==================== block 1
Block 1, signal wires on met1:
Scale bar: 200 um. Supply wires on this layer in grey.
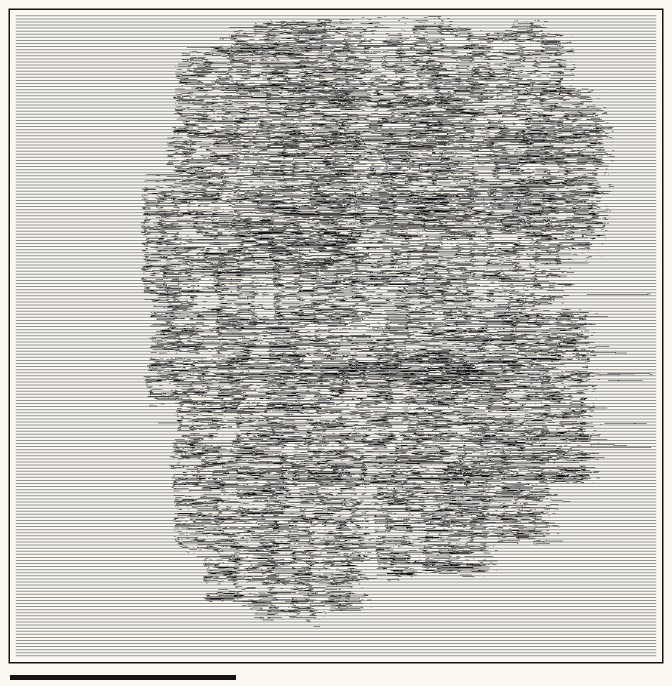

[config.mk]
export PLATFORM = sky130hd
export DESIGN_NAME = sram_fsm
export DESIGN_NICKNAME = d
export VERILOG_FILES = /design/src/rtl/sram_fsm.sv
export SDC_FILE = /design/constraint.sdc
export NUM_CORES = 2
export LEC_CHECK = 0
export CORE_MARGIN = 5
export CORE_UTILIZATION = 30
export DETAILED_ROUTE_END_ITERATION = 8
export PLACE_DENSITY = 0.54
export SETUP_SLACK_MARGIN = 0.2
export SYNTH_ARGS = -nofsm -noshare
export SYNTH_HDL_FRONTEND = slang
export SYNTH_SLANG_ARGS = --single-unit
[constraint.sdc]
create_clock -name clk -period 6.1 [get_ports clk]
set_input_delay 0.61 -clock clk [delete_from_list [all_inputs] [get_ports clk]]
set_output_delay 0.61 -clock clk [all_outputs]
set_load 0.005 [all_outputs]
[src/rtl/sram_fsm.sv]
// Single-port synchronous SRAM with active-low enables and a registered read port.
// A three-state controller decodes the enables at every rising edge.
module sram_fsm #(
    parameter int unsigned ADDR_WIDTH = 8,
    parameter int unsigned DATA_WIDTH = 8,
    parameter int unsigned MEM_SIZE   = 1 << ADDR_WIDTH
) (
    input  logic                  clk,
    input  logic                  reset,
    input  logic                  chip_enable_n,
    input  logic                  write_enable_n,
    input  logic                  read_enable_n,
    input  logic [ADDR_WIDTH-1:0] address,
    input  logic [DATA_WIDTH-1:0] data_in,
    output logic [DATA_WIDTH-1:0] data_out
);

    typedef enum logic [1:0] {
        IDLE,
        READ,
        WRITE
    } state_t;

    state_t current_state;
    state_t next_state;

    logic [DATA_WIDTH-1:0] mem [0:MEM_SIZE-1];
    logic                  addr_valid;

    assign addr_valid = (32'(address) < MEM_SIZE);

    // Conflicting or deselected requests fall through to IDLE.
    always_comb begin
        next_state = IDLE;
        if (!chip_enable_n && !write_enable_n && read_enable_n) begin
            next_state = WRITE;
        end else if (!chip_enable_n && write_enable_n && !read_enable_n) begin
            next_state = READ;
        end
    end

    always_ff @(posedge clk) begin
        if (reset) begin
            current_state <= IDLE;
            data_out      <= '0;
            for (int i = 0; i < int'(MEM_SIZE); i++) begin
                mem[i[ADDR_WIDTH-1:0]] <= '0;
            end
        end else begin
            current_state <= next_state;
            if (next_state == WRITE && addr_valid) begin
                mem[address] <= data_in;
            end
            // Read data is held only for the cycle after a valid read edge.
            if (next_state == READ && addr_valid) begin
                data_out <= mem[address];
            end else begin
                data_out <= '0;
            end
        end
    end

endmodule

==================== block 2
File: src/rtl/inst_queue.sv
// inst_queue: circular fetch->ROB instruction FIFO with head decode; IQ_PERF_EN adds stall counters.
// Latency: an entry is dispatchable the cycle after it is written (1-cycle minimum), one dispatch per cycle.
// Backpressure: fetch_ready = ~full with no pass-through; dispatch waits for rob_free & rs_ready.
module inst_queue #(
   parameter int DEPTH = 8
) (
   input  logic        clk,
   input  logic        rst,
   input  logic        flush,
   input  logic        fetch_valid,
   output logic        fetch_ready,
   input  logic [31:0] fetch_instr,
   input  logic [31:0] fetch_pc,
   input  logic [31:0] fetch_predict,
   input  logic [2:0]  fetch_pc_save,
   input  logic        rob_free,
   input  logic        rs_ready,
   output logic        load_instruction,
   output logic [4:0]  reg_num_o,
   output logic [6:0]  opcode_o,
   output logic [31:0] imm_data,
   output logic [2:0]  pc_save_o,
   output logic [31:0] target_predict_o,
   output logic [31:0] instruction_o,
   output logic [31:0] inst_pc_o,
   output logic [31:0] b_imm_o,
   output logic [31:0] j_imm_o,
   output logic        empty
`ifdef IQ_PERF_EN
   ,
   output logic [31:0] full_stall_cnt,
   output logic [31:0] rob_stall_cnt
`endif
);

   localparam int PTR_W = $clog2(DEPTH);
   localparam int CNT_W = PTR_W + 1;

   localparam logic [6:0] OP_LUI   = 7'b0110111;
   localparam logic [6:0] OP_AUIPC = 7'b0010111;
   localparam logic [6:0] OP_BR    = 7'b1100011;
   localparam logic [6:0] OP_STORE = 7'b0100011;

   typedef struct packed {
      logic [31:0] instr;
      logic [31:0] pc;
      logic [31:0] predict;
      logic [2:0]  pc_save;
   } iq_entry_t;

   iq_entry_t        entries_q [DEPTH];
   iq_entry_t        head_entry;
   iq_entry_t        wr_entry;

   logic [PTR_W-1:0] head_q, head_d;
   logic [PTR_W-1:0] tail_q, tail_d;
   logic [CNT_W-1:0] count_q, count_d;

   logic             full;
   logic             is_empty;
   logic             push;
   logic             pop;

   logic [31:0]      head_instr;
   logic [6:0]       head_op;
   logic [31:0]      u_imm;

   // Full gates fetch regardless of a same-cycle pop, so there is never a pass-through path.
   always_comb begin
      full     = (count_q == CNT_W'(DEPTH));
      is_empty = (count_q == '0);
      push     = fetch_valid & ~full & ~flush;
      pop      = ~is_empty & rob_free & rs_ready & ~flush;
   end

   assign fetch_ready      = ~full;
   assign empty            = is_empty;
   assign load_instruction = pop;

   always_comb begin
      head_d  = head_q;
      tail_d  = tail_q;
      count_d = count_q;
      if (flush) begin
         head_d  = '0;
         tail_d  = '0;
         count_d = '0;
      end else begin
         if (push) tail_d = tail_q + PTR_W'(1);
         if (pop)  head_d = head_q + PTR_W'(1);
         case ({push, pop})
            2'b10:   count_d = count_q + CNT_W'(1);
            2'b01:   count_d = count_q - CNT_W'(1);
            default: count_d = count_q;
         endcase
      end
   end

   always_ff @(posedge clk or negedge rst) begin
      if (!rst) begin
         head_q  <= '0;
         tail_q  <= '0;
         count_q <= '0;
      end else begin
         head_q  <= head_d;
         tail_q  <= tail_d;
         count_q <= count_d;
      end
   end

   // Payload storage is deliberately not reset or cleared; only the pointers define validity.
   always_comb begin
      wr_entry.instr   = fetch_instr;
      wr_entry.pc      = fetch_pc;
      wr_entry.predict = fetch_predict;
      wr_entry.pc_save = fetch_pc_save;
   end

   always_ff @(posedge clk) begin
      if (push) entries_q[tail_q] <= wr_entry;
   end

   assign head_entry = entries_q[head_q];

   always_comb begin
      head_instr       = head_entry.instr;
      head_op          = head_instr[6:0];
      u_imm            = {head_instr[31:12], 12'b0};

      opcode_o         = head_op;
      instruction_o    = head_instr;
      inst_pc_o        = head_entry.pc;
      target_predict_o = head_entry.predict;
      pc_save_o        = head_entry.pc_save;

      reg_num_o = head_instr[11:7];
      if (head_op == OP_BR || head_op == OP_STORE) reg_num_o = '0;

      imm_data = '0;
      if (head_op == OP_LUI)        imm_data = u_imm;
      else if (head_op == OP_AUIPC) imm_data = head_entry.pc + u_imm;

      b_imm_o = {{20{head_instr[31]}}, head_instr[7], head_instr[30:25], head_instr[11:8], 1'b0};
      j_imm_o = {{12{head_instr[31]}}, head_instr[19:12], head_instr[20], head_instr[30:21], 1'b0};
   end

`ifdef IQ_PERF_EN
   logic [31:0] full_stall_q, full_stall_d;
   logic [31:0] rob_stall_q, rob_stall_d;

   // Saturating counters; they survive a flush so stall statistics span mispredicts.
   always_comb begin
      full_stall_d = full_stall_q;
      rob_stall_d  = rob_stall_q;
      if (fetch_valid && full && full_stall_q != 32'hFFFF_FFFF)
         full_stall_d = full_stall_q + 32'd1;
      if (!is_empty && !(rob_free && rs_ready) && rob_stall_q != 32'hFFFF_FFFF)
         rob_stall_d = rob_stall_q + 32'd1;
   end

   always_ff @(posedge clk or negedge rst) begin
      if (!rst) begin
         full_stall_q <= '0;
         rob_stall_q  <= '0;
      end else begin
         full_stall_q <= full_stall_d;
         rob_stall_q  <= rob_stall_d;
      end
   end

   assign full_stall_cnt = full_stall_q;
   assign rob_stall_cnt  = rob_stall_q;
`endif

endmodule

File: config.mk
export PLATFORM = sky130hd
export DESIGN_NAME = inst_queue
export DESIGN_NICKNAME = d
export VERILOG_FILES = /design/src/rtl/inst_queue.sv
export SDC_FILE = /design/constraint.sdc
export NUM_CORES = 1
export LEC_CHECK = 0
export CAP_MARGIN = 20
export CORE_ASPECT_RATIO = 1.75
export CORE_UTILIZATION = 57
export DETAILED_ROUTE_END_ITERATION = 12
export HOLD_SLACK_MARGIN = 0.1
export PLACE_DENSITY_LB_ADDON = 0.3
export SLEW_MARGIN = 20
export SYNTH_ARGS = -nofsm -noshare
export SYNTH_HDL_FRONTEND = slang
export SYNTH_SLANG_ARGS = --single-unit
export TNS_END_PERCENT = 100
File: constraint.sdc
create_clock -name clk -period 9.3 [get_ports clk]
set_input_delay 2.79 -clock clk [delete_from_list [all_inputs] [get_ports clk]]
set_output_delay 2.79 -clock clk [all_outputs]
set_load 0.1 [all_outputs]
==================== block 3
$ cat config.mk
export PLATFORM = sky130hd
export DESIGN_NAME = tdm_demux4
export DESIGN_NICKNAME = d
export VERILOG_FILES = /design/src/rtl/tdm_pkg.sv /design/src/rtl/tdm_slot_ctr.sv /design/src/rtl/tdm_demux4.sv
export SDC_FILE = /design/constraint.sdc
export NUM_CORES = 1
export LEC_CHECK = 0
export ABC_AREA = 1
export ABC_CLOCK_PERIOD_IN_PS = 3300
export CAP_MARGIN = 20
export CORE_AREA = 8 8 45 47
export DETAILED_ROUTE_END_ITERATION = 10
export DIE_AREA = 0 0 53 55
export GPL_TIMING_DRIVEN = 0
export PLACE_DENSITY_LB_ADDON = 0.15
export SETUP_SLACK_MARGIN = 0.05
export SKIP_LAST_GASP = 1
export SLEW_MARGIN = 0
export SYNTH_ARGS = -nofsm -noshare
export SYNTH_HDL_FRONTEND = slang
export SYNTH_SLANG_ARGS = --single-unit
export TNS_END_PERCENT = 5
$ cat constraint.sdc
create_clock -name clk -period 3.3 [get_ports clk]
set_input_delay 0.66 -clock clk [delete_from_list [all_inputs] [get_ports clk]]
set_output_delay 0.66 -clock clk [all_outputs]
set_load 0.1 [all_outputs]
$ cat src/rtl/tdm_pkg.sv
// Shared definitions for the 4-slot TDM transmitter/receiver pair.
package tdm_pkg;

   localparam int NUM_SLOTS = 4;
   localparam int SLOT_W    = 2;

   typedef enum logic {HUNT, LOCKED} tdm_state_t;

   typedef logic [SLOT_W-1:0] slot_t;

endpackage

$ cat src/rtl/tdm_slot_ctr.sv
// Mod-4 slot counter with clear, load-to-1 and increment enable.
module tdm_slot_ctr
   import tdm_pkg::*;
(
   input  logic  clk,
   input  logic  rst_n,
   input  logic  en,
   input  logic  load,
   input  logic  clr,
   output slot_t slot,
   output logic  last
);

   always_ff @(posedge clk) begin
      if (!rst_n)
         slot <= '0;
      else if (clr)
         slot <= '0;
      else if (load)
         slot <= slot_t'(1);
      else if (en)
         slot <= slot + slot_t'(1);
   end

   assign last = (slot == slot_t'(NUM_SLOTS - 1));

endmodule

$ cat src/rtl/tdm_demux4.sv
// Four-slot TDM demultiplexer: frame alignment, shadow capture,
// and frame-coherent registered outputs.
module tdm_demux4
   import tdm_pkg::*;
#(
   parameter int WIDTH = 1
) (
   input  logic             clk,
   input  logic             rst_n,
   input  logic [WIDTH-1:0] din,
   input  logic             din_valid,
   input  logic             frame_sync,
   output logic [WIDTH-1:0] y0,
   output logic [WIDTH-1:0] y1,
   output logic [WIDTH-1:0] y2,
   output logic [WIDTH-1:0] y3,
   output logic             frame_valid,
   output logic             locked,
   output logic             sync_err,
   output slot_t            slot
);

   tdm_state_t       state;
   logic [WIDTH-1:0] sh0, sh1, sh2;
   logic             is_lock, at0, last;
   logic             load, clr, inc, err;

   assign is_lock = (state == LOCKED);
   assign at0     = (slot == '0);

   // A synced beat always restarts the frame at slot 0, in either state.
   assign load = din_valid & frame_sync;
   assign clr  = din_valid & is_lock & ~frame_sync & at0;
   assign inc  = din_valid & is_lock & ~frame_sync & ~at0;
   assign err  = din_valid & is_lock & (frame_sync ^ at0);

   tdm_slot_ctr u_ctr (
      .clk   (clk),
      .rst_n (rst_n),
      .en    (inc),
      .load  (load),
      .clr   (clr),
      .slot  (slot),
      .last  (last)
   );

   always_ff @(posedge clk) begin
      if (!rst_n) begin
         state       <= HUNT;
         sh0         <= '0;
         sh1         <= '0;
         sh2         <= '0;
         y0          <= '0;
         y1          <= '0;
         y2          <= '0;
         y3          <= '0;
         frame_valid <= 1'b0;
         sync_err    <= 1'b0;
      end else begin
         frame_valid <= inc & last;
         sync_err    <= err;
         if (load)
            state <= LOCKED;
         else if (clr)
            state <= HUNT;
         if (load)
            sh0 <= din;
         if (inc && slot == slot_t'(1))
            sh1 <= din;
         if (inc && slot == slot_t'(2))
            sh2 <= din;
         // Slot 3 comes straight from din so the frame lands in one edge.
         if (inc && last) begin
            y0 <= sh0;
            y1 <= sh1;
            y2 <= sh2;
            y3 <= din;
         end
      end
   end

   assign locked = is_lock;

endmodule


## Gallery

M2 wires.
image #1
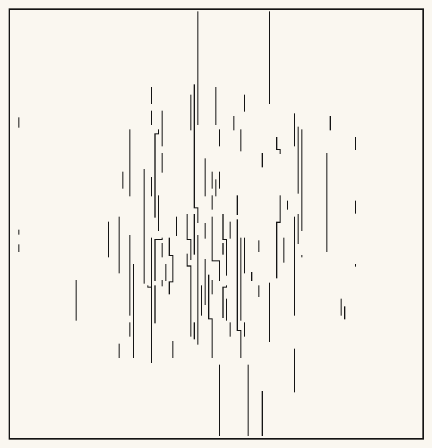
image #2
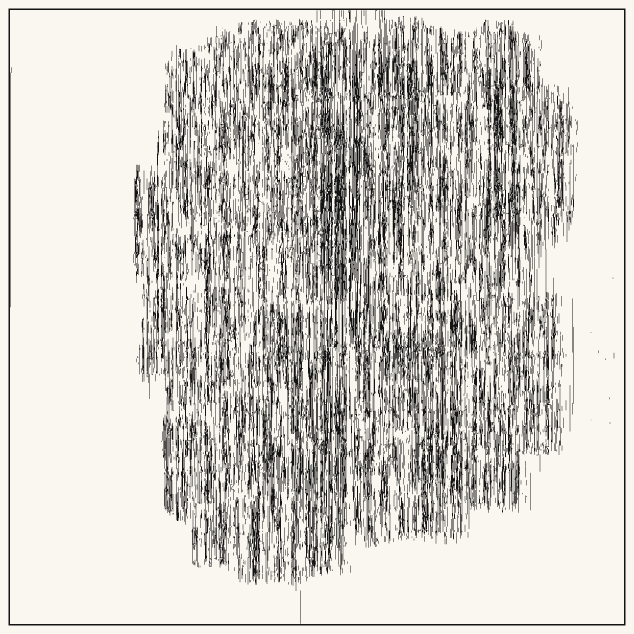
image #3
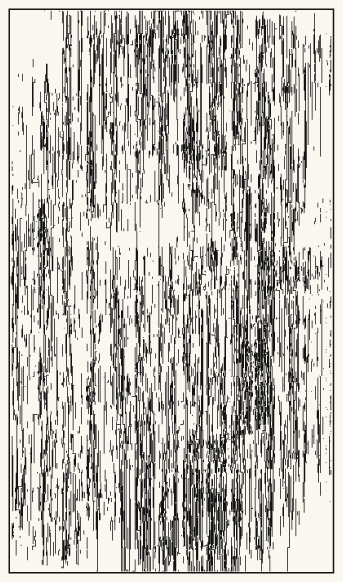
| from | picture |
|---|---|
| block 1 | image #2 |
| block 2 | image #3 |
| block 3 | image #1 |

Key to image #1:
main direction: vertical
longest straight run: 16.0 um
share of all routed wire: 43%

Block 3, clock nets:
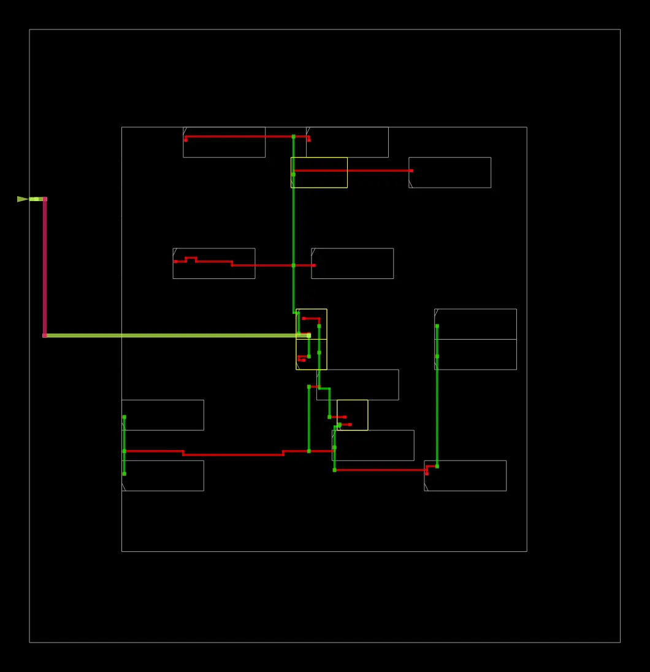
clock latency of the later-clocked register in the worst-skew pair: 0.26 ns
Clock net power: 0.000115 W

==> summary.txt, block 3 <==
Physical implementation status

The flow ran to the end, and the final reports show no timing, DRC or antenna violations. The register share after synthesis stands at 0.419. The layout buffering overhead excluding clock cells stands at 0.179. The synthesized instance count stands at 78. The adder-cell share of the synthesized area stands at 0.0873. The stage delay of the slowest cell on the critical path stands at 1.15 ns. From the final report, the count of setup violators was given as 0. The first routing iteration left 4 violations. Summed over all layers, the routed wires come to 1.08 mm.

There are 12 flip-flops and latches. The critical path's slowest stage uses the library cell sky130_fd_sc_hd__clkdlybuf4s50_1. For met3 alone, demand over resource in global routing was 0.0348. The total of flip-flops plus latches after synthesis stands at 12. The top-level I/O count stands at 14. The yosys cell count stands at 78. In this run the most critical hold path is launched from sh0$_SDFFE_PN0P_.

Of all flip-flops after synthesis, the portion carrying an async set or reset was 0. The worst-case register-to-register setup slack stands at 1.90 ns. The number of global-route vias before repair stands at 420. The floorplan step defined a core boundary enclosing 1380 um^2. The pin count of the biggest net entering global routing stands at 11.

The final-report hold violation count stands at 0. The fraction of cell area in sequential cells is reported as 0.321. The sequential cells in the finished layout cover a total of 240 um^2. The number of max-slew violations in the final report stands at 0. Setup repair after global routing left no endpoint under its margin.

For reference, the critical path is launched at u_ctr.slot[1]$_SDFFE_PP0P_.
-- block 3: state kept, by name, indices dropped and copies added (netlist names) --
signal and flops:
y2 1, sh0 1, sh1 1, u_ctr.slot 2, frame_valid 1, locked 1
sh2 1, y0 1, y1 1, sync_err 1, y3 1
-- block 3: power by group --
part | switching, W | internal [W] | total, W
Combinational | 0.0000328 | 0.0000143 | 0.0000471
Clock | 0.0000481 | 0.0000669 | 0.000115
Sequential | 0.00000203 | 0.000148 | 0.000150
Total | 0.0000829 | 0.000229 | 0.000312
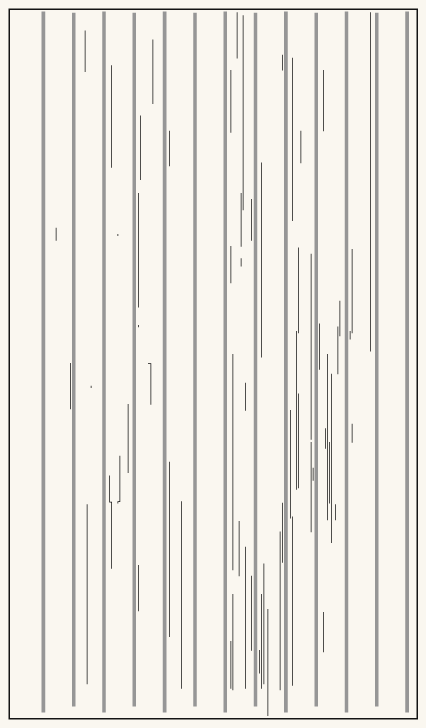
Block 2: the metal 4 layer
Supply wires on this layer in grey.
share of all routed wire: 3.4%
main direction: vertical
nets with wire on the layer: 41
wire length on this layer: 2410 um

==> summary.txt, block 2 <==
Physical implementation status

The number of distinct library cells after synthesis stands at 61. The routed wire length on met3 stands at 4.88 mm. The region available for standard cell placement spans 56100 um^2.

For this block, the initial DRC count from the detailed router was 1331. The register share after synthesis stands at 0.744. The path class of the tightest hold or removal check is reg2reg. The script computed the net switching share of total power as 0.311. The clock-net power stands at 0.00278 W. The count of nets after finishing stands at 1918.

The layout report lists the combined flip-flop and latch area as 24000 um^2. The run finished with clean final reports. The proportion of synthesized flip-flops having asynchronous set or reset stands at 0.0125.

In the final layout, the registers with the most flip-flops are entries_q: 792 flops, count_q: 4 flops. According to the floorplan report, the die height is 317 um. STA lists the startpoint of the worst register-to-register path as count_q[0]$_DFFE_PN0P_. Once placement finished, the instance area stood at 35900 um^2. The critical path is of the reg2out type. entries_q holds more flip-flops than any other register. In the synthesis report, Yosys lists the chip area as 32300 um^2.

The synth_stat.txt file lists the number of cells as 1506. The number of global-route vias before repair stands at 16300. In the final report, the number of pins over their slew limit comes to 0.
## block 2: kinds of logic after synthesis
| kind of cell | Yosys count |
|---|---|
| adders and majority gates | 25 |
| xor gates and xnor gates | 17 |
| buffers and inverters | 144 |
| and+or+nand+nor | 141 |
| muxes | 300 |
| DFF | 802 |
| AOI/OAI and AO/OA | 76 |
| other | 1 |
## block 2: final cells by class
type / instances / share of cell area
multi-input combinational: 561 / 0.197
tap: 702 / 0.0231
clock inverter: 31 / 0.00678
inverter: 6 / 0.000592
sequential: 802 / 0.632
timing repair buffer: 347 / 0.0899
antenna: 3 / 0.000197
clock buffer: 89 / 0.0499
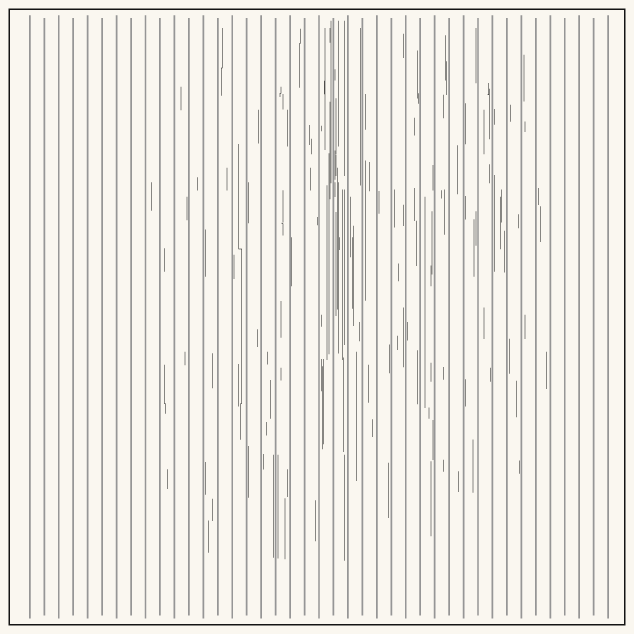
Block 1: the metal 4 layer
Supply wires on this layer in grey.
nets with wire on the layer: 77
longest straight run: 198 um
share of all routed wire: 2.4%
main direction: vertical
wire length on this layer: 6630 um

About 'signal wires on met1' of block 1:
longest straight run: 82.8 um
main direction: horizontal

==> summary.txt, block 1 <==
Physical implementation status

The share of cell area taken by flip-flops and latches stands at 0.575. The stage delay of the slowest cell on the critical path stands at 0.96 ns. The power in sequential cells stands at 0.0164 W.

In this run the register-to-register setup slack is 2.82 ns. The routed layout has 57900 vias. The synthesis report lists the Yosys warning total as 0. The fraction of final cell area spent on non-clock buffers in this run is 0.0234.

In the global route stage, met2 resource usage came out at 0.262. The run finished with clean final reports. The filler cell count stands at 30600. The pin closest to its max-slew limit shows a slew of 1.46 ns. Sorting the synthesized cells by area gives the leading types as sky130_fd_sc_hd__edfxtp_1 (64%), sky130_fd_sc_hd__and3_1 (13%), sky130_fd_sc_hd__mux4_2 (7.5%), sky130_fd_sc_hd__mux2i_1 (4.4%), sky130_fd_sc_hd__clkbuf_1 (2.8%). Post-synthesis, Yosys gives the total cell area as 96200 um^2. The post-DP HPWL stands at 161 mm. On the critical path, the stage with the largest delay is an instance of sky130_fd_sc_hd__nor4_1. The count of buffers added by post-CTS timing repair for setup stands at 0. The x dimension of the die stands at 576 um. Counting endpoints that fail hold in the final report gives 0. The cell depth of the worst hold path stands at 2. Clock-pin slew was measured on the worst setup and hold paths at 0.06 ns. The worst path in the final design needs a cycle of 4.59 ns, including I/O delays and setup. Looking at the reg2reg group, the worst path starts from mem[183][6]$_SDFFCE_PN0P_. The most numerous cell type found on the critical path is sky130_fd_sc_hd__buf_4. The global-route usage over all layers stands at 0.161.
==> block 1: how the worst max path moves through the flow <==
stage	depth (start not counted)	slack (ns)	end
3_5_place_dp	11	0.68	data_out[6]$_SDFF_PP0_
4_1_cts	11	1.61	data_out[6]$_SDFF_PP0_
2_1_floorplan	9	3.13	mem[112][0]$_SDFFCE_PN0P_
3_3_place_gp	11	0.66	data_out[6]$_SDFF_PP0_
6_report	11	1.51	data_out[6]$_SDFF_PP0_
5_1_grt	11	1.44	data_out[6]$_SDFF_PP0_
==> block 1: registers in the layout, summed over array words and instances (netlist names) <==
name	count
mem	2048
data_out	8

==================== block 4
Block 4, logic cells by family:
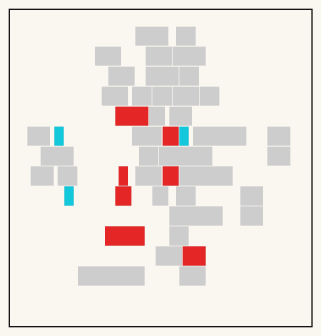

### config.mk
export PLATFORM = sky130hd
export DESIGN_NAME = alu_control_unit_flat
export DESIGN_NICKNAME = d
export VERILOG_FILES = /design/src/rtl/alu_control_unit_if.sv /design/src/rtl/alu_control_unit.sv /design/src/flat_wrapper.sv
export SDC_FILE = /design/constraint.sdc
export NUM_CORES = 1
export LEC_CHECK = 0
export CAP_MARGIN = 20
export CORE_AREA = 2 2 39 41
export DETAILED_ROUTE_END_ITERATION = 12
export DIE_AREA = 0 0 41 43
export PLACE_DENSITY = 0.47
export SYNTH_ARGS = -nofsm -noshare
export SYNTH_HDL_FRONTEND = slang
export SYNTH_SLANG_ARGS = --single-unit
### constraint.sdc
create_clock -name clk -period 1.2 [get_ports clk]
set_input_delay 0.24 -clock clk [delete_from_list [all_inputs] [get_ports clk]]
set_output_delay 0.24 -clock clk [all_outputs]
set_load 0.02 [all_outputs]
### src/rtl/alu_control_unit_if.sv
// Bus interface for the ALU control decoder.
//   aluop   [1:0] ALUOp from main control (00 mem, 01 branch, 10 R-type, 11 reserved)
//   funct   [5:0] instruction bits [5:0], meaningful only for R-type
//   select  [2:0] registered ALU operation select
//   illegal       registered flag: R-type with an unsupported funct code
// master drives aluop/funct (control side); slave is the decoder.
interface alu_control_unit_if;
  logic [1:0] aluop;
  logic [5:0] funct;
  logic [2:0] select;
  logic       illegal;

  modport master (
    output aluop,
    output funct,
    input  select,
    input  illegal
  );

  modport slave (
    input  aluop,
    input  funct,
    output select,
    output illegal
  );
endinterface

### src/rtl/alu_control_unit.sv
// ALU control decoder: maps ALUOp and the R-type funct field to the 3-bit ALU
// operation select. Outputs are registered, so the decode of the inputs seen
// at one rising edge is visible right after that edge.
//   clk   system clock, rising edge
//   rst   synchronous, active-high reset (select = add, illegal = 0)
//   bus   alu_control_unit_if.slave: aluop, funct in; select, illegal out
module alu_control_unit (
  input logic               clk,
  input logic               rst,
  alu_control_unit_if.slave bus
);

  localparam logic [2:0] SelAnd = 3'b000;
  localparam logic [2:0] SelOr  = 3'b001;
  localparam logic [2:0] SelAdd = 3'b010;
  localparam logic [2:0] SelSub = 3'b110;
  localparam logic [2:0] SelSlt = 3'b111;

  logic [2:0] select_d, select_q;
  logic       illegal_d, illegal_q;

  always_comb begin
    select_d  = SelAdd;
    illegal_d = 1'b0;
    unique case (bus.aluop)
      2'b00: select_d = SelAdd;
      2'b01: select_d = SelSub;
      2'b10: begin
        unique case (bus.funct)
          6'b100000: select_d = SelAdd;
          6'b100010: select_d = SelSub;
          6'b100100: select_d = SelAnd;
          6'b100101: select_d = SelOr;
          6'b101010: select_d = SelSlt;
          default: begin
            select_d  = SelAdd;
            illegal_d = 1'b1;
          end
        endcase
      end
      // Reserved encoding falls back to add without raising the debug flag.
      default: select_d = SelAdd;
    endcase
  end

  always_ff @(posedge clk) begin
    if (rst) begin
      select_q  <= SelAdd;
      illegal_q <= 1'b0;
    end else begin
      select_q  <= select_d;
      illegal_q <= illegal_d;
    end
  end

  assign bus.select  = select_q;
  assign bus.illegal = illegal_q;

endmodule

### src/flat_wrapper.sv
// flat-port wrapper written by rule: the top's interface ports become plain ports
module alu_control_unit_flat 
  (clk, rst, bus_aluop, bus_funct, bus_select, bus_illegal);
  alu_control_unit_if bus_i ();
  input logic clk;
  input logic rst;
  input wire logic [$bits(bus_i.aluop)-1:0] bus_aluop;
  input wire logic [$bits(bus_i.funct)-1:0] bus_funct;
  output wire logic [$bits(bus_i.select)-1:0] bus_select;
  output wire logic [$bits(bus_i.illegal)-1:0] bus_illegal;
  assign bus_i.aluop = bus_aluop;
  assign bus_i.funct = bus_funct;
  assign bus_select = bus_i.select;
  assign bus_illegal = bus_i.illegal;
  alu_control_unit u_core (.clk(clk), .rst(rst), .bus(bus_i));
endmodule
==================== block 5
### src/rtl/xc_rf_wb_pkg.sv
`default_nettype none
// ============================================================================
// Module      : xc_rf_wb_pkg
// Description : Shared definitions for the register-file writeback slice.
//               It defines the register-address and data widths and the
//               writeback FSM state encoding.
// Ports       : none (package)
// Revision    : 1.0 - initial release
// ============================================================================
package xc_rf_wb_pkg;

  localparam int REG_ADDR_W = 5;
  localparam int DATA_W     = 32;

  typedef enum logic [0:0] {
    IDLE     = 1'b0,
    SPLIT_HI = 1'b1
  } wb_state_t;

endpackage : xc_rf_wb_pkg
`default_nettype wire

### src/rtl/xc_rr_arb2.sv
`default_nettype none
// ============================================================================
// Module      : xc_rr_arb2
// Description : Two-requester round-robin arbiter. It produces a one-hot grant
//               and keeps a last-grant register that updates on each transfer.
// Ports       : clock  - sole clock
//               resetn - synchronous active-low reset (last-grant -> B)
//               req    - request vector, bit0 = A, bit1 = B
//               xfer   - a transfer happened this cycle on the granted channel
//               grant  - one-hot grant (combinational)
// Revision    : 1.0 - initial release
// ============================================================================
module xc_rr_arb2 (
  input  logic       clock,
  input  logic       resetn,
  input  logic [1:0] req,
  input  logic       xfer,
  output logic [1:0] grant
);

  // 1 = B was granted last. Resetting to B lets A win the first tie.
  logic last_b;

  always_comb begin
    grant = req;
    if (req == 2'b11) begin
      grant = last_b ? 2'b01 : 2'b10;
    end
  end

  always_ff @(posedge clock) begin
    if (!resetn) begin
      last_b <= 1'b1;
    end else if (xfer) begin
      last_b <= grant[1];
    end
  end

endmodule : xc_rr_arb2
`default_nettype wire

### src/rtl/xc_rf_wb.sv
`default_nettype none
// ============================================================================
// Module      : xc_rf_wb
// Description : Register-file writeback merger. It arbitrates two result
//               channels onto one registered register-file write port. Wide
//               results go out either natively (WIDE_EN=1) or as two narrow
//               writes to addr and addr|1 (WIDE_EN=0). A wide request to an
//               odd address is consumed and flagged on err.
// Ports       : clock, resetn                        - clock, sync active-low reset
//               a_valid/a_ready/a_wide/a_addr/
//               a_wdata/a_wdata_hi                   - result channel A
//               b_*                                  - result channel B
//               rd_wen/rd_wide/rd_addr/rd_wdata/
//               rd_wdata_hi                          - registered write port
//               err                                  - one-cycle reject pulse
//               busy                                 - split pending or write out
// Revision    : 1.0 - initial release
// ============================================================================
module xc_rf_wb
  import xc_rf_wb_pkg::*;
#(
  parameter int WIDE_EN = 1
) (
  input  logic                  clock,
  input  logic                  resetn,
  input  logic                  a_valid,
  output logic                  a_ready,
  input  logic                  a_wide,
  input  logic [REG_ADDR_W-1:0] a_addr,
  input  logic [DATA_W-1:0]     a_wdata,
  input  logic [DATA_W-1:0]     a_wdata_hi,
  input  logic                  b_valid,
  output logic                  b_ready,
  input  logic                  b_wide,
  input  logic [REG_ADDR_W-1:0] b_addr,
  input  logic [DATA_W-1:0]     b_wdata,
  input  logic [DATA_W-1:0]     b_wdata_hi,
  output logic                  rd_wen,
  output logic                  rd_wide,
  output logic [REG_ADDR_W-1:0] rd_addr,
  output logic [DATA_W-1:0]     rd_wdata,
  output logic [DATA_W-1:0]     rd_wdata_hi,
  output logic                  err,
  output logic                  busy
);

  wb_state_t state, state_nxt;

  logic [1:0]            grant;
  logic                  accept;
  logic                  sel_wide;
  logic [REG_ADDR_W-1:0] sel_addr;
  logic [DATA_W-1:0]     sel_wdata;
  logic [DATA_W-1:0]     sel_wdata_hi;

  // High half of a split write. The low address bit is implied (always 1).
  logic [REG_ADDR_W-1:1] pend_addr;
  logic [DATA_W-1:0]     pend_hi;

  logic                  wen_nxt;
  logic                  wide_nxt;
  logic [REG_ADDR_W-1:0] addr_nxt;
  logic [DATA_W-1:0]     wdata_nxt;
  logic [DATA_W-1:0]     wdata_hi_nxt;
  logic                  err_nxt;

  xc_rr_arb2 u_arb (
    .clock  (clock),
    .resetn (resetn),
    .req    ({b_valid, a_valid}),
    .xfer   (accept),
    .grant  (grant)
  );

  // Readys are gated with resetn so nothing is consumed while reset is held.
  assign a_ready = resetn && (state == IDLE) && grant[0];
  assign b_ready = resetn && (state == IDLE) && grant[1];
  assign accept  = (a_valid && a_ready) || (b_valid && b_ready);

  assign sel_wide     = grant[1] ? b_wide     : a_wide;
  assign sel_addr     = grant[1] ? b_addr     : a_addr;
  assign sel_wdata    = grant[1] ? b_wdata    : a_wdata;
  assign sel_wdata_hi = grant[1] ? b_wdata_hi : a_wdata_hi;

  assign busy = (state == SPLIT_HI) || rd_wen;

  always_comb begin
    state_nxt    = state;
    wen_nxt      = 1'b0;
    wide_nxt     = 1'b0;
    addr_nxt     = '0;
    wdata_nxt    = '0;
    wdata_hi_nxt = '0;
    err_nxt      = 1'b0;
    case (state)
      IDLE: begin
        if (accept) begin
          if (sel_wide && sel_addr[0]) begin
            err_nxt = 1'b1;
          end else begin
            wen_nxt   = 1'b1;
            addr_nxt  = sel_addr;
            wdata_nxt = sel_wdata;
            if (sel_wide) begin
              if (WIDE_EN != 0) begin
                wide_nxt     = 1'b1;
                wdata_hi_nxt = sel_wdata_hi;
              end else begin
                state_nxt = SPLIT_HI;
              end
            end
          end
        end
      end
      SPLIT_HI: begin
        wen_nxt   = 1'b1;
        addr_nxt  = {pend_addr, 1'b1};
        wdata_nxt = pend_hi;
        state_nxt = IDLE;
      end
      default: state_nxt = IDLE;
    endcase
  end

  always_ff @(posedge clock) begin
    if (!resetn) begin
      state       <= IDLE;
      rd_wen      <= 1'b0;
      rd_wide     <= 1'b0;
      rd_addr     <= '0;
      rd_wdata    <= '0;
      rd_wdata_hi <= '0;
      err         <= 1'b0;
      pend_addr   <= '0;
      pend_hi     <= '0;
    end else begin
      state       <= state_nxt;
      rd_wen      <= wen_nxt;
      rd_wide     <= wide_nxt;
      rd_addr     <= addr_nxt;
      rd_wdata    <= wdata_nxt;
      rd_wdata_hi <= wdata_hi_nxt;
      err         <= err_nxt;
      if (accept) begin
        pend_addr <= sel_addr[REG_ADDR_W-1:1];
        pend_hi   <= sel_wdata_hi;
      end
    end
  end

endmodule : xc_rf_wb
`default_nettype wire

### config.mk
export PLATFORM = sky130hd
export DESIGN_NAME = xc_rf_wb
export DESIGN_NICKNAME = d
export VERILOG_FILES = /design/src/rtl/xc_rf_wb_pkg.sv /design/src/rtl/xc_rr_arb2.sv /design/src/rtl/xc_rf_wb.sv
export SDC_FILE = /design/constraint.sdc
export NUM_CORES = 1
export LEC_CHECK = 0
export CORE_MARGIN = 3
export CORE_UTILIZATION = 30
export CTS_BUF_LIST = sky130_fd_sc_hd__clkbuf_2 sky130_fd_sc_hd__clkbuf_4 sky130_fd_sc_hd__clkbuf_8
export CTS_CLUSTER_SIZE = 14
export DETAILED_ROUTE_END_ITERATION = 8
export GPL_TIMING_DRIVEN = 1
export HOLD_SLACK_MARGIN = 0.05
export PLACE_DENSITY = 0.79
export SYNTH_ARGS = -nofsm -noshare
export SYNTH_HDL_FRONTEND = slang
export SYNTH_HIERARCHICAL = 1
export SYNTH_SLANG_ARGS = --single-unit
### constraint.sdc
create_clock -name clock -period 1.5 [get_ports clock]
set_input_delay 0.3 -clock clock [delete_from_list [all_inputs] [get_ports clock]]
set_output_delay 0.3 -clock clock [all_outputs]
set_load 0.01 [all_outputs]
Block 5, M3 wires:
Scale bar: 20 um.
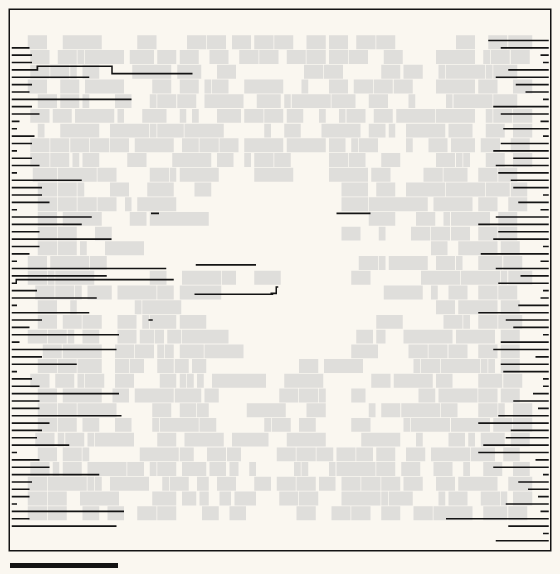
longest straight run: 29.0 um
main direction: horizontal
nets with wire on the layer: 136

==> summary.txt, block 5 <==
Physical implementation status

The run finished with clean final reports. The endpoint of the worst hold path is reported as rd_wdata_hi[2]$_SDFF_PP0_. The pin closest to its max-slew limit shows a slew of 0.271 ns. TritonCTS built the clock tree. The H-tree was split into 3 levels.

The area occupied by multi-input gates stands at 1090 um^2. Once synthesis finished, the tally of register bits stood at 73. The antenna diode count stands at 0.

Dividing the synthesized area by the synthesized cell count gives 10.6 um^2. The final setup skew stands at 0.0102 ns. The data arrival time reported for the critical path is 1.16 ns.

Looking at the reg2reg group, the worst path ends at rd_wdata[14]$_SDFF_PP0_. The critical path ends at rd_wdata_hi[24]. The final-layout setup total negative slack stands at 0 ns. The total chip power stands at 0.00465 W. The most common logic cells in the final layout are sky130_fd_sc_hd__clkdlybuf4s50_1 (146), sky130_fd_sc_hd__dfxtp_1 (72), sky130_fd_sc_hd__nor2_1 (69). The critical path goes through clkdlybuf4s50_1.

The number of setup violations in the final report stands at 0. In the global route stage, met1 resource usage came out at 0.163. The worst-case max-slew headroom was logged as 0.819. The total power per unit cell area stands at 875 nW/um^2. Max-slew check failures listed in the final report amount to 0. The port buffer count stands at 218. Looking at the cell usage after synthesis, the top flip-flop cell is sky130_fd_sc_hd__dfxtp_1. The detailed router finished its first iteration with 27 violations. The proportion of synthesized flip-flops having asynchronous set or reset stands at 0. After clock tree synthesis, the clock-pin slew on the worst setup and hold paths is 0.08 ns.

The final-report hold violation count stands at 0. The per-cell via count in the routed design stands at 4.35. The count of yosys warnings during synthesis stands at 6.
==> block 5: flip-flops by register name, summed over array words and instances, names as in the netlist <==
signal and cells:
rd_wide 1, u_arb/last_b 1, rd_wen 1, rd_wdata_hi 32, err 1, rd_wdata 32
rd_addr 5
==> block 5: repair_timing <==
action	CTS	global route
hold buffers	0	0
resized	55	32
endpoints found under the setup margin	114	90
cloned	0	1
pin swaps	4	3
buffers inserted	0	2
==> block 5: layout make-up <==
class                      count  area share
clock buffer                  12      0.0299
clock inverter                 4      0.0139
inverter                       6     0.00424
multi-input combinational    154       0.206
sequential                    73       0.276
tap                          105      0.0247
timing repair buffer         232       0.446
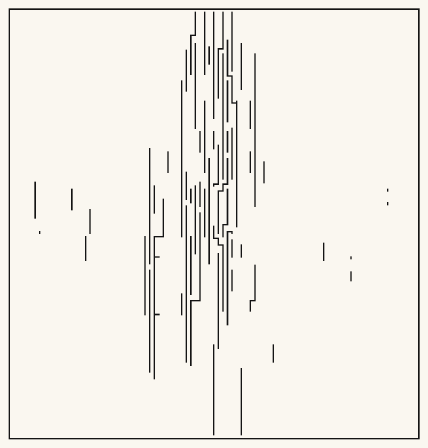
Block 4: M2 wires
wire length on this layer: 360 um
share of all routed wire: 54%
longest straight run: 15.6 um

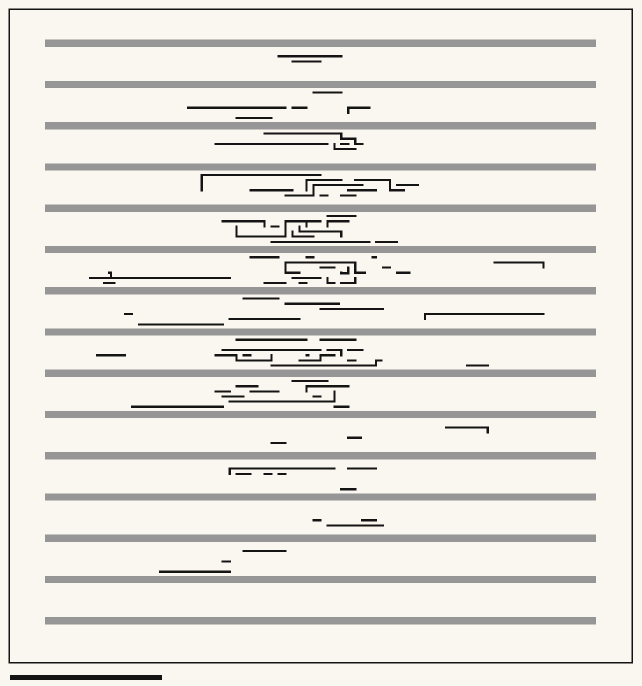
Block 4: signal wires on met1
Scale bar: 10 um. Supply wires on this layer in grey.
nets with wire on the layer: 47
share of all routed wire: 37%
wire length on this layer: 244 um
longest straight run: 9.20 um
main direction: horizontal

About 'logic cells by family' of block 4:
legend:
  NOR gates:
    colour: red
    cells: 7
    most_used: nor2b_1
    where: centre
  inverters:
    colour: cyan
    cells: 3
    most_used: inv_1

==> summary.txt, block 4 <==
Physical implementation status

After layout, the worst setup slack is 0.110 ns. The flow ran to the end, and the final reports show no timing, DRC or antenna violations. The met1 usage in global routing stands at 0.103.

The proportion of synthesized area in mux cells stands at 0.0417. The main area contributors are sky130_fd_sc_hd__dfxtp_1 (33%), sky130_fd_sc_hd__ha_1 (10%), sky130_fd_sc_hd__and4bb_1 (5.2%), sky130_fd_sc_hd__and4bb_2 (5.2%), sky130_fd_sc_hd__nor2b_1 (5.2%). Grouping non-sequential cells by family puts the most area in simple AND/OR/NAND/NOR gates. The smallest clock period supported by the final layout is computed as 1.09 ns.

On the reported timing paths, the clock transition at the registers reads 0.04 ns. The cell-mix breakdown from Yosys lists the simple-gate area share as 0.323. Before any placement, the netlist area is recorded as 240 um^2. In the global route stage, met2 resource usage came out at 0.156. The antenna diode count stands at 0.

The detailed router reported a total wirelength of 662 um. The number of ordinary inverters in the final layout stands at 3. The met2 wire length stands at 359 um. The total of flip-flops plus latches after synthesis stands at 4. CTS reports a maximum clock tree buffer depth of 2. Following the worst setup path forward leads to its endpoint at bus_select[0].

The area recorded from the Yosys report for this design is 240 um^2. For reference, the most critical setup path is categorized as reg2out.
## block 4: through the flow
stage / instances / TNS (ns) / total power, W
3_5_place_dp: 59 / -1.45 / 0.000245
3_3_place_gp: 59 / -1.34 / 0.000244
6_report: 62 / 0 / 0.000417
5_1_grt: 62 / 0 / 0.000438
4_1_cts: 62 / 0 / 0.000425
2_1_floorplan: 24 / 0 / 0.000178
## block 4: power breakdown
group / total (W) / switching (W) / leakage [nW] / internal, W
combinational: 0.000109 / 0.0000454 / 0.177 / 0.0000638
sequential: 0.000139 / 0.000000811 / 0.0327 / 0.000139
clock: 0.000168 / 0.0000561 / 0.0138 / 0.000112

==================== block 6
Block 6, M2 wires:
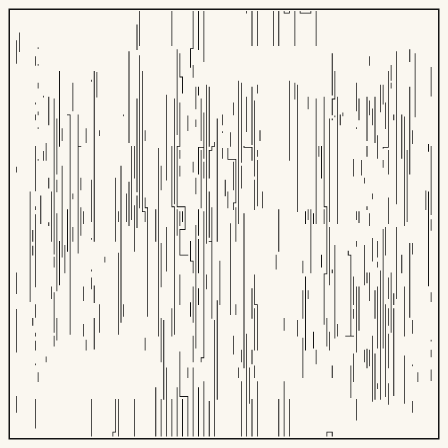

File: src/rtl/cell_mem_pkg.sv
// Shared definitions for the cell-memory arbiter: requester tags and grid defaults.
package cell_mem_pkg;

  typedef enum logic [1:0] {
    REQ_NONE = 2'd0,
    REQ_VGA  = 2'd1,
    REQ_UART = 2'd2,
    REQ_LIFE = 2'd3
  } req_id_t;

  localparam int GRID_W         = 80;
  localparam int GRID_H         = 60;
  localparam int DEF_ADDR_WIDTH = 13;
  localparam int DEF_DATA_WIDTH = 8;

endpackage

File: src/rtl/cell_mem_rr_pick.sv
// Two-way round-robin selector; pick=0 selects req[0], pick=1 selects req[1].
module cell_mem_rr_pick (
  input  logic       clk,
  input  logic       reset,
  input  logic [1:0] req,
  input  logic       advance,
  output logic       pick
);

  logic ptr;

  // Sole requester always wins; the pointer only breaks ties.
  always_comb begin
    pick = req[1];
    if (req == 2'b11) pick = ptr;
  end

  always_ff @(posedge clk or posedge reset) begin
    if (reset)        ptr <= 1'b0;
    else if (advance) ptr <= ~pick;
  end

endmodule

File: src/rtl/cell_mem_arbiter.sv
// Single-port cell-memory arbiter: VGA priority, starvation pre-emption, UART/life round-robin.
// Optional statistics counters built when CELL_MEM_ARB_STATS_EN is defined.
module cell_mem_arbiter
  import cell_mem_pkg::*;
#(
  parameter int ADDR_WIDTH   = DEF_ADDR_WIDTH,
  parameter int DATA_WIDTH   = DEF_DATA_WIDTH,
  parameter int STARVE_LIMIT = 15
) (
  input  logic                  clk,
  input  logic                  reset,
  input  logic                  vga_req,
  input  logic                  uart_req,
  input  logic                  life_req,
  input  logic                  vga_we,
  input  logic                  uart_we,
  input  logic                  life_we,
  input  logic [ADDR_WIDTH-1:0] vga_addr,
  input  logic [ADDR_WIDTH-1:0] uart_addr,
  input  logic [ADDR_WIDTH-1:0] life_addr,
  input  logic [DATA_WIDTH-1:0] uart_wdata,
  input  logic [DATA_WIDTH-1:0] life_wdata,
  output logic                  vga_gnt,
  output logic                  uart_gnt,
  output logic                  life_gnt,
  output logic                  vga_rvalid,
  output logic                  uart_rvalid,
  output logic                  life_rvalid,
  output logic [DATA_WIDTH-1:0] rdata,
  output logic                  mem_en,
  output logic                  mem_we,
  output logic [ADDR_WIDTH-1:0] mem_addr,
  output logic [DATA_WIDTH-1:0] mem_wdata,
  input  logic [DATA_WIDTH-1:0] mem_rdata,
  output logic [15:0]           stat_preempt,
  output logic [15:0]           stat_conflict
);

  localparam int STARVE_W = (STARVE_LIMIT > 0) ? $clog2(STARVE_LIMIT + 1) : 1;

  logic [1:0]          low_req;
  logic                low_any;
  logic                low_gnt;
  logic                pick;
  logic                preempt;
  logic [STARVE_W-1:0] starve_cnt;
  req_id_t             gnt_id;
  req_id_t             rd_tag;

  assign low_req = {life_req, uart_req};
  assign low_any = |low_req;

  cell_mem_rr_pick u_rr (
    .clk     (clk),
    .reset   (reset),
    .req     (low_req),
    .advance (low_gnt),
    .pick    (pick)
  );

  assign preempt = (STARVE_LIMIT != 0) && low_any &&
                   (starve_cnt == STARVE_W'(STARVE_LIMIT));

  always_comb begin
    gnt_id = REQ_NONE;
    if (!reset) begin
      if (preempt || (!vga_req && low_any)) gnt_id = pick ? REQ_LIFE : REQ_UART;
      else if (vga_req)                     gnt_id = REQ_VGA;
    end
  end

  assign vga_gnt  = (gnt_id == REQ_VGA);
  assign uart_gnt = (gnt_id == REQ_UART);
  assign life_gnt = (gnt_id == REQ_LIFE);
  assign low_gnt  = uart_gnt | life_gnt;
  assign mem_en   = (gnt_id != REQ_NONE);

  always_comb begin
    mem_we    = 1'b0;
    mem_addr  = '0;
    mem_wdata = '0;
    case (gnt_id)
      REQ_VGA:  begin mem_we = vga_we;  mem_addr = vga_addr;                          end
      REQ_UART: begin mem_we = uart_we; mem_addr = uart_addr; mem_wdata = uart_wdata; end
      REQ_LIFE: begin mem_we = life_we; mem_addr = life_addr; mem_wdata = life_wdata; end
      default:  ;
    endcase
  end

  always_ff @(posedge clk or posedge reset) begin
    if (reset)                                             starve_cnt <= '0;
    else if (low_gnt || !low_any)                          starve_cnt <= '0;
    else if (vga_gnt && starve_cnt < STARVE_W'(STARVE_LIMIT)) starve_cnt <= starve_cnt + 1'b1;
  end

  always_ff @(posedge clk or posedge reset) begin
    if (reset)                rd_tag <= REQ_NONE;
    else if (mem_en && !mem_we) rd_tag <= gnt_id;
    else                      rd_tag <= REQ_NONE;
  end

  assign vga_rvalid  = (rd_tag == REQ_VGA);
  assign uart_rvalid = (rd_tag == REQ_UART);
  assign life_rvalid = (rd_tag == REQ_LIFE);
  assign rdata       = mem_rdata;

`ifdef CELL_MEM_ARB_STATS_EN
  logic multi_req;
  assign multi_req = (vga_req & uart_req) | (vga_req & life_req) | (uart_req & life_req);

  always_ff @(posedge clk or posedge reset) begin
    if (reset) begin
      stat_preempt  <= '0;
      stat_conflict <= '0;
    end else begin
      if (preempt && low_gnt && stat_preempt != '1)  stat_preempt  <= stat_preempt + 1'b1;
      if (multi_req && stat_conflict != '1)          stat_conflict <= stat_conflict + 1'b1;
    end
  end
`else
  assign stat_preempt  = '0;
  assign stat_conflict = '0;
`endif

endmodule

File: config.mk
export PLATFORM = sky130hd
export DESIGN_NAME = cell_mem_arbiter
export DESIGN_NICKNAME = d
export VERILOG_FILES = /design/src/rtl/cell_mem_pkg.sv /design/src/rtl/cell_mem_rr_pick.sv /design/src/rtl/cell_mem_arbiter.sv
export SDC_FILE = /design/constraint.sdc
export NUM_CORES = 1
export LEC_CHECK = 0
export CAP_MARGIN = 20
export CORE_MARGIN = 3
export CORE_UTILIZATION = 29
export DETAILED_ROUTE_END_ITERATION = 16
export PLACE_DENSITY_LB_ADDON = 0.15
export SLEW_MARGIN = 15
export SYNTH_ARGS = -nofsm -noshare
export SYNTH_HDL_FRONTEND = slang
export SYNTH_HIERARCHICAL = 1
export SYNTH_SLANG_ARGS = --single-unit
File: constraint.sdc
create_clock -name clk -period 2.1 [get_ports clk]
set_clock_uncertainty 0.15 [all_clocks]
set_input_delay 0.315 -clock clk [delete_from_list [all_inputs] [get_ports clk]]
set_output_delay 0.315 -clock clk [all_outputs]
set_load 0.05 [all_outputs]
==================== block 7
<file path="src/rtl/pipe_and_chain.sv">
// pipe_and_chain: pipelined linear reduction of an N-bit vector with a
// per-item selectable operator (AND / OR / XOR; code 11 behaves as AND).
// One register stage per chain link, full valid/ready backpressure.
// Optional feature macro: PIPE_AND_CHAIN_TAPS_EN adds the out_taps port and
// carries every earlier partial result along so taps align with out_result.
module pipe_and_chain #(
  parameter int N = 4
) (
  input  logic         clk,
  input  logic         rst_n,
  input  logic [N-1:0] in_bits,
  input  logic [1:0]   in_op,
  input  logic         in_valid,
  output logic         in_ready,
  output logic         out_result,
`ifdef PIPE_AND_CHAIN_TAPS_EN
  output logic [N-2:0] out_taps,
`endif
  output logic         out_valid,
  input  logic         out_ready
);

  // One chain link: combine running partial with the next operand bit.
  function automatic logic f_link(input logic [1:0] op, input logic a, input logic b);
    case (op)
      2'b01:   f_link = a | b;
      2'b10:   f_link = a ^ b;
      default: f_link = a & b;
    endcase
  endfunction

  // Whole pipeline moves together; it only freezes when the head item is blocked.
  logic w_adv;
  assign w_adv    = !(out_valid && !out_ready);
  assign in_ready = w_adv;

  for (genvar s = 0; s < N - 1; s++) begin : g_st
    logic       r_vld;
    logic       r_part;
    logic       w_vld_in;
    logic [1:0] w_op_in;
    logic       w_a;
    logic       w_b;

    if (s == 0) begin : g_src
      assign w_vld_in = in_valid;
      assign w_op_in  = in_op;
      assign w_a      = in_bits[0];
      assign w_b      = in_bits[1];
    end else begin : g_src
      assign w_vld_in = g_st[s-1].r_vld;
      assign w_op_in  = g_st[s-1].g_opk.r_op;
      assign w_a      = g_st[s-1].r_part;
      assign w_b      = g_st[s-1].g_rem.r_rem[0];
    end

    // Stage valid and running partial; bubbles advance like real items.
    always_ff @(posedge clk or negedge rst_n) begin
      if (!rst_n) begin
        r_vld  <= 1'b0;
        r_part <= 1'b0;
      end else if (w_adv) begin
        r_vld  <= w_vld_in;
        r_part <= f_link(w_op_in, w_a, w_b);
      end
    end

    // The op code and the not-yet-consumed operand bits are only needed
    // by later links, so the final stage does not keep them.
    if (s < N - 2) begin : g_opk
      logic [1:0] r_op;

      // Op code travels with its item so mixed-op streams stay correct.
      always_ff @(posedge clk or negedge rst_n) begin
        if (!rst_n)     r_op <= 2'b00;
        else if (w_adv) r_op <= w_op_in;
      end
    end

    if (s < N - 2) begin : g_rem
      // r_rem[0] is in_bits[s+2], the operand consumed by the next link.
      logic [N-s-3:0] r_rem;
      logic [N-s-3:0] w_rem_in;

      if (s == 0) begin : g_rs
        assign w_rem_in = in_bits[N-1:2];
      end else begin : g_rs
        assign w_rem_in = g_st[s-1].g_rem.r_rem[N-s-2:1];
      end

      // Shift the remaining operands down one position per link.
      always_ff @(posedge clk or negedge rst_n) begin
        if (!rst_n)     r_rem <= '0;
        else if (w_adv) r_rem <= w_rem_in;
      end
    end

`ifdef PIPE_AND_CHAIN_TAPS_EN
    if (s > 0) begin : g_tap
      // r_hist[k] is the partial over in_bits[0..k+1] of this item.
      logic [s-1:0] r_hist;
      logic [s-1:0] w_hist_in;

      if (s == 1) begin : g_hs
        assign w_hist_in = g_st[0].r_part;
      end else begin : g_hs
        assign w_hist_in = {g_st[s-1].r_part, g_st[s-1].g_tap.r_hist};
      end

      // Carry earlier partials forward so taps line up with the result.
      always_ff @(posedge clk or negedge rst_n) begin
        if (!rst_n)     r_hist <= '0;
        else if (w_adv) r_hist <= w_hist_in;
      end
    end
`endif
  end

  assign out_valid  = g_st[N-2].r_vld;
  assign out_result = g_st[N-2].r_part;

`ifdef PIPE_AND_CHAIN_TAPS_EN
  if (N > 2) begin : g_taps_out
    assign out_taps = {g_st[N-2].r_part, g_st[N-2].g_tap.r_hist};
  end else begin : g_taps_out
    assign out_taps = g_st[N-2].r_part;
  end
`endif

endmodule
</file>
<file path="config.mk">
export PLATFORM = sky130hd
export DESIGN_NAME = pipe_and_chain
export DESIGN_NICKNAME = d
export VERILOG_FILES = /design/src/rtl/pipe_and_chain.sv
export SDC_FILE = /design/constraint.sdc
export NUM_CORES = 1
export LEC_CHECK = 0
export CORE_MARGIN = 1
export CORE_UTILIZATION = 32
export CTS_BUF_LIST = sky130_fd_sc_hd__clkbuf_16
export DETAILED_ROUTE_END_ITERATION = 16
export PLACE_DENSITY = 0.61
export SLEW_MARGIN = 15
export SYNTH_ARGS = -nofsm -noshare
export SYNTH_HDL_FRONTEND = slang
export SYNTH_SLANG_ARGS = --single-unit
</file>
<file path="constraint.sdc">
create_clock -name clk -period 1.4 [get_ports clk]
set_input_delay 0.14 -clock clk [delete_from_list [all_inputs] [get_ports clk]]
set_output_delay 0.14 -clock clk [all_outputs]
set_load 0.01 [all_outputs]
</file>
Block 7, signal wires on met1:
Scale bar: 20 um. Supply wires on this layer in grey.
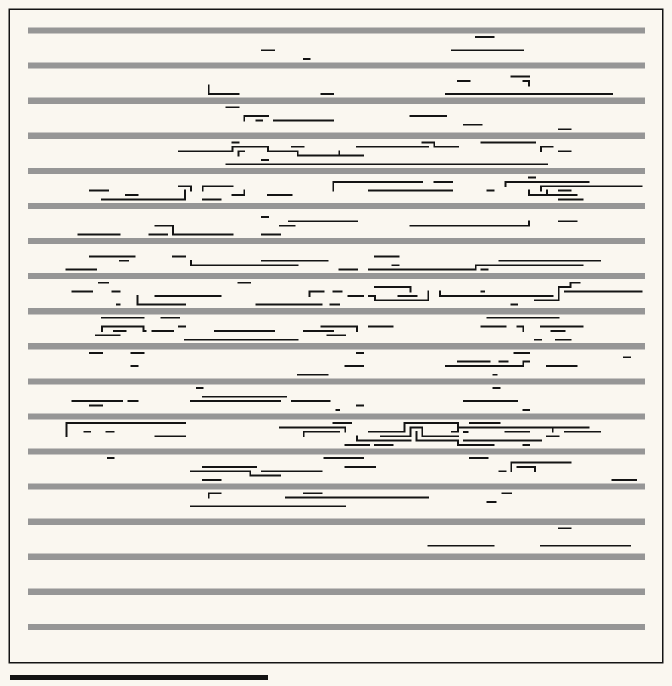
share of all routed wire: 45%
longest straight run: 24.8 um

==> summary.txt, block 7 <==
Physical implementation status

In this run the deepest clock path goes through 2 buffers. The number of global-route vias before repair stands at 518. The largest register by flop count is g_st.g_opk.r_op. Of the available clock period, the critical path in the final layout requires 0.910. STA classifies the critical path startpoint as an input port. The leftover overflow at the end of global routing stands at 0. The global routing report lists combined usage of all routing layers as 0.115. The number of distinct library cells after synthesis stands at 14. After synthesis, the cell types taking the most area are sky130_fd_sc_hd__dfrtp_1 (43%), sky130_fd_sc_hd__ha_1 (20%), sky130_fd_sc_hd__inv_1 (9.0%), sky130_fd_sc_hd__nand2_1 (8.0%), sky130_fd_sc_hd__o21ai_1 (4.0%). According to the finish report, the design has a final net count of 122.

The number of flip-flops under the largest register name stands at 4. The total of plain and repair buffers excluding clock buffers stands at 18. The adder-cell share of the synthesized area stands at 0.199. The area share of the largest cell type after synthesis stands at 0.431. The level count of the clock H-tree stands at 1. At the floorplan stage, the core utilization is reported as 0.341. The register share after synthesis stands at 0.431. The cell family contributing the most delay on the critical path is buffers and inverters. Counting both buffers and inverters, the worst setup path holds a total of 2. Per STA, the startpoint of the critical path is in_bits[0].

The arrival time at the worst endpoint stands at 1.39 ns. The cell sitting at the root of the clock tree is a sky130_fd_sc_hd__clkbuf_16. The run finished with clean final reports.
==> block 7: per-stage QoR <==
step / std cells / power (W) / setup WS, ns
after detailed placement: 123 / 0.00116 / -0.143
after CTS: 127 / 0.00172 / 0.115
after global placement: 123 / 0.00114 / -0.0932
after global routing: 127 / 0.00182 / 0.00218
after floorplan: 79 / 0.000967 / 0.202
final: 127 / 0.00168 / 0.126
==> block 7: report_power, final <==
part	switching, W	internal (W)	leakage [nW]
combinational	0.000286	0.000279	0.333
sequential	0.0000704	0.000502	0.157
clock	0.000167	0.000381	0.0409
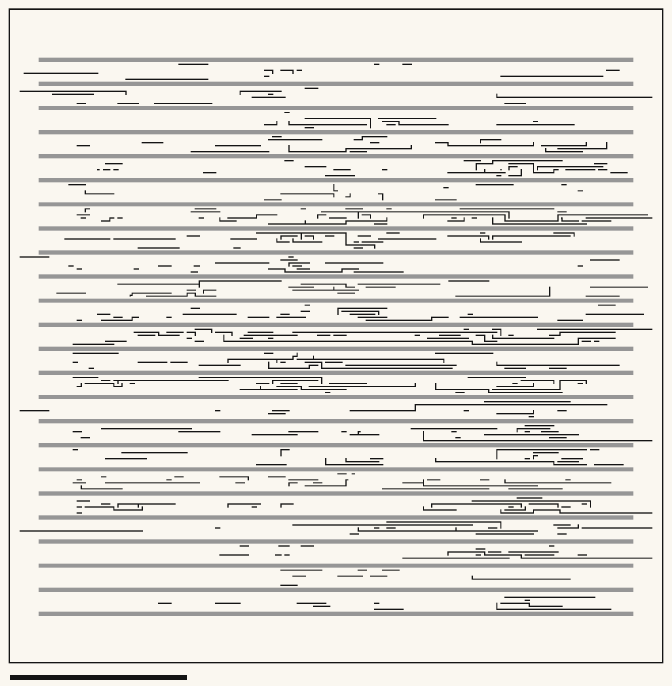
Block 6: signal wires on met1
Scale bar: 20 um. Supply wires on this layer in grey.
share of all routed wire: 36%
nets with wire on the layer: 233
wire length on this layer: 1700 um
longest straight run: 28.1 um
main direction: horizontal

Notes on 'M2 wires' of block 6 above:
nets with wire on the layer: 303
share of all routed wire: 49%
main direction: vertical
longest straight run: 37.7 um
wire length on this layer: 2330 um

==> summary.txt, block 6 <==
Physical implementation status

The run finished, with violations left. Per the synthesis report, the number of distinct cell types is 37. The checks that failed: negative setup slack. The share of total power consumed by net switching stands at 0.443. The worst IR drop on VDD stands at 0.000295 V. The finished layout reports a core utilization of 0.665.

For the worst-skew pair, the clock arrives at the later sink with an insertion delay of 0.23 ns. There are 7 flip-flops and latches. The smallest setup slack after layout stands at -0.113 ns. The flow inserted 50 tap cells.

In this run, placement finished with an instance count of 309. The number of max-slew violations in the final report stands at 0. Per the detail_route log, the uppermost layer with routed signals is met4. Looking at the clock tree report, the root buffer type is sky130_fd_sc_hd__clkbuf_8.

In this run, the synthesized area fraction spent on AND-OR/OR-AND gates is recorded as 0.209. The layer flagged by global routing as most heavily used is met2. Per the finish-stage timing summary, setup violations number 24. The count of library flops with an enable pin stands at 0. The floorplan step defined a die boundary enclosing 5420 um^2. The routed design uses 2.33 mm of met2 wire. The top-level I/O count stands at 140. The endpoint identified for the worst register-to-register timing path is u_rr/ptr$_DFFE_PP0P_.

The port buffer count stands at 91. Buffers inserted during clock tree synthesis total 3. The reported leakage power stands at 1.18 nW.
[block 6: what timing repair did]
action | in CTS | in global routing
hold buffers | 0 | 0
pin swaps | 5 | 0
setup endpoints to repair | 26 | 25
buffers inserted | 1 | 0
gates resized | 18 | 8
cloned | 1 | 0
[block 6: how the worst max path moves through the flow]
stage,depth (start not counted),endpoint,slack [ns]
after global placement,7,mem_addr[2],-0.29
after detailed placement,7,mem_addr[2],-0.31
after CTS,5,mem_addr[2],-0.1
after global routing,5,mem_addr[6],-0.18
final,5,mem_addr[2],-0.11
after floorplan,5,mem_addr[10],-0.22

## Gallery

Logic cells by family.
shot_01.png
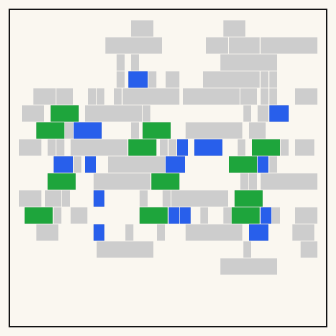
shot_02.png
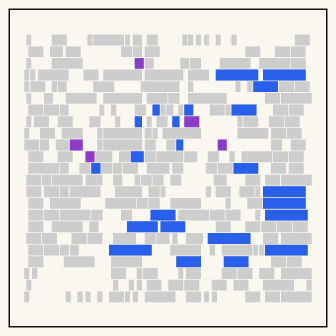
shot_02.png: block 6
shot_01.png: block 7
The one with the most cells is shot_02.png.

Key to shot_02.png:
legend:
  inverting AOI/OAI gates:
    colour: blue
    cells: 23
    most_used: o32ai_4
  AND and OR gates:
    colour: purple
    cells: 5


==================== block 8
Block 8, M3 wires:
Scale bar: 20 um.
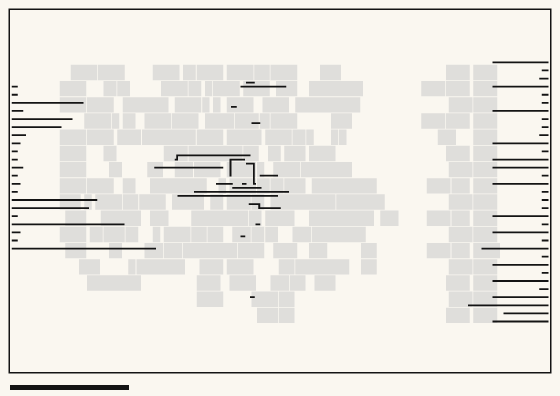

$ cat src/rtl/alu_pkg.sv
// Shared definitions for the ALU compare-result consumers.
// Masks are classified by reduction so the helpers work for any mask width.
package alu_pkg;

  localparam int DATA_W_DEF = 32;
  localparam logic [DATA_W_DEF-1:0] ALL_ONES = {DATA_W_DEF{1'b1}};

  // A result is well-formed when the mask is all-ones with flag low, or zero with flag high.
  function automatic logic is_wellformed(input logic mask_ones,
                                         input logic mask_zero,
                                         input logic flag);
    return (mask_ones && !flag) || (mask_zero && flag);
  endfunction

endpackage

$ cat src/rtl/cond_fifo.sv
// Parametric synchronous FIFO with push/pop, occupancy count and a head-of-queue view.
// DEPTH must be a power of two so that the pointers wrap naturally.
module cond_fifo
  import alu_pkg::*;
#(
  parameter int WIDTH = 1,
  parameter int DEPTH = 4
) (
  input  logic                       clk,
  input  logic                       rst,
  input  logic                       push_i,
  input  logic                       pop_i,
  input  logic [WIDTH-1:0]           din_i,
  output logic [WIDTH-1:0]           dout_o,
  output logic [$clog2(DEPTH+1)-1:0] count_o
);

  localparam int AW = $clog2(DEPTH);
  localparam int CW = $clog2(DEPTH+1);
  localparam logic [CW-1:0] FULL_COUNT = CW'(DEPTH);

  logic [WIDTH-1:0] mem_q [DEPTH];
  logic [AW-1:0]    wr_ptr_q, wr_ptr_d;
  logic [AW-1:0]    rd_ptr_q, rd_ptr_d;
  logic [CW-1:0]    count_q, count_d;
  logic             do_push, do_pop;

  // Guard locally as well, so the FIFO can never overflow or underflow on its own.
  assign do_push = push_i && (count_q != FULL_COUNT);
  assign do_pop  = pop_i && (count_q != '0);

  always_comb begin
    wr_ptr_d = wr_ptr_q;
    rd_ptr_d = rd_ptr_q;
    count_d  = count_q;
    if (do_push) wr_ptr_d = wr_ptr_q + AW'(1);
    if (do_pop)  rd_ptr_d = rd_ptr_q + AW'(1);
    if (do_push && !do_pop)      count_d = count_q + CW'(1);
    else if (do_pop && !do_push) count_d = count_q - CW'(1);
  end

  always_ff @(posedge clk or posedge rst) begin
    if (rst) begin
      wr_ptr_q <= '0;
      rd_ptr_q <= '0;
      count_q  <= '0;
    end else begin
      wr_ptr_q <= wr_ptr_d;
      rd_ptr_q <= rd_ptr_d;
      count_q  <= count_d;
    end
  end

  always_ff @(posedge clk) begin
    if (do_push) mem_q[wr_ptr_q] <= din_i;
  end

  assign dout_o  = mem_q[rd_ptr_q];
  assign count_o = count_q;

endmodule

$ cat src/rtl/alu_cond_latch.sv
// Decodes compare-unit masks into a single taken bit and queues them for the branch unit.
// Malformed masks are queued as not-taken and raise a sticky error flag.
module alu_cond_latch
  import alu_pkg::*;
#(
  parameter int DATA_W = DATA_W_DEF,
  parameter int DEPTH  = 4
) (
  input  logic                       clk,
  input  logic                       rst,
  input  logic                       in_valid,
  output logic                       in_ready,
  input  logic [DATA_W-1:0]          in_mask,
  input  logic                       in_flag,
  input  logic                       in_invert,
  output logic                       out_valid,
  input  logic                       out_ready,
  output logic                       out_taken,
  output logic [DATA_W-1:0]          out_mask,
  output logic [$clog2(DEPTH+1)-1:0] count,
  output logic                       err_malformed,
  input  logic                       err_clear
);

  localparam int CW = $clog2(DEPTH+1);
  localparam logic [CW-1:0] FULL_COUNT = CW'(DEPTH);

  logic mask_ones, mask_zero, wellformed, taken_in;
  logic push, pop;
  logic head_taken;
  logic err_q, err_d;

  assign mask_ones  = &in_mask;
  assign mask_zero  = ~|in_mask;
  assign wellformed = is_wellformed(mask_ones, mask_zero, in_flag);
  // Invert only applies to well-formed results; malformed ones always store not-taken.
  assign taken_in   = wellformed & (mask_ones ^ in_invert);

  assign in_ready  = (count < FULL_COUNT);
  assign out_valid = (count != '0);
  assign push      = in_valid & in_ready;
  assign pop       = out_valid & out_ready;

  cond_fifo #(
    .WIDTH (1),
    .DEPTH (DEPTH)
  ) u_fifo (
    .clk     (clk),
    .rst     (rst),
    .push_i  (push),
    .pop_i   (pop),
    .din_i   (taken_in),
    .dout_o  (head_taken),
    .count_o (count)
  );

  // Storage is not reset, so mask the head with out_valid.
  assign out_taken = out_valid & head_taken;
  assign out_mask  = {DATA_W{out_taken}};

  always_comb begin
    err_d = err_q;
    if (push && !wellformed) err_d = 1'b1;
    else if (err_clear)      err_d = 1'b0;
  end

  always_ff @(posedge clk or posedge rst) begin
    if (rst) err_q <= 1'b0;
    else     err_q <= err_d;
  end

  assign err_malformed = err_q;

endmodule

$ cat config.mk
export PLATFORM = sky130hd
export DESIGN_NAME = alu_cond_latch
export DESIGN_NICKNAME = d
export VERILOG_FILES = /design/src/rtl/alu_pkg.sv /design/src/rtl/cond_fifo.sv /design/src/rtl/alu_cond_latch.sv
export SDC_FILE = /design/constraint.sdc
export NUM_CORES = 1
export LEC_CHECK = 0
export CORE_ASPECT_RATIO = 0.6
export CORE_MARGIN = 8
export CORE_UTILIZATION = 32
export CTS_BUF_LIST = sky130_fd_sc_hd__clkbuf_4 sky130_fd_sc_hd__clkbuf_8
export DETAILED_ROUTE_END_ITERATION = 6
export HOLD_SLACK_MARGIN = 0.06
export PLACE_DENSITY = 0.85
export SETUP_SLACK_MARGIN = 0.4
export SKIP_CTS_REPAIR_TIMING = 1
export SKIP_LAST_GASP = 1
export SLEW_MARGIN = 20
export SYNTH_ARGS = -nofsm -noshare
export SYNTH_HDL_FRONTEND = slang
export SYNTH_HIERARCHICAL = 1
export SYNTH_SLANG_ARGS = --single-unit
$ cat constraint.sdc
create_clock -name clk -period 2.22 [get_ports clk]
set_input_delay 0.333 -clock clk [delete_from_list [all_inputs] [get_ports clk]]
set_output_delay 0.333 -clock clk [all_outputs]
set_load 0.01 [all_outputs]
==================== block 9
--- src/rtl/prime_check_if.sv ---
// prime_check_if: request/result link between prime_check and the divmod stage.
//   dm_go    : request pulse to divmod (rising edge starts a division)
//   dm_a     : dividend
//   dm_b     : divisor
//   dm_ready : divmod idle / result valid
//   dm_error : divmod flagged an error for the last division
//   dm_div   : quotient
//   dm_mod   : remainder
// master = prime_check side, slave = divmod side.
interface prime_check_if #(
  parameter int unsigned WIDTH = 16
) ();
  logic             dm_go;
  logic [WIDTH-1:0] dm_a;
  logic [WIDTH-1:0] dm_b;
  logic             dm_ready;
  logic             dm_error;
  logic [WIDTH-1:0] dm_div;
  logic [WIDTH-1:0] dm_mod;

  modport master (
    output dm_go, dm_a, dm_b,
    input  dm_ready, dm_error, dm_div, dm_mod
  );

  modport slave (
    input  dm_go, dm_a, dm_b,
    output dm_ready, dm_error, dm_div, dm_mod
  );
endinterface

--- src/rtl/prime_check.sv ---
// prime_check: trial-division primality tester driving an attached divmod.
// A rising edge on go launches a check of n. Divisors d = 2, 3, ... are
// issued to divmod; the check ends on the first exact division with q >= d
// (composite, factor = d) or when q <= d (no divisor can remain, prime).
//   clk, rst      : clock, synchronous active-high reset
//   go, n         : launch strobe (edge-detected) and candidate
//   ready         : idle / result valid
//   prime, factor : result; factor is the smallest divisor, 0 if prime or n < 2
//   error         : divmod reported an error during the check
//   dm            : divmod request/result link (prime_check_if.master)
// Build option: define PRIME_CHECK_ODD_STEP_EN to step d by 2 after d = 2
// (2, 3, 5, 7, ...). Results are unchanged; only the division count drops.
module prime_check #(
  parameter int unsigned WIDTH_LOG = 4
) (
  input  logic                        clk,
  input  logic                        rst,
  input  logic                        go,
  input  logic [(1<<WIDTH_LOG)-1:0]   n,
  output logic                        ready,
  output logic                        prime,
  output logic [(1<<WIDTH_LOG)-1:0]   factor,
  output logic                        error,
  prime_check_if.master               dm
);
  localparam int unsigned WIDTH = 1 << WIDTH_LOG;

  typedef enum logic [2:0] {
    IDLE,
    ISSUE,
    SETTLE,
    WAIT,
    DONE
  } state_e;

  state_e           state_q,  state_d;
  logic             ready_q,  ready_d;
  logic             prime_q,  prime_d;
  logic [WIDTH-1:0] factor_q, factor_d;
  logic             error_q,  error_d;
  logic             dm_go_q,  dm_go_d;
  logic [WIDTH-1:0] dm_b_q,   dm_b_d;
  logic             go_prev_q, go_prev_d;
  logic [WIDTH-1:0] n_reg_q,  n_reg_d;
  logic [WIDTH-1:0] d_q,      d_d;

  logic             launch;
  logic [WIDTH-1:0] d_next;

  // Launches only while idle/finished; go_prev tracks go regardless so a
  // level held across completion never relaunches.
  assign launch = go && !go_prev_q && ready_q;

`ifdef PRIME_CHECK_ODD_STEP_EN
  // From 2 step to 3, then stay on odd divisors.
  assign d_next = d_q + (d_q[0] ? WIDTH'(2) : WIDTH'(1));
`else
  assign d_next = d_q + WIDTH'(1);
`endif

  always_comb begin
    state_d   = state_q;
    ready_d   = ready_q;
    prime_d   = prime_q;
    factor_d  = factor_q;
    error_d   = error_q;
    dm_go_d   = 1'b0;
    dm_b_d    = dm_b_q;
    go_prev_d = go;
    n_reg_d   = n_reg_q;
    d_d       = d_q;

    case (state_q)
      IDLE, DONE: begin
        // ready is low for one cycle after an n < 2 launch, then returns.
        ready_d = 1'b1;
        if (launch) begin
          n_reg_d  = n;
          ready_d  = 1'b0;
          prime_d  = 1'b0;
          factor_d = '0;
          error_d  = 1'b0;
          if (n < WIDTH'(2)) begin
            state_d = DONE;
          end else begin
            d_d     = WIDTH'(2);
            state_d = ISSUE;
          end
        end
      end

      ISSUE: begin
        dm_go_d = 1'b1;
        dm_b_d  = d_q;
        state_d = SETTLE;
      end

      // divmod's ready is still stale here; it drops one cycle after the edge.
      SETTLE: begin
        state_d = WAIT;
      end

      WAIT: begin
        if (dm.dm_ready) begin
          if (dm.dm_error) begin
            error_d = 1'b1;
            prime_d = 1'b0;
            ready_d = 1'b1;
            state_d = DONE;
          end else if ((dm.dm_mod == '0) && (dm.dm_div >= d_q)) begin
            factor_d = d_q;
            prime_d  = 1'b0;
            ready_d  = 1'b1;
            state_d  = DONE;
          end else if (dm.dm_div <= d_q) begin
            // q <= d with no exact hit implies n < (d+1)^2: nothing left to try.
            prime_d  = 1'b1;
            factor_d = '0;
            ready_d  = 1'b1;
            state_d  = DONE;
          end else begin
            d_d     = d_next;
            state_d = ISSUE;
          end
        end
      end

      default: begin
        state_d = IDLE;
      end
    endcase
  end

  always_ff @(posedge clk) begin
    if (rst) begin
      state_q   <= IDLE;
      ready_q   <= 1'b1;
      prime_q   <= 1'b0;
      factor_q  <= '0;
      error_q   <= 1'b0;
      dm_go_q   <= 1'b0;
      dm_b_q    <= '0;
      go_prev_q <= 1'b0;
    end else begin
      state_q   <= state_d;
      ready_q   <= ready_d;
      prime_q   <= prime_d;
      factor_q  <= factor_d;
      error_q   <= error_d;
      dm_go_q   <= dm_go_d;
      dm_b_q    <= dm_b_d;
      go_prev_q <= go_prev_d;
    end
  end

  // Datapath registers are only meaningful after a launch; left unreset.
  always_ff @(posedge clk) begin
    n_reg_q <= n_reg_d;
    d_q     <= d_d;
  end

  assign ready    = ready_q;
  assign prime    = prime_q;
  assign factor   = factor_q;
  assign error    = error_q;
  assign dm.dm_go = dm_go_q;
  assign dm.dm_a  = n_reg_q;
  assign dm.dm_b  = dm_b_q;
endmodule
--- src/flat_wrapper.sv ---
// flat-port wrapper written by rule: the top's interface ports become plain ports
module prime_check_flat 
#(
  parameter int unsigned WIDTH_LOG = 4
)
  (clk, rst, go, n, ready, prime, factor, error, dm_dm_go, dm_dm_a, dm_dm_b, dm_dm_ready, dm_dm_error, dm_dm_div, dm_dm_mod);
  prime_check_if dm_i ();
  input  logic clk;
  input  logic rst;
  input  logic go;
  input  logic [(1<<WIDTH_LOG)-1:0] n;
  output logic ready;
  output logic prime;
  output logic [(1<<WIDTH_LOG)-1:0] factor;
  output logic error;
  output wire logic [$bits(dm_i.dm_go)-1:0] dm_dm_go;
  output wire logic [$bits(dm_i.dm_a)-1:0] dm_dm_a;
  output wire logic [$bits(dm_i.dm_b)-1:0] dm_dm_b;
  input wire logic [$bits(dm_i.dm_ready)-1:0] dm_dm_ready;
  input wire logic [$bits(dm_i.dm_error)-1:0] dm_dm_error;
  input wire logic [$bits(dm_i.dm_div)-1:0] dm_dm_div;
  input wire logic [$bits(dm_i.dm_mod)-1:0] dm_dm_mod;
  assign dm_dm_go = dm_i.dm_go;
  assign dm_dm_a = dm_i.dm_a;
  assign dm_dm_b = dm_i.dm_b;
  assign dm_i.dm_ready = dm_dm_ready;
  assign dm_i.dm_error = dm_dm_error;
  assign dm_i.dm_div = dm_dm_div;
  assign dm_i.dm_mod = dm_dm_mod;
  prime_check #(.WIDTH_LOG(WIDTH_LOG)) u_core (.clk(clk), .rst(rst), .go(go), .n(n), .ready(ready), .prime(prime), .factor(factor), .error(error), .dm(dm_i));
endmodule
--- config.mk ---
export PLATFORM = sky130hd
export DESIGN_NAME = prime_check_flat
export DESIGN_NICKNAME = d
export VERILOG_FILES = /design/src/rtl/prime_check_if.sv /design/src/rtl/prime_check.sv /design/src/flat_wrapper.sv
export SDC_FILE = /design/constraint.sdc
export NUM_CORES = 1
export LEC_CHECK = 0
export ABC_CLOCK_PERIOD_IN_PS = 4200
export CAP_MARGIN = 20
export CORE_MARGIN = 2
export CORE_UTILIZATION = 45
export CTS_CLUSTER_DIAMETER = 200
export CTS_CLUSTER_SIZE = 8
export DETAILED_ROUTE_END_ITERATION = 10
export PLACE_DENSITY = 0.85
export SYNTH_ARGS = -nofsm -noshare
export SYNTH_HDL_FRONTEND = slang
export SYNTH_SLANG_ARGS = --single-unit
--- constraint.sdc ---
create_clock -name clk -period 4.2 [get_ports clk]
set_clock_uncertainty 0.05 [all_clocks]
set_input_delay 0.84 -clock clk [delete_from_list [all_inputs] [get_ports clk]]
set_output_delay 0.84 -clock clk [all_outputs]
set_load 0.1 [all_outputs]
==================== block 10
`src/rtl/dds_phase_acc.sv`:
```
// rtl/dds_phase_acc.sv - 32-bit DDS phase accumulator; optional portamento glide via PHASE_GLIDE_EN.
module dds_phase_acc #(
  parameter logic [31:0] PHASE_OFFSET = 32'h0000_0000,
  parameter int          GLIDE_SHIFT  = 8
) (
  input  logic        CLK,
  input  logic        RESET,
  input  logic        ENABLE,
  input  logic [31:0] FTW_IN,
  input  logic        FTW_VALID,
  output logic        FTW_READY,
  input  logic        SYNC,
  output logic [31:0] DDS,
  output logic        WRAP
);

  if (GLIDE_SHIFT < 1 || GLIDE_SHIFT > 16) begin : g_bad_glide_shift
    $error("GLIDE_SHIFT must be in 1..16");
  end

  logic [31:0] r_dds;
  logic        r_wrap;
  logic [31:0] r_cur_ftw;
  logic [32:0] w_sum;
  logic        w_accept;

  // The increment always uses the pre-update cur_ftw; new tuning applies one tick later.
  assign w_sum    = {1'b0, r_dds} + {1'b0, r_cur_ftw};
  assign w_accept = FTW_VALID && FTW_READY;

  always_ff @(posedge CLK) begin
    if (!RESET) begin
      r_dds  <= PHASE_OFFSET;
      r_wrap <= 1'b0;
    end else if (SYNC) begin
      r_dds  <= PHASE_OFFSET;
      r_wrap <= 1'b0;
    end else if (ENABLE) begin
      r_dds  <= w_sum[31:0];
      r_wrap <= w_sum[32];
    end else begin
      r_wrap <= 1'b0;
    end
  end

`ifdef PHASE_GLIDE_EN
  typedef enum logic {
    ST_IDLE  = 1'b0,
    ST_GLIDE = 1'b1
  } state_t;

  state_t             r_state;
  state_t             w_state_next;
  logic [31:0]        r_tgt_ftw;
  logic [31:0]        w_tgt_next;
  logic [31:0]        w_cur_next;
  logic signed [32:0] w_diff;
  logic signed [32:0] w_step;

  // Signed 33-bit difference so glides downward converge as well as upward.
  assign w_diff = $signed({1'b0, r_tgt_ftw}) - $signed({1'b0, r_cur_ftw});
  assign w_step = w_diff >>> GLIDE_SHIFT;

  always_ff @(posedge CLK) begin
    if (!RESET) begin
      r_state   <= ST_IDLE;
      r_tgt_ftw <= 32'h0;
      r_cur_ftw <= 32'h0;
    end else begin
      r_state   <= w_state_next;
      r_tgt_ftw <= w_tgt_next;
      r_cur_ftw <= w_cur_next;
    end
  end

  always_comb begin
    w_state_next = r_state;
    w_tgt_next   = r_tgt_ftw;
    w_cur_next   = r_cur_ftw;
    case (r_state)
      ST_IDLE: begin
        if (w_accept) begin
          w_tgt_next   = FTW_IN;
          w_state_next = ST_GLIDE;
        end
      end
      ST_GLIDE: begin
        if (ENABLE) begin
          // A zero step means the remaining gap is below one slew unit: snap to target.
          if (w_step == '0) begin
            w_cur_next   = r_tgt_ftw;
            w_state_next = ST_IDLE;
          end else begin
            w_cur_next = r_cur_ftw + w_step[31:0];
          end
        end
      end
      default: w_state_next = ST_IDLE;
    endcase
  end

  assign FTW_READY = (r_state == ST_IDLE);
`else
  always_ff @(posedge CLK) begin
    if (!RESET) begin
      r_cur_ftw <= 32'h0;
    end else if (w_accept) begin
      r_cur_ftw <= FTW_IN;
    end
  end

  assign FTW_READY = 1'b1;
`endif

  assign DDS  = r_dds;
  assign WRAP = r_wrap;

endmodule

```
`config.mk`:
```
export PLATFORM = sky130hd
export DESIGN_NAME = dds_phase_acc
export DESIGN_NICKNAME = d
export VERILOG_FILES = /design/src/rtl/dds_phase_acc.sv
export SDC_FILE = /design/constraint.sdc
export NUM_CORES = 1
export LEC_CHECK = 0
export CELL_PAD_IN_SITES_DETAIL_PLACEMENT = 1
export CELL_PAD_IN_SITES_GLOBAL_PLACEMENT = 1
export CORE_UTILIZATION = 40
export DETAILED_ROUTE_END_ITERATION = 12
export PLACE_DENSITY = 0.77
export SLEW_MARGIN = 30
export SYNTH_ARGS = -nofsm -noshare
export SYNTH_HDL_FRONTEND = slang
export SYNTH_SLANG_ARGS = --single-unit
```
`constraint.sdc`:
```
create_clock -name CLK -period 3.3 [get_ports CLK]
set_clock_uncertainty 0.05 [all_clocks]
set_input_delay 0.66 -clock CLK [delete_from_list [all_inputs] [get_ports CLK]]
set_output_delay 0.66 -clock CLK [all_outputs]
set_load 0.01 [all_outputs]
```
==================== block 11
<file path="src/rtl/din_fifo_pkg.sv">
// Shared types and saturating-add helpers for the offset-and-saturate sample FIFO.
// Arithmetic is done in a wide signed type so any legal output wordlength fits.
package din_fifo_pkg;

    localparam int SAT_W = 64;
    localparam int DEFAULT_DIN_OFFSET = 32768;

    typedef logic signed [SAT_W-1:0] wide_t;

    typedef struct packed {
        wide_t val;
        logic  sat;
    } sat_res_t;

    function automatic wide_t sat_max(input int w);
        return (wide_t'(1) <<< (w - 1)) - wide_t'(1);
    endfunction

    function automatic wide_t sat_min(input int w);
        return -(wide_t'(1) <<< (w - 1));
    endfunction

    function automatic sat_res_t sat_add(
        input wide_t a,
        input wide_t b,
        input int    w
    );
        wide_t    s;
        sat_res_t r;
        s     = a + b;
        r.sat = 1'b1;
        if (s > sat_max(w)) begin
            r.val = sat_max(w);
        end else if (s < sat_min(w)) begin
            r.val = sat_min(w);
        end else begin
            r.val = s;
            r.sat = 1'b0;
        end
        return r;
    endfunction

endpackage

</file>
<file path="src/rtl/din_fifo_sat_ram.sv">
// Generic 1-write/1-read register array for the sample FIFO.
// Synchronous write, combinational read.
module din_fifo_sat_ram
    import din_fifo_pkg::*;
#(
    parameter int LOG2_DEPTH = 2,
    parameter int WIDTH      = 18
) (
    input  logic                  clk,
    input  logic                  wr_en,
    input  logic [LOG2_DEPTH-1:0] wr_addr,
    input  logic [WIDTH-1:0]      wr_data,
    input  logic [LOG2_DEPTH-1:0] rd_addr,
    output logic [WIDTH-1:0]      rd_data
);

    logic [WIDTH-1:0] mem [1 << LOG2_DEPTH];

    always_ff @(posedge clk) begin
        if (wr_en) begin
            mem[wr_addr] <= wr_data;
        end
    end

    assign rd_data = mem[rd_addr];

endmodule

</file>
<file path="src/rtl/din_fifo_sat.sv">
// Input-sample FIFO with write-time DC offset, saturation, fill level and flush.
// Define DIN_FIFO_STATS_EN to add the WR_COUNT / SAT_COUNT statistics outputs.
module din_fifo_sat
    import din_fifo_pkg::*;
#(
    parameter int LOG2_DEPTH      = 2,
    parameter int DIN_WORDLENGTH  = 16,
    parameter int DOUT_WORDLENGTH = 18,
    parameter logic signed [DOUT_WORDLENGTH-1:0] DIN_OFFSET =
        DOUT_WORDLENGTH'(DEFAULT_DIN_OFFSET),
    parameter int AFULL_THRESH    = 3
) (
    input  logic                              CLK,
    input  logic                              RESET,
    input  logic                              FLUSH,
    input  logic                              DIN_IN_RTS,
    output logic                              DIN_IN_RTR,
    input  logic signed [DIN_WORDLENGTH-1:0]  DIN_DAT,
    output logic                              DIN_OUT_RTS,
    input  logic                              DIN_OUT_RTR,
    output logic signed [DOUT_WORDLENGTH-1:0] DOUT_DAT,
    output logic [LOG2_DEPTH:0]               FILL,
    output logic                              AFULL,
`ifdef DIN_FIFO_STATS_EN
    output logic [31:0]                       WR_COUNT,
    output logic [15:0]                       SAT_COUNT,
    output logic                              SAT_FLAG
`else
    output logic                              SAT_FLAG
`endif
);

    localparam int DEPTH = 1 << LOG2_DEPTH;
    localparam logic [LOG2_DEPTH:0] DEPTH_F  = (LOG2_DEPTH + 1)'(DEPTH);
    localparam logic [LOG2_DEPTH:0] THRESH_F = (LOG2_DEPTH + 1)'(AFULL_THRESH);

    if (LOG2_DEPTH < 1 || LOG2_DEPTH > 8) begin : g_bad_depth
        $error("din_fifo_sat: LOG2_DEPTH must be 1..8");
    end
    if (DOUT_WORDLENGTH < DIN_WORDLENGTH) begin : g_bad_width
        $error("din_fifo_sat: DOUT_WORDLENGTH < DIN_WORDLENGTH");
    end
    if (DOUT_WORDLENGTH > SAT_W - 2) begin : g_too_wide
        $error("din_fifo_sat: DOUT_WORDLENGTH too large");
    end
    if (AFULL_THRESH < 1 || AFULL_THRESH > DEPTH) begin : g_bad_thresh
        $error("din_fifo_sat: AFULL_THRESH out of range");
    end

    logic [LOG2_DEPTH:0]          fill;
    logic [LOG2_DEPTH-1:0]        wptr;
    logic [LOG2_DEPTH-1:0]        rptr;
    logic                         sat_flag;
    logic                         in_xfc;
    logic                         out_xfc;
    sat_res_t                     wr_res;
    logic [DOUT_WORDLENGTH-1:0]   wr_data;
    logic                         unused_hi;

    // Both handshakes are forced low during reset and flush so nothing moves.
    assign DIN_IN_RTR  = (fill < DEPTH_F) & ~RESET & ~FLUSH;
    assign DIN_OUT_RTS = (fill != '0) & ~RESET & ~FLUSH;
    assign in_xfc      = DIN_IN_RTS & DIN_IN_RTR;
    assign out_xfc     = DIN_OUT_RTS & DIN_OUT_RTR;

    assign wr_res    = sat_add(wide_t'(DIN_DAT), wide_t'(DIN_OFFSET),
                               DOUT_WORDLENGTH);
    assign wr_data   = wr_res.val[DOUT_WORDLENGTH-1:0];
    assign unused_hi = ^wr_res.val[SAT_W-1:DOUT_WORDLENGTH];

    din_fifo_sat_ram #(
        .LOG2_DEPTH (LOG2_DEPTH),
        .WIDTH      (DOUT_WORDLENGTH)
    ) u_ram (
        .clk     (CLK),
        .wr_en   (in_xfc),
        .wr_addr (wptr),
        .wr_data (wr_data),
        .rd_addr (rptr),
        .rd_data (DOUT_DAT)
    );

    always_ff @(posedge CLK) begin
        if (RESET || FLUSH) begin
            fill     <= '0;
            wptr     <= '0;
            rptr     <= '0;
            sat_flag <= 1'b0;
        end else begin
            if (in_xfc) begin
                wptr <= wptr + 1'b1;
            end
            if (out_xfc) begin
                rptr <= rptr + 1'b1;
            end
            if (in_xfc && !out_xfc) begin
                fill <= fill + 1'b1;
            end else if (out_xfc && !in_xfc) begin
                fill <= fill - 1'b1;
            end
            if (in_xfc && wr_res.sat) begin
                sat_flag <= 1'b1;
            end
        end
    end

    assign FILL     = fill;
    assign AFULL    = (fill >= THRESH_F);
    assign SAT_FLAG = sat_flag;

`ifdef DIN_FIFO_STATS_EN
    // Statistics survive FLUSH; only RESET clears them.
    always_ff @(posedge CLK) begin
        if (RESET) begin
            WR_COUNT  <= '0;
            SAT_COUNT <= '0;
        end else if (in_xfc) begin
            WR_COUNT <= WR_COUNT + 32'd1;
            if (wr_res.sat && SAT_COUNT != 16'hFFFF) begin
                SAT_COUNT <= SAT_COUNT + 16'd1;
            end
        end
    end
`endif

endmodule

</file>
<file path="config.mk">
export PLATFORM = sky130hd
export DESIGN_NAME = din_fifo_sat
export DESIGN_NICKNAME = d
export VERILOG_FILES = /design/src/rtl/din_fifo_pkg.sv /design/src/rtl/din_fifo_sat_ram.sv /design/src/rtl/din_fifo_sat.sv
export SDC_FILE = /design/constraint.sdc
export NUM_CORES = 1
export LEC_CHECK = 0
export ABC_AREA = 0
export CAP_MARGIN = 25
export CORE_MARGIN = 2
export CORE_UTILIZATION = 57
export DETAILED_ROUTE_END_ITERATION = 16
export GPL_TIMING_DRIVEN = 0
export MAX_ROUTING_LAYER = met4
export PLACE_DENSITY_LB_ADDON = 0.15
export REMOVE_ABC_BUFFERS = 1
export SYNTH_ARGS = -nofsm -noshare
export SYNTH_HDL_FRONTEND = slang
export SYNTH_HIERARCHICAL = 1
export SYNTH_SLANG_ARGS = --single-unit
</file>
<file path="constraint.sdc">
create_clock -name CLK -period 6.05 [get_ports CLK]
set_input_delay 0.605 -clock CLK [delete_from_list [all_inputs] [get_ports CLK]]
set_output_delay 0.605 -clock CLK [all_outputs]
set_load 0.005 [all_outputs]
</file>

==> screenshots <==
M2 wires.
picture 1
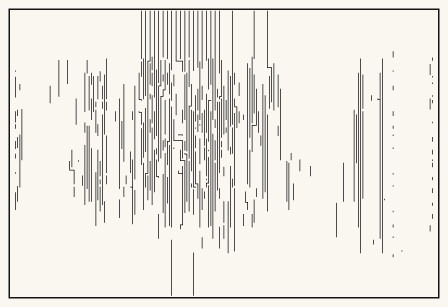
picture 2
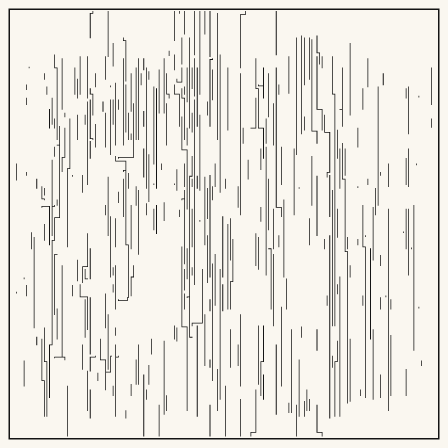
picture 3
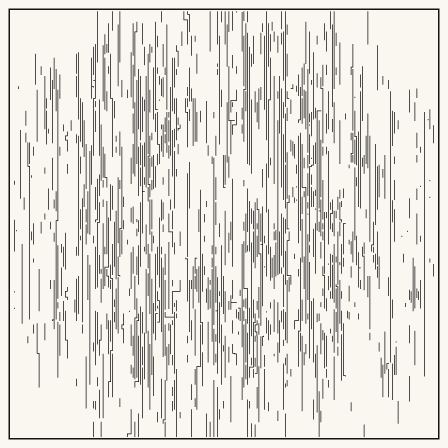
picture 4
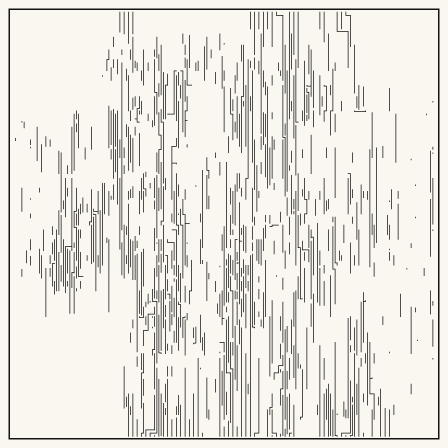
| picture | from |
|---|---|
| picture 1 | block 8 |
| picture 3 | block 10 |
| picture 2 | block 11 |
| picture 4 | block 9 |

Block 8, signal wires on met1:
Scale bar: 20 um. Supply wires on this layer in grey.
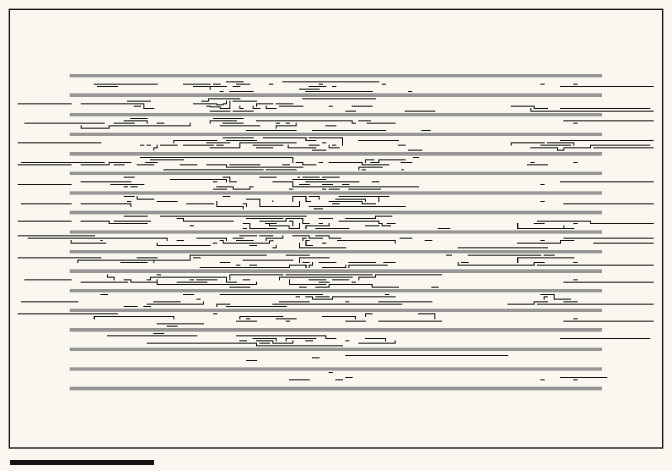
wire length on this layer: 1670 um
main direction: horizontal
nets with wire on the layer: 185
share of all routed wire: 40%

Notes on 'M3 wires' of block 8 above:
longest straight run: 23.9 um
share of all routed wire: 8.9%

==> summary.txt, block 8 <==
Physical implementation status

The level count of the clock H-tree stands at 1. The length of routed wiring on met1 stands at 1.67 mm. After the first detailed-routing iteration, the DRC count stood at 88.

The leftover overflow at the end of global routing stands at 0. The flow ran to the end, and the final reports show no timing, DRC or antenna violations. Setup repair after global routing could not meet its margin everywhere. STA reports the tightest min-delay check as being of type in2async. The kind of cell with the highest combined delay along the critical path is simple AND/OR/NAND/NOR gates. Across the routed clock network, the largest skew measured is 0.00172 ns. The synthesized chip area reported by yosys stands at 1070 um^2. The biggest area contributor in the post-synthesis netlist is sky130_fd_sc_hd__buf_4. The post-synthesis compound-gate area fraction stands at 0.0537. The register share after synthesis stands at 0.299. The iteration count recorded for the first detailed-route pass is 4. The total chip power stands at 0.00303 W. Routability-driven placement finished with a final weighted congestion of 0.801. The number of setup violations in the final report stands at 0. The library cells used most frequently in the layout, excluding fill and tap cells, are sky130_fd_sc_hd__dlymetal6s2s_1 (34), sky130_fd_sc_hd__buf_6 (33), sky130_fd_sc_hd__clkdlybuf4s50_1 (11). The remaining number of nets flagged by the antenna check after routing stands at 0. The cell sitting at the root of the clock tree is a sky130_fd_sc_hd__clkbuf_8.

Leaving out filler cells and counting taps, the final layout contains 219. Per the final report, max-transition violations number 0. The critical path buffer and inverter count stands at 1.
-- block 8: where the power goes --
| part | switching, W | leakage, nW | internal [W] |
|---|---|---|---|
| Clock | 0.0000813 | 0.0231 | 0.000122 |
| Sequential | 0.0000677 | 0.125 | 0.000327 |
| Combinational | 0.00102 | 0.942 | 0.00141 |
-- block 8: stage by stage --
step | util | worst slack, ns
floorplan | - | 0.173
global placement | 0.535 | 0.0764
detailed placement | 0.535 | -0.139
CTS | 0.549 | -0.217
global route | 0.633 | 0.150
finish | 0.633 | 0.211
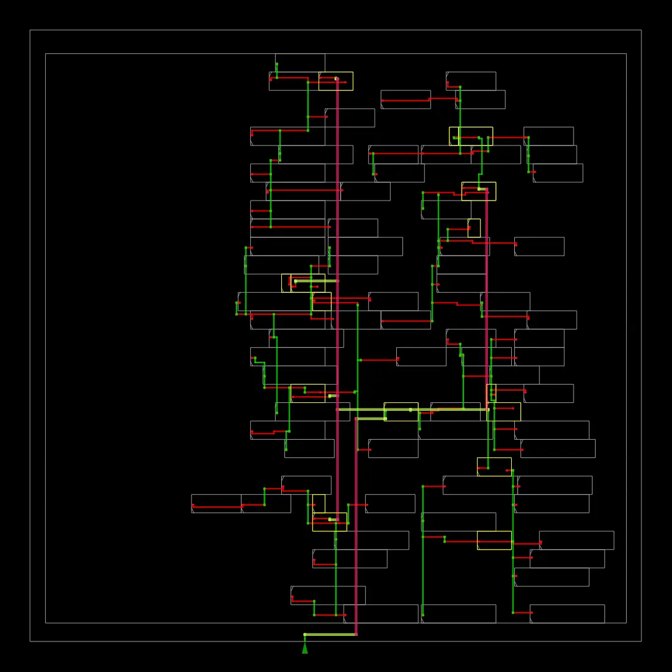
Block 9: clock nets
Clock buffer cells: 13
clock sink count: 72
clock latency of the later-clocked register in the worst-skew pair: 0.34 ns

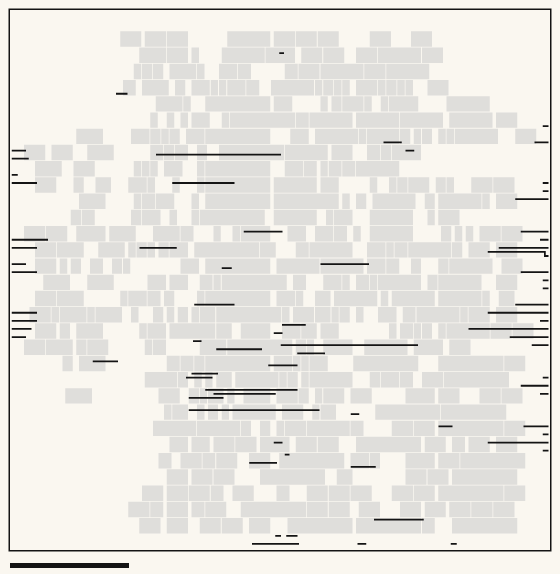
Block 9: M3 wires
Scale bar: 20 um.
main direction: horizontal
share of all routed wire: 4.2%
longest straight run: 22.7 um
nets with wire on the layer: 61
wire length on this layer: 343 um

==> summary.txt, block 9 <==
Physical implementation status

105 I/O pins were placed. Per the post-run analysis, buffers plus inverters along the critical path come to 2. The final weighted congestion in routability-driven placement stands at 0.789. Max-cap violations in this run came to 0. The worst path needs 3.08 ns of the cycle, external delays included. In this run the layout overhead on the synthesized area is reported as 38.7%. For reference, the critical path is launched at dm_dm_div[1]. Clock tree synthesis selected as its root buffer the cell sky130_fd_sc_hd__clkbuf_8. The fraction of met2 tracks used by global routing stands at 0.319.

The dominant power group in this design is combinational cells. The number of setup violations in the final report stands at 0. The flow ran to the end, and the final reports show no timing, DRC or antenna violations. Per the synthesis report, the adder-cell share of the synthesized area is 0.0631. The worst hold path terminates at u_core.dm.dm_b[10]$_SDFFE_PP0P_. In this run, synthesis inferred 32 flip-flops with an integrated enable. The total of flip-flops plus latches after synthesis stands at 72.

The worst path meets setup with 1.12 ns of slack. Recorded from the global router log, the overflow total was 0. In this run the core area contains 31 standard-cell rows. The final wirelength stands at 8.14 mm. The pin closest to its max-slew limit shows a slew of 1.00 ns.
block 9: cell type report:
type,instances,area (um^2)
Tap cell,99,124
Fill cell,572,2580
Timing Repair Buffer,108,1070
Sequential cell,72,1760
Multi-Input combinational cell,228,1490
Clock buffer,13,149
Inverter,17,63.8
Clock inverter,3,17.5
block 9: registers in the layout (all words and copies together) (netlist names):
signal and cells:
u_core.d_q 16, u_core.state_q 3, u_core.dm.dm_go 1, u_core.go_prev_q 1, u_core.prime 1, u_core.dm.dm_a 16
u_core.ready 1, u_core.dm.dm_b 16, u_core.factor 16, u_core.error 1
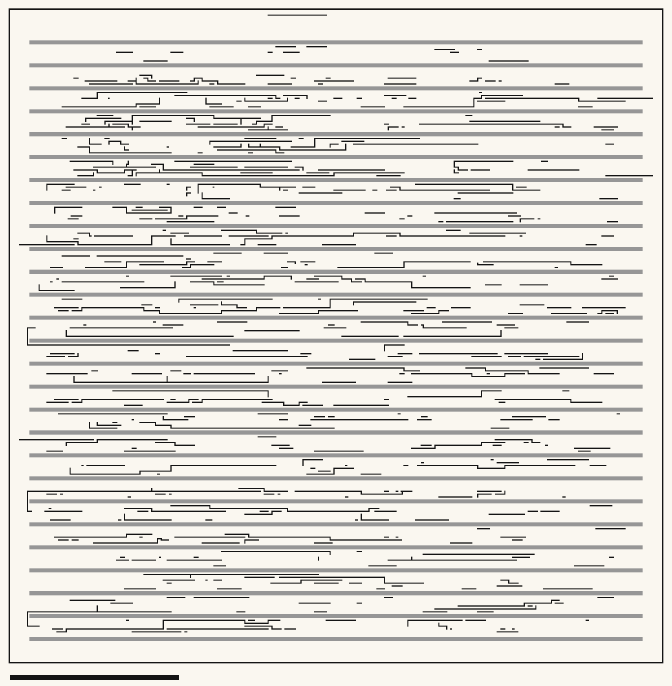
Block 11: signal wires on met1
Scale bar: 20 um. Supply wires on this layer in grey.
wire length on this layer: 2210 um
longest straight run: 27.6 um
nets with wire on the layer: 196
share of all routed wire: 43%

==> summary.txt, block 11 <==
Physical implementation status

The layout contains a multi-input combinational cell count of 60. In the hold report, the worst path ends at wptr[0]$_SDFFE_PP0P_. Setup slack on the worst reg-to-reg path comes out at 3.70 ns. The fraction of final cell area spent on non-clock buffers in this run is 0.129. The number of cells on the worst hold path is listed as 2. The max-slew check reports its worst relative slack as 0.368.

The worst IR drop on VDD stands at 0.000223 V. The maximum fanout along the worst path stands at 11. Setup slack on the worst path after placement came out at 3.03 ns. The non-filler instance count after layout stands at 275. 0 antenna diodes ended up in the layout.

Wires add up to 5.12 mm. Per the final layout report, the fraction of cells sized above drive strength 1 comes to 0.156. The count of warning messages emitted by the tools stands at 25. The register share after synthesis stands at 0.752. The routed layout has 1472 vias. The first routing iteration left 111 violations. The area share of the largest cell type after synthesis stands at 0.706. The count of yosys warnings during synthesis stands at 6. According to the floorplan report, the die height is 77.3 um. The flow ran to the end, and the final reports show no timing, DRC or antenna violations.
-- block 11: cell families (layout without fill, tap and decap cells) --
family | count (synthesis) | after routing | synth area share
compound gates | 5 | 5 | 0.0151
xor+xnor | 6 | 6 | 0.0172
fa+ha+maj | 2 | 2 | 0.0106
buf+inv | 9 | 66 | 0.0237
flops | 79 | 79 | 0.752
mux | 19 | 19 | 0.146
other cells | 1 | 9 | 0.00123
simple gates | 19 | 19 | 0.0343
-- block 11: per-layer routing --
layer	track usage	up-vias
met5	-	-
met4	0.0875	0
met3	0.0600	13
met2	0.290	41
met1	0.240	736
li1	-	682
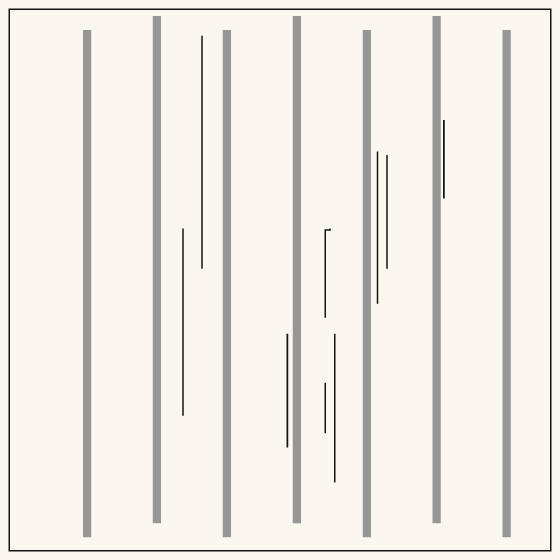
Block 10: the metal 4 layer
Supply wires on this layer in grey.
main direction: vertical
nets with wire on the layer: 9

==> summary.txt, block 10 <==
Physical implementation status

The run finished with clean final reports. Counting the buffers created by CTS gives 9. The per-cell via count in the routed design stands at 5.70. The smallest setup slack after layout stands at 0.244 ns.

The post-DP HPWL stands at 9.39 mm. The report shows a maximum critical-path fanout of 4. The top achievable clock speed stands at 0.327 GHz. Per the Yosys statistics, synthesis produced 492 cells. The flow inserted 136 tap cells. In the global route stage, overall resource usage came out at 0.239. Per the synthesis report, the adder-cell share of the synthesized area is 0.0995. The count of warning messages emitted by the tools stands at 26.

The endpoint identified for the worst register-to-register timing path is DDS[30]$_SDFFE_PP0P_. The routed design shows a wire length per standard cell of 18.2 um. Leaving out fill and tap cells, the most frequent cells in the layout are sky130_fd_sc_hd__clkdlybuf4s50_1 (68), sky130_fd_sc_hd__dfxtp_1 (65), sky130_fd_sc_hd__mux2i_1 (44). The report lists the cells along the critical path as ha_1 -> fa_1 -> a211oi_2 -> o21bai_1 -> o21ai_1 -> a31oi_1 -> o2111ai_2 -> a2111oi_0 -> a211o_1. In this run, the synthesized area fraction spent on xor and xnor cells is recorded as 0.0415. Per the area breakdown, the dominant cell category is logic gates. By area the synthesized netlist is led by sky130_fd_sc_hd__dfxtp_1 (31%), sky130_fd_sc_hd__mux2i_1 (10%), sky130_fd_sc_hd__ha_1 (9.5%), sky130_fd_sc_hd__nor2b_1 (5.2%), sky130_fd_sc_hd__a21oi_1 (3.9%).
## block 10: stage by stage
step	std cells	util
after floorplan	492	-
after global placement	677	0.488
after detailed placement	677	0.489
after CTS	691	0.506
after global routing	691	0.507
final	691	0.507
## block 10: metal layers
layer  vias to the layer above  GRT usage  share of wire
met2                        77      0.420           0.50
met4                         0     0.0855          0.018
met3                        18     0.0499          0.036
met5                         -          0              0
li1                       1905          -              -
met1                      1939      0.287           0.45

==================== block 12
[src/rtl/fir_mac_seq.sv]
// Time-multiplexed FIR engine: snapshots N delay-line taps and coefficients per sample,
// runs N serial MACs on one multiplier, then rounds/saturates to a 16-bit valid/ready output.
module fir_mac_seq #(
  parameter int N         = 8,
  parameter int ACC_W     = 40,
  parameter int OUT_SHIFT = 15
) (
  input  logic              clk,
  input  logic              rst,
  input  logic              in_valid,
  input  logic [16*N-1:0]   taps,
  input  logic [16*N-1:0]   coefs,
  input  logic              out_ready,
  output logic              out_valid,
  output logic [15:0]       out_data,
  output logic              busy,
  output logic              overrun
);

  localparam int IDX_W = $clog2(N);
  localparam logic signed [ACC_W-1:0] RND_BIAS = ACC_W'(1) << (OUT_SHIFT - 1);
  localparam logic signed [ACC_W-1:0] SAT_MAX  = ACC_W'(32'sd32767);
  localparam logic signed [ACC_W-1:0] SAT_MIN  = ACC_W'(-32'sd32768);

  typedef enum logic [2:0] {IDLE, LOAD, MAC, ROUND, HOLD} state_t;

  state_t                    state_reg, state_next;
  logic signed [ACC_W-1:0]   acc_reg;
  logic [IDX_W-1:0]          idx_reg;
  logic                      out_valid_reg;
  logic [15:0]               out_data_reg;
  logic                      overrun_reg;
  logic signed [15:0]        snap_tap  [N];
  logic signed [15:0]        snap_coef [N];

  logic                      accept;
  logic                      last_mac;
  logic signed [31:0]        prod;
  logic signed [ACC_W-1:0]   prod_ext;
  logic signed [ACC_W-1:0]   rnd_sum;
  logic signed [ACC_W-1:0]   rnd_shift;
  logic [15:0]               sat_val;

  // HOLD always has out_valid high, so out_ready alone completes the handshake there.
  assign accept   = in_valid && ((state_reg == IDLE) || ((state_reg == HOLD) && out_ready));
  assign last_mac = (idx_reg == IDX_W'(N - 1));

  assign prod      = snap_tap[idx_reg] * snap_coef[idx_reg];
  assign prod_ext  = {{(ACC_W-32){prod[31]}}, prod};
  assign rnd_sum   = acc_reg + RND_BIAS;
  assign rnd_shift = rnd_sum >>> OUT_SHIFT;

  always_comb begin
    sat_val = rnd_shift[15:0];
    if (rnd_shift > SAT_MAX)
      sat_val = 16'h7fff;
    else if (rnd_shift < SAT_MIN)
      sat_val = 16'h8000;
  end

  always_ff @(posedge clk or posedge rst) begin
    if (rst)
      state_reg <= IDLE;
    else
      state_reg <= state_next;
  end

  always_comb begin
    state_next = state_reg;
    case (state_reg)
      IDLE:    if (in_valid) state_next = LOAD;
      LOAD:    state_next = MAC;
      MAC:     if (last_mac) state_next = ROUND;
      ROUND:   state_next = HOLD;
      HOLD:    if (out_ready) state_next = in_valid ? LOAD : IDLE;
      default: state_next = IDLE;
    endcase
  end

  always_comb begin
    busy      = (state_reg != IDLE);
    out_valid = out_valid_reg;
    out_data  = out_data_reg;
    overrun   = overrun_reg;
  end

  // Snapshot taps/coefs in LOAD so later input changes cannot leak into the running sum.
  generate
    for (genvar gi = 0; gi < N; gi++) begin : g_snap
      always_ff @(posedge clk or posedge rst) begin
        if (rst) begin
          snap_tap[gi]  <= '0;
          snap_coef[gi] <= '0;
        end else if (state_reg == LOAD) begin
          snap_tap[gi]  <= taps[16*gi +: 16];
          snap_coef[gi] <= coefs[16*gi +: 16];
        end
      end
    end
  endgenerate

  always_ff @(posedge clk or posedge rst) begin
    if (rst) begin
      acc_reg       <= '0;
      idx_reg       <= '0;
      out_valid_reg <= 1'b0;
      out_data_reg  <= '0;
      overrun_reg   <= 1'b0;
    end else begin
      case (state_reg)
        LOAD: begin
          acc_reg <= '0;
          idx_reg <= '0;
        end
        MAC: begin
          acc_reg <= acc_reg + prod_ext;
          idx_reg <= idx_reg + IDX_W'(1);
        end
        ROUND: begin
          out_data_reg  <= sat_val;
          out_valid_reg <= 1'b1;
        end
        HOLD: begin
          if (out_ready)
            out_valid_reg <= 1'b0;
        end
        default: ;
      endcase
      if (in_valid && !accept)
        overrun_reg <= 1'b1;
    end
  end

endmodule

[config.mk]
export PLATFORM = sky130hd
export DESIGN_NAME = fir_mac_seq
export DESIGN_NICKNAME = d
export VERILOG_FILES = /design/src/rtl/fir_mac_seq.sv
export SDC_FILE = /design/constraint.sdc
export NUM_CORES = 2
export LEC_CHECK = 0
export CAP_MARGIN = 0
export CORE_ASPECT_RATIO = 1.75
export CORE_MARGIN = 2
export CORE_UTILIZATION = 50
export DETAILED_ROUTE_END_ITERATION = 16
export DONT_BUFFER_PORTS = 1
export GPL_ROUTABILITY_DRIVEN = 0
export GPL_TIMING_DRIVEN = 0
export HOLD_SLACK_MARGIN = 0.1
export PLACE_DENSITY = 0.7
export SYNTH_ARGS = -nofsm -noshare
export SYNTH_HDL_FRONTEND = slang
export SYNTH_SLANG_ARGS = --single-unit
[constraint.sdc]
create_clock -name clk -period 14.4 [get_ports clk]
set_input_delay 2.16 -clock clk [delete_from_list [all_inputs] [get_ports clk]]
set_output_delay 2.16 -clock clk [all_outputs]
set_load 0.02 [all_outputs]
==================== block 13
## config.mk

```make
export PLATFORM = sky130hd
export DESIGN_NAME = axis_block_accumulator
export DESIGN_NICKNAME = d
export VERILOG_FILES = /design/src/rtl/axis_block_accumulator.sv
export SDC_FILE = /design/constraint.sdc
export NUM_CORES = 1
export LEC_CHECK = 0
export ABC_CLOCK_PERIOD_IN_PS = 2750
export CAP_MARGIN = 10
export CORE_AREA = 2 2 93 95
export DETAILED_ROUTE_END_ITERATION = 10
export DIE_AREA = 0 0 95 97
export GPL_TIMING_DRIVEN = 0
export SYNTH_ARGS = -nofsm -noshare
export SYNTH_HDL_FRONTEND = slang
export SYNTH_SLANG_ARGS = --single-unit
```

## constraint.sdc

```tcl
create_clock -name clk -period 2.75 [get_ports clk]
set_input_delay 0.55 -clock clk [delete_from_list [all_inputs] [get_ports clk]]
set_output_delay 0.55 -clock clk [all_outputs]
set_load 0.02 [all_outputs]
```

## src/rtl/axis_block_accumulator.sv

```systemverilog
// AXIS block accumulator: sums fixed blocks of 2^BLOCK_SIZE_LOG unsigned samples and emits sum and mean.
// Build option: define AXIS_BLOCK_ACC_ROUND_EN for a round-half-up mean (default build truncates).
module axis_block_accumulator #(
    parameter int DATA_WIDTH     = 10,
    parameter int BLOCK_SIZE_LOG = 4
) (
    input  logic                                 clk,
    input  logic                                 rst,
    input  logic                                 input_valid,
    input  logic [DATA_WIDTH-1:0]                input_data,
    output logic                                 input_ready,
    output logic                                 output_valid,
    output logic [DATA_WIDTH+BLOCK_SIZE_LOG-1:0] output_sum,
    output logic [DATA_WIDTH-1:0]                output_mean,
    input  logic                                 output_ready
);

    localparam int SW    = DATA_WIDTH + BLOCK_SIZE_LOG;
    localparam int CNT_W = (BLOCK_SIZE_LOG == 0) ? 1 : BLOCK_SIZE_LOG;
    localparam logic [CNT_W-1:0] CNT_LAST = CNT_W'((1 << BLOCK_SIZE_LOG) - 1);

    logic [SW-1:0]         acc_q, acc_d;
    logic [CNT_W-1:0]      cnt_q, cnt_d;
    logic [SW-1:0]         out_sum_q, out_sum_d;
    logic [DATA_WIDTH-1:0] out_mean_q, out_mean_d;
    logic                  out_valid_q, out_valid_d;

    logic                  last_sample;
    logic                  in_fire;
    logic                  out_fire;
    logic [SW-1:0]         blk_sum;
    logic [DATA_WIDTH-1:0] blk_mean;

    // Handshakes: a transfer happens on a rising edge where valid and ready are both
    // high; valid never waits on ready, and input_ready looks combinationally at output_ready
    // so the final sample of a block can land in the same cycle the held result leaves.
    assign last_sample = (cnt_q == CNT_LAST);
    assign input_ready = !last_sample || !out_valid_q || output_ready;
    assign in_fire     = input_valid && input_ready;
    assign out_fire    = out_valid_q && output_ready;
    assign blk_sum     = acc_q + SW'(input_data);

`ifdef AXIS_BLOCK_ACC_ROUND_EN
    // Adding half an LSB before the shift equals adding the first discarded bit after it.
    if (BLOCK_SIZE_LOG > 0) begin : g_round
        assign blk_mean = blk_sum[SW-1:BLOCK_SIZE_LOG] + DATA_WIDTH'(blk_sum[BLOCK_SIZE_LOG-1]);
    end else begin : g_no_round
        assign blk_mean = blk_sum[DATA_WIDTH-1:0];
    end
`else
    assign blk_mean = blk_sum[SW-1:BLOCK_SIZE_LOG];
`endif

    always_comb begin
        acc_d       = acc_q;
        cnt_d       = cnt_q;
        out_sum_d   = out_sum_q;
        out_mean_d  = out_mean_q;
        out_valid_d = out_valid_q;
        if (out_fire) begin
            out_valid_d = 1'b0;
        end
        if (in_fire) begin
            if (last_sample) begin
                out_sum_d   = blk_sum;
                out_mean_d  = blk_mean;
                out_valid_d = 1'b1;
                acc_d       = '0;
                cnt_d       = '0;
            end else begin
                acc_d = blk_sum;
                cnt_d = cnt_q + CNT_W'(1);
            end
        end
    end

    always_ff @(posedge clk or negedge rst) begin
        if (!rst) begin
            acc_q       <= '0;
            cnt_q       <= '0;
            out_sum_q   <= '0;
            out_mean_q  <= '0;
            out_valid_q <= 1'b0;
        end else begin
            acc_q       <= acc_d;
            cnt_q       <= cnt_d;
            out_sum_q   <= out_sum_d;
            out_mean_q  <= out_mean_d;
            out_valid_q <= out_valid_d;
        end
    end

    assign output_valid = out_valid_q;
    assign output_sum   = out_sum_q;
    assign output_mean  = out_mean_q;

endmodule
```

Block 12, the metal 4 layer:
Supply wires on this layer in grey.
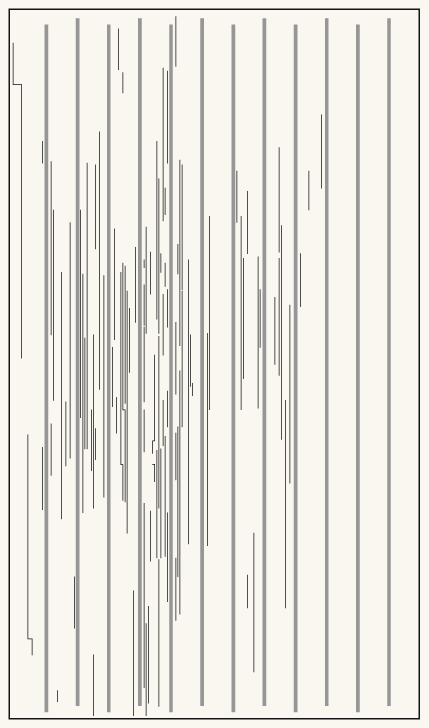
longest straight run: 124 um
wire length on this layer: 4750 um

==> summary.txt, block 12 <==
Physical implementation status

Per the final layout report, the fraction of cells sized above drive strength 1 comes to 0.184. The flow ran to the end, and the final reports show no timing, DRC or antenna violations. The endpoint identified for the worst register-to-register timing path is acc_reg[34]$_DFFE_PP0P_. The detailed router reports a met2 wire length of 38.8 mm. The area fraction in and, or, nand and nor cells after synthesis stands at 0.0705.

The post-cts gate resize count stands at 0. In the routed layout, each cell is associated on average with a via count of 5.68. Per the synth stats, the proportion of register bits with asynchronous set or reset is 1.00. The final cycle utilization of the critical path stands at 0.701.

Hold timing on the final database bottoms out at a slack of 0.501 ns. The run reported a max-capacitance violation count of 0. The count of yosys warnings during synthesis stands at 0.

The slowest stage of the critical path belongs to the cell sky130_fd_sc_hd__clkbuf_1. The non-filler instance count after layout stands at 3043. At floorplan, the net count of the design was reported as 3012. The utilization after layout stands at 0.541. The number of instances in the placed design stands at 2986. According to the floorplan report, the die height is 308 um. TritonCTS built the clock tree.
## block 12: area by class of cell
cell class / count / area, um^2
Buffer: 85 / 348
Timing Repair Buffer: 4 / 93.8
Tap cell: 678 / 848
Clock inverter: 7 / 51.3
Inverter: 422 / 1590
Fill cell: 4435 / 24000
Multi-Input combinational cell: 1477 / 16600
Antenna cell: 9 / 22.5
Clock buffer: 41 / 831
Sequential cell: 320 / 8010
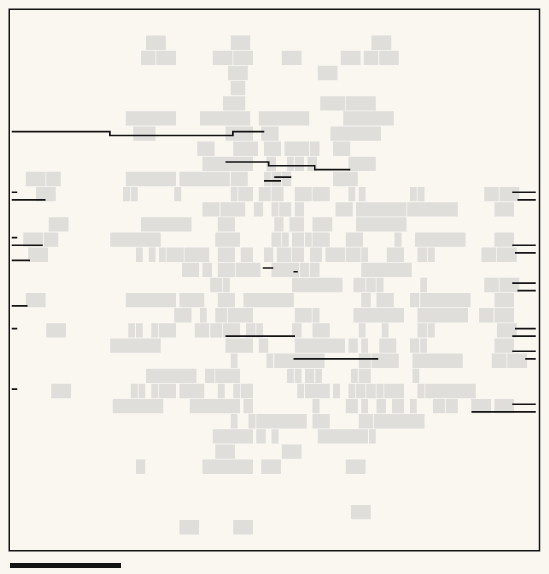
Block 13: M3 wires
Scale bar: 20 um.
longest straight run: 22.1 um
wire length on this layer: 173 um
share of all routed wire: 4.0%

==> summary.txt, block 13 <==
Physical implementation status

At the pin with the least slew margin, the transition time is 0.793 ns. The worst setup path is of the in2out kind. The met2 wire length stands at 2.03 mm. Looking at the cell usage after synthesis, the top flip-flop cell is sky130_fd_sc_hd__dfrtp_1.

The run finished with clean final reports. The layout report gives the register share of total cell area as 0.330. The floorplan step records an initial core utilization of 0.234. The total standard cell area after synthesis stands at 1900 um^2. The final weighted congestion in routability-driven placement stands at 0.807. After detailed routing, no signal wire sits above met4. The number of optimization iterations in the first detailed-route pass stands at 4. By area the synthesized netlist is led by sky130_fd_sc_hd__dfrtp_1 (43%), sky130_fd_sc_hd__nand2_1 (7.9%), sky130_fd_sc_hd__ha_1 (7.2%), sky130_fd_sc_hd__a22o_1 (4.1%), sky130_fd_sc_hd__xnor2_1 (4.1%). Among all stages on the critical path, the largest delay is contributed by sky130_fd_sc_hd__clkdlybuf4s50_1.

The DRC violation total left in the routed layout is recorded as 0. In the final layout, the share of cells above drive strength 1 is 0.122. OpenSTA lists the critical path endpoint as input_ready. The cell sitting at the root of the clock tree is a sky130_fd_sc_hd__clkbuf_8. The report puts the hold buffer count at CTS at 0. The number of distinct library cells after synthesis stands at 40. For reference, the mux area share after synthesis is 0.0197. The post-synthesis to final-layout area growth stands at 31.4%.
## block 13: metrics by stage
stage               instances  setup TNS (ns)  area, um^2  setup slack (ns)
global route              351               0        2500             0.118
finish                    351               0        2500             0.179
detailed placement        343         -0.0214        2420           -0.0135
global placement          343        -0.00781        2420          -0.00521
CTS                       351               0        2500             0.170
floorplan                 199               0        1900             0.608
## block 13: flip-flops by register name (all words and copies together), names as in the netlist
| signal | count |
|---|---|
| output_valid | 1 |
| acc_q | 14 |
| output_sum | 14 |
| cnt_q | 4 |


==> notes/layouts.md <==
Pictures saved along the way, in no particular order.

M2 wires.
(a)
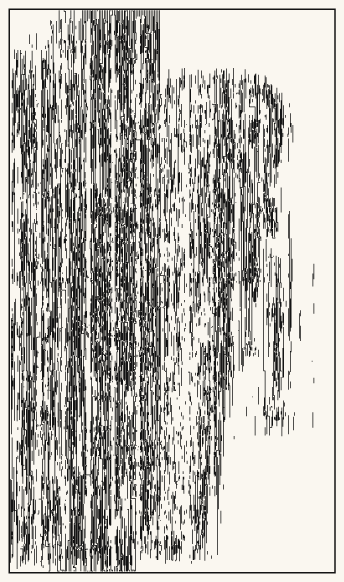
(b)
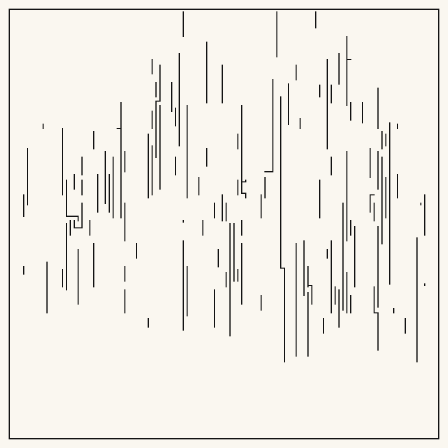
(c)
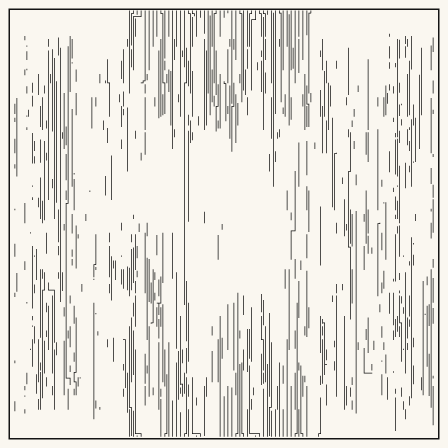
(d)
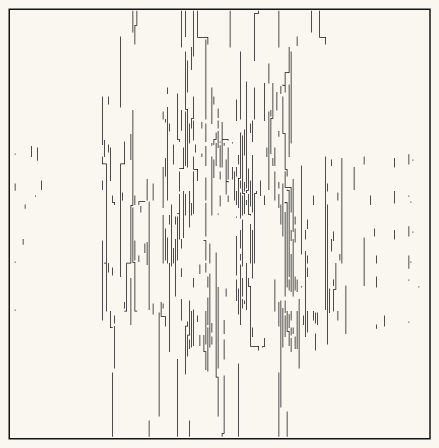
(c) comes from block 5.
(a) comes from block 12.
(d) comes from block 13.
(b) comes from block 7.

Key to (a):
longest straight run: 114 um
share of all routed wire: 54%
nets with wire on the layer: 2681


==> gallery <==
Clock nets.
Plate I
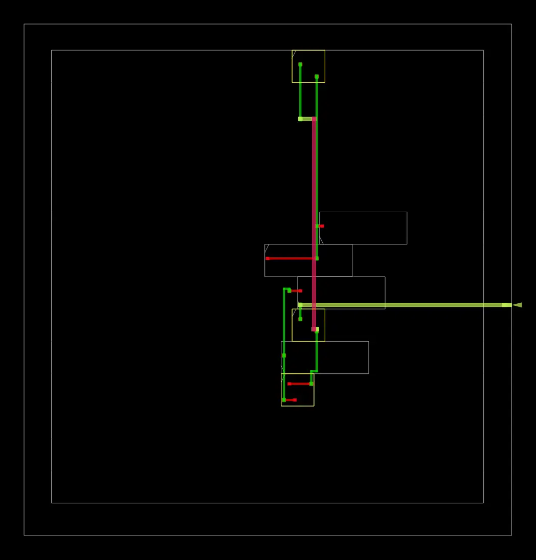
Plate II
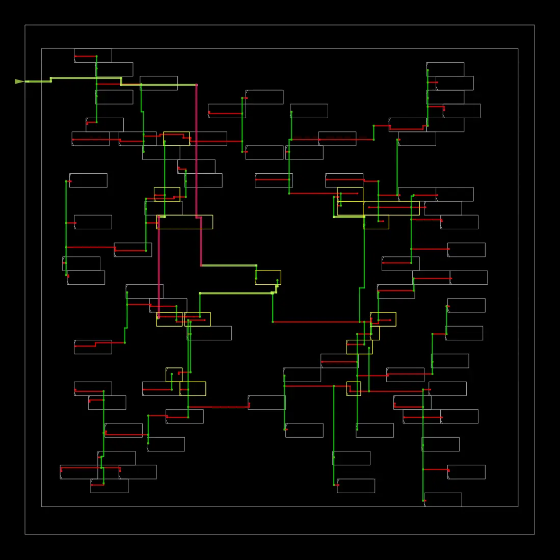
Plate III
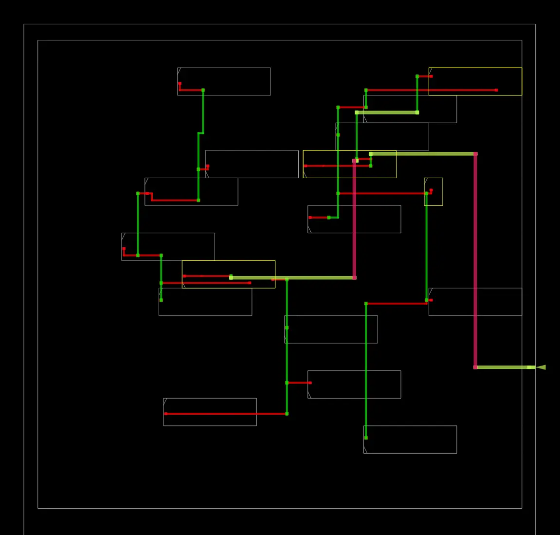
Plate IV
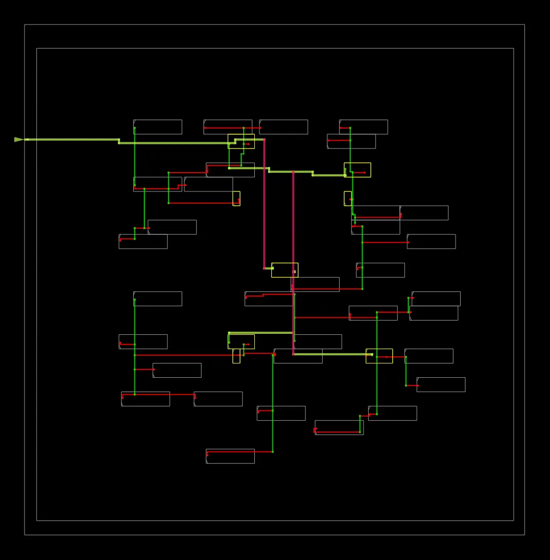
Plate V
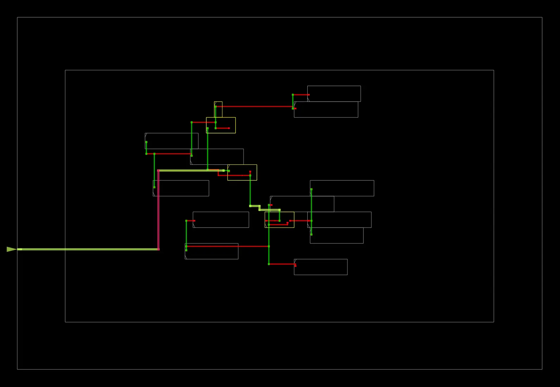
Plate VI
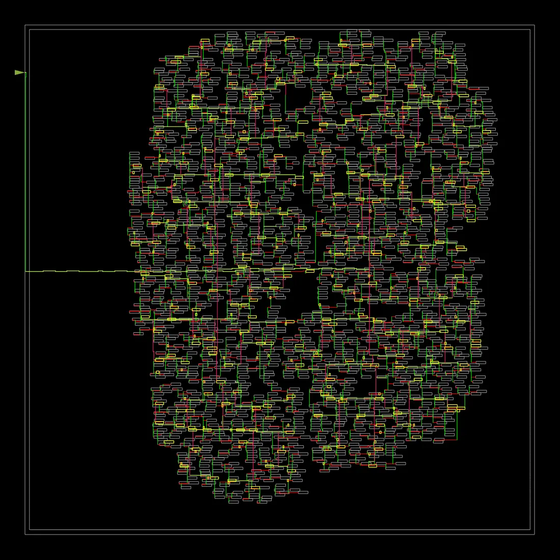
For block 5, see Plate II.
For block 7, see Plate III.
For block 1, see Plate VI.
For block 13, see Plate IV.
For block 4, see Plate I.
For block 8, see Plate V.
- most sequential cells: Plate VI
- fewest sequential cells: Plate I

Power figures rest on the tool's default switching activity, not on a simulated workload.
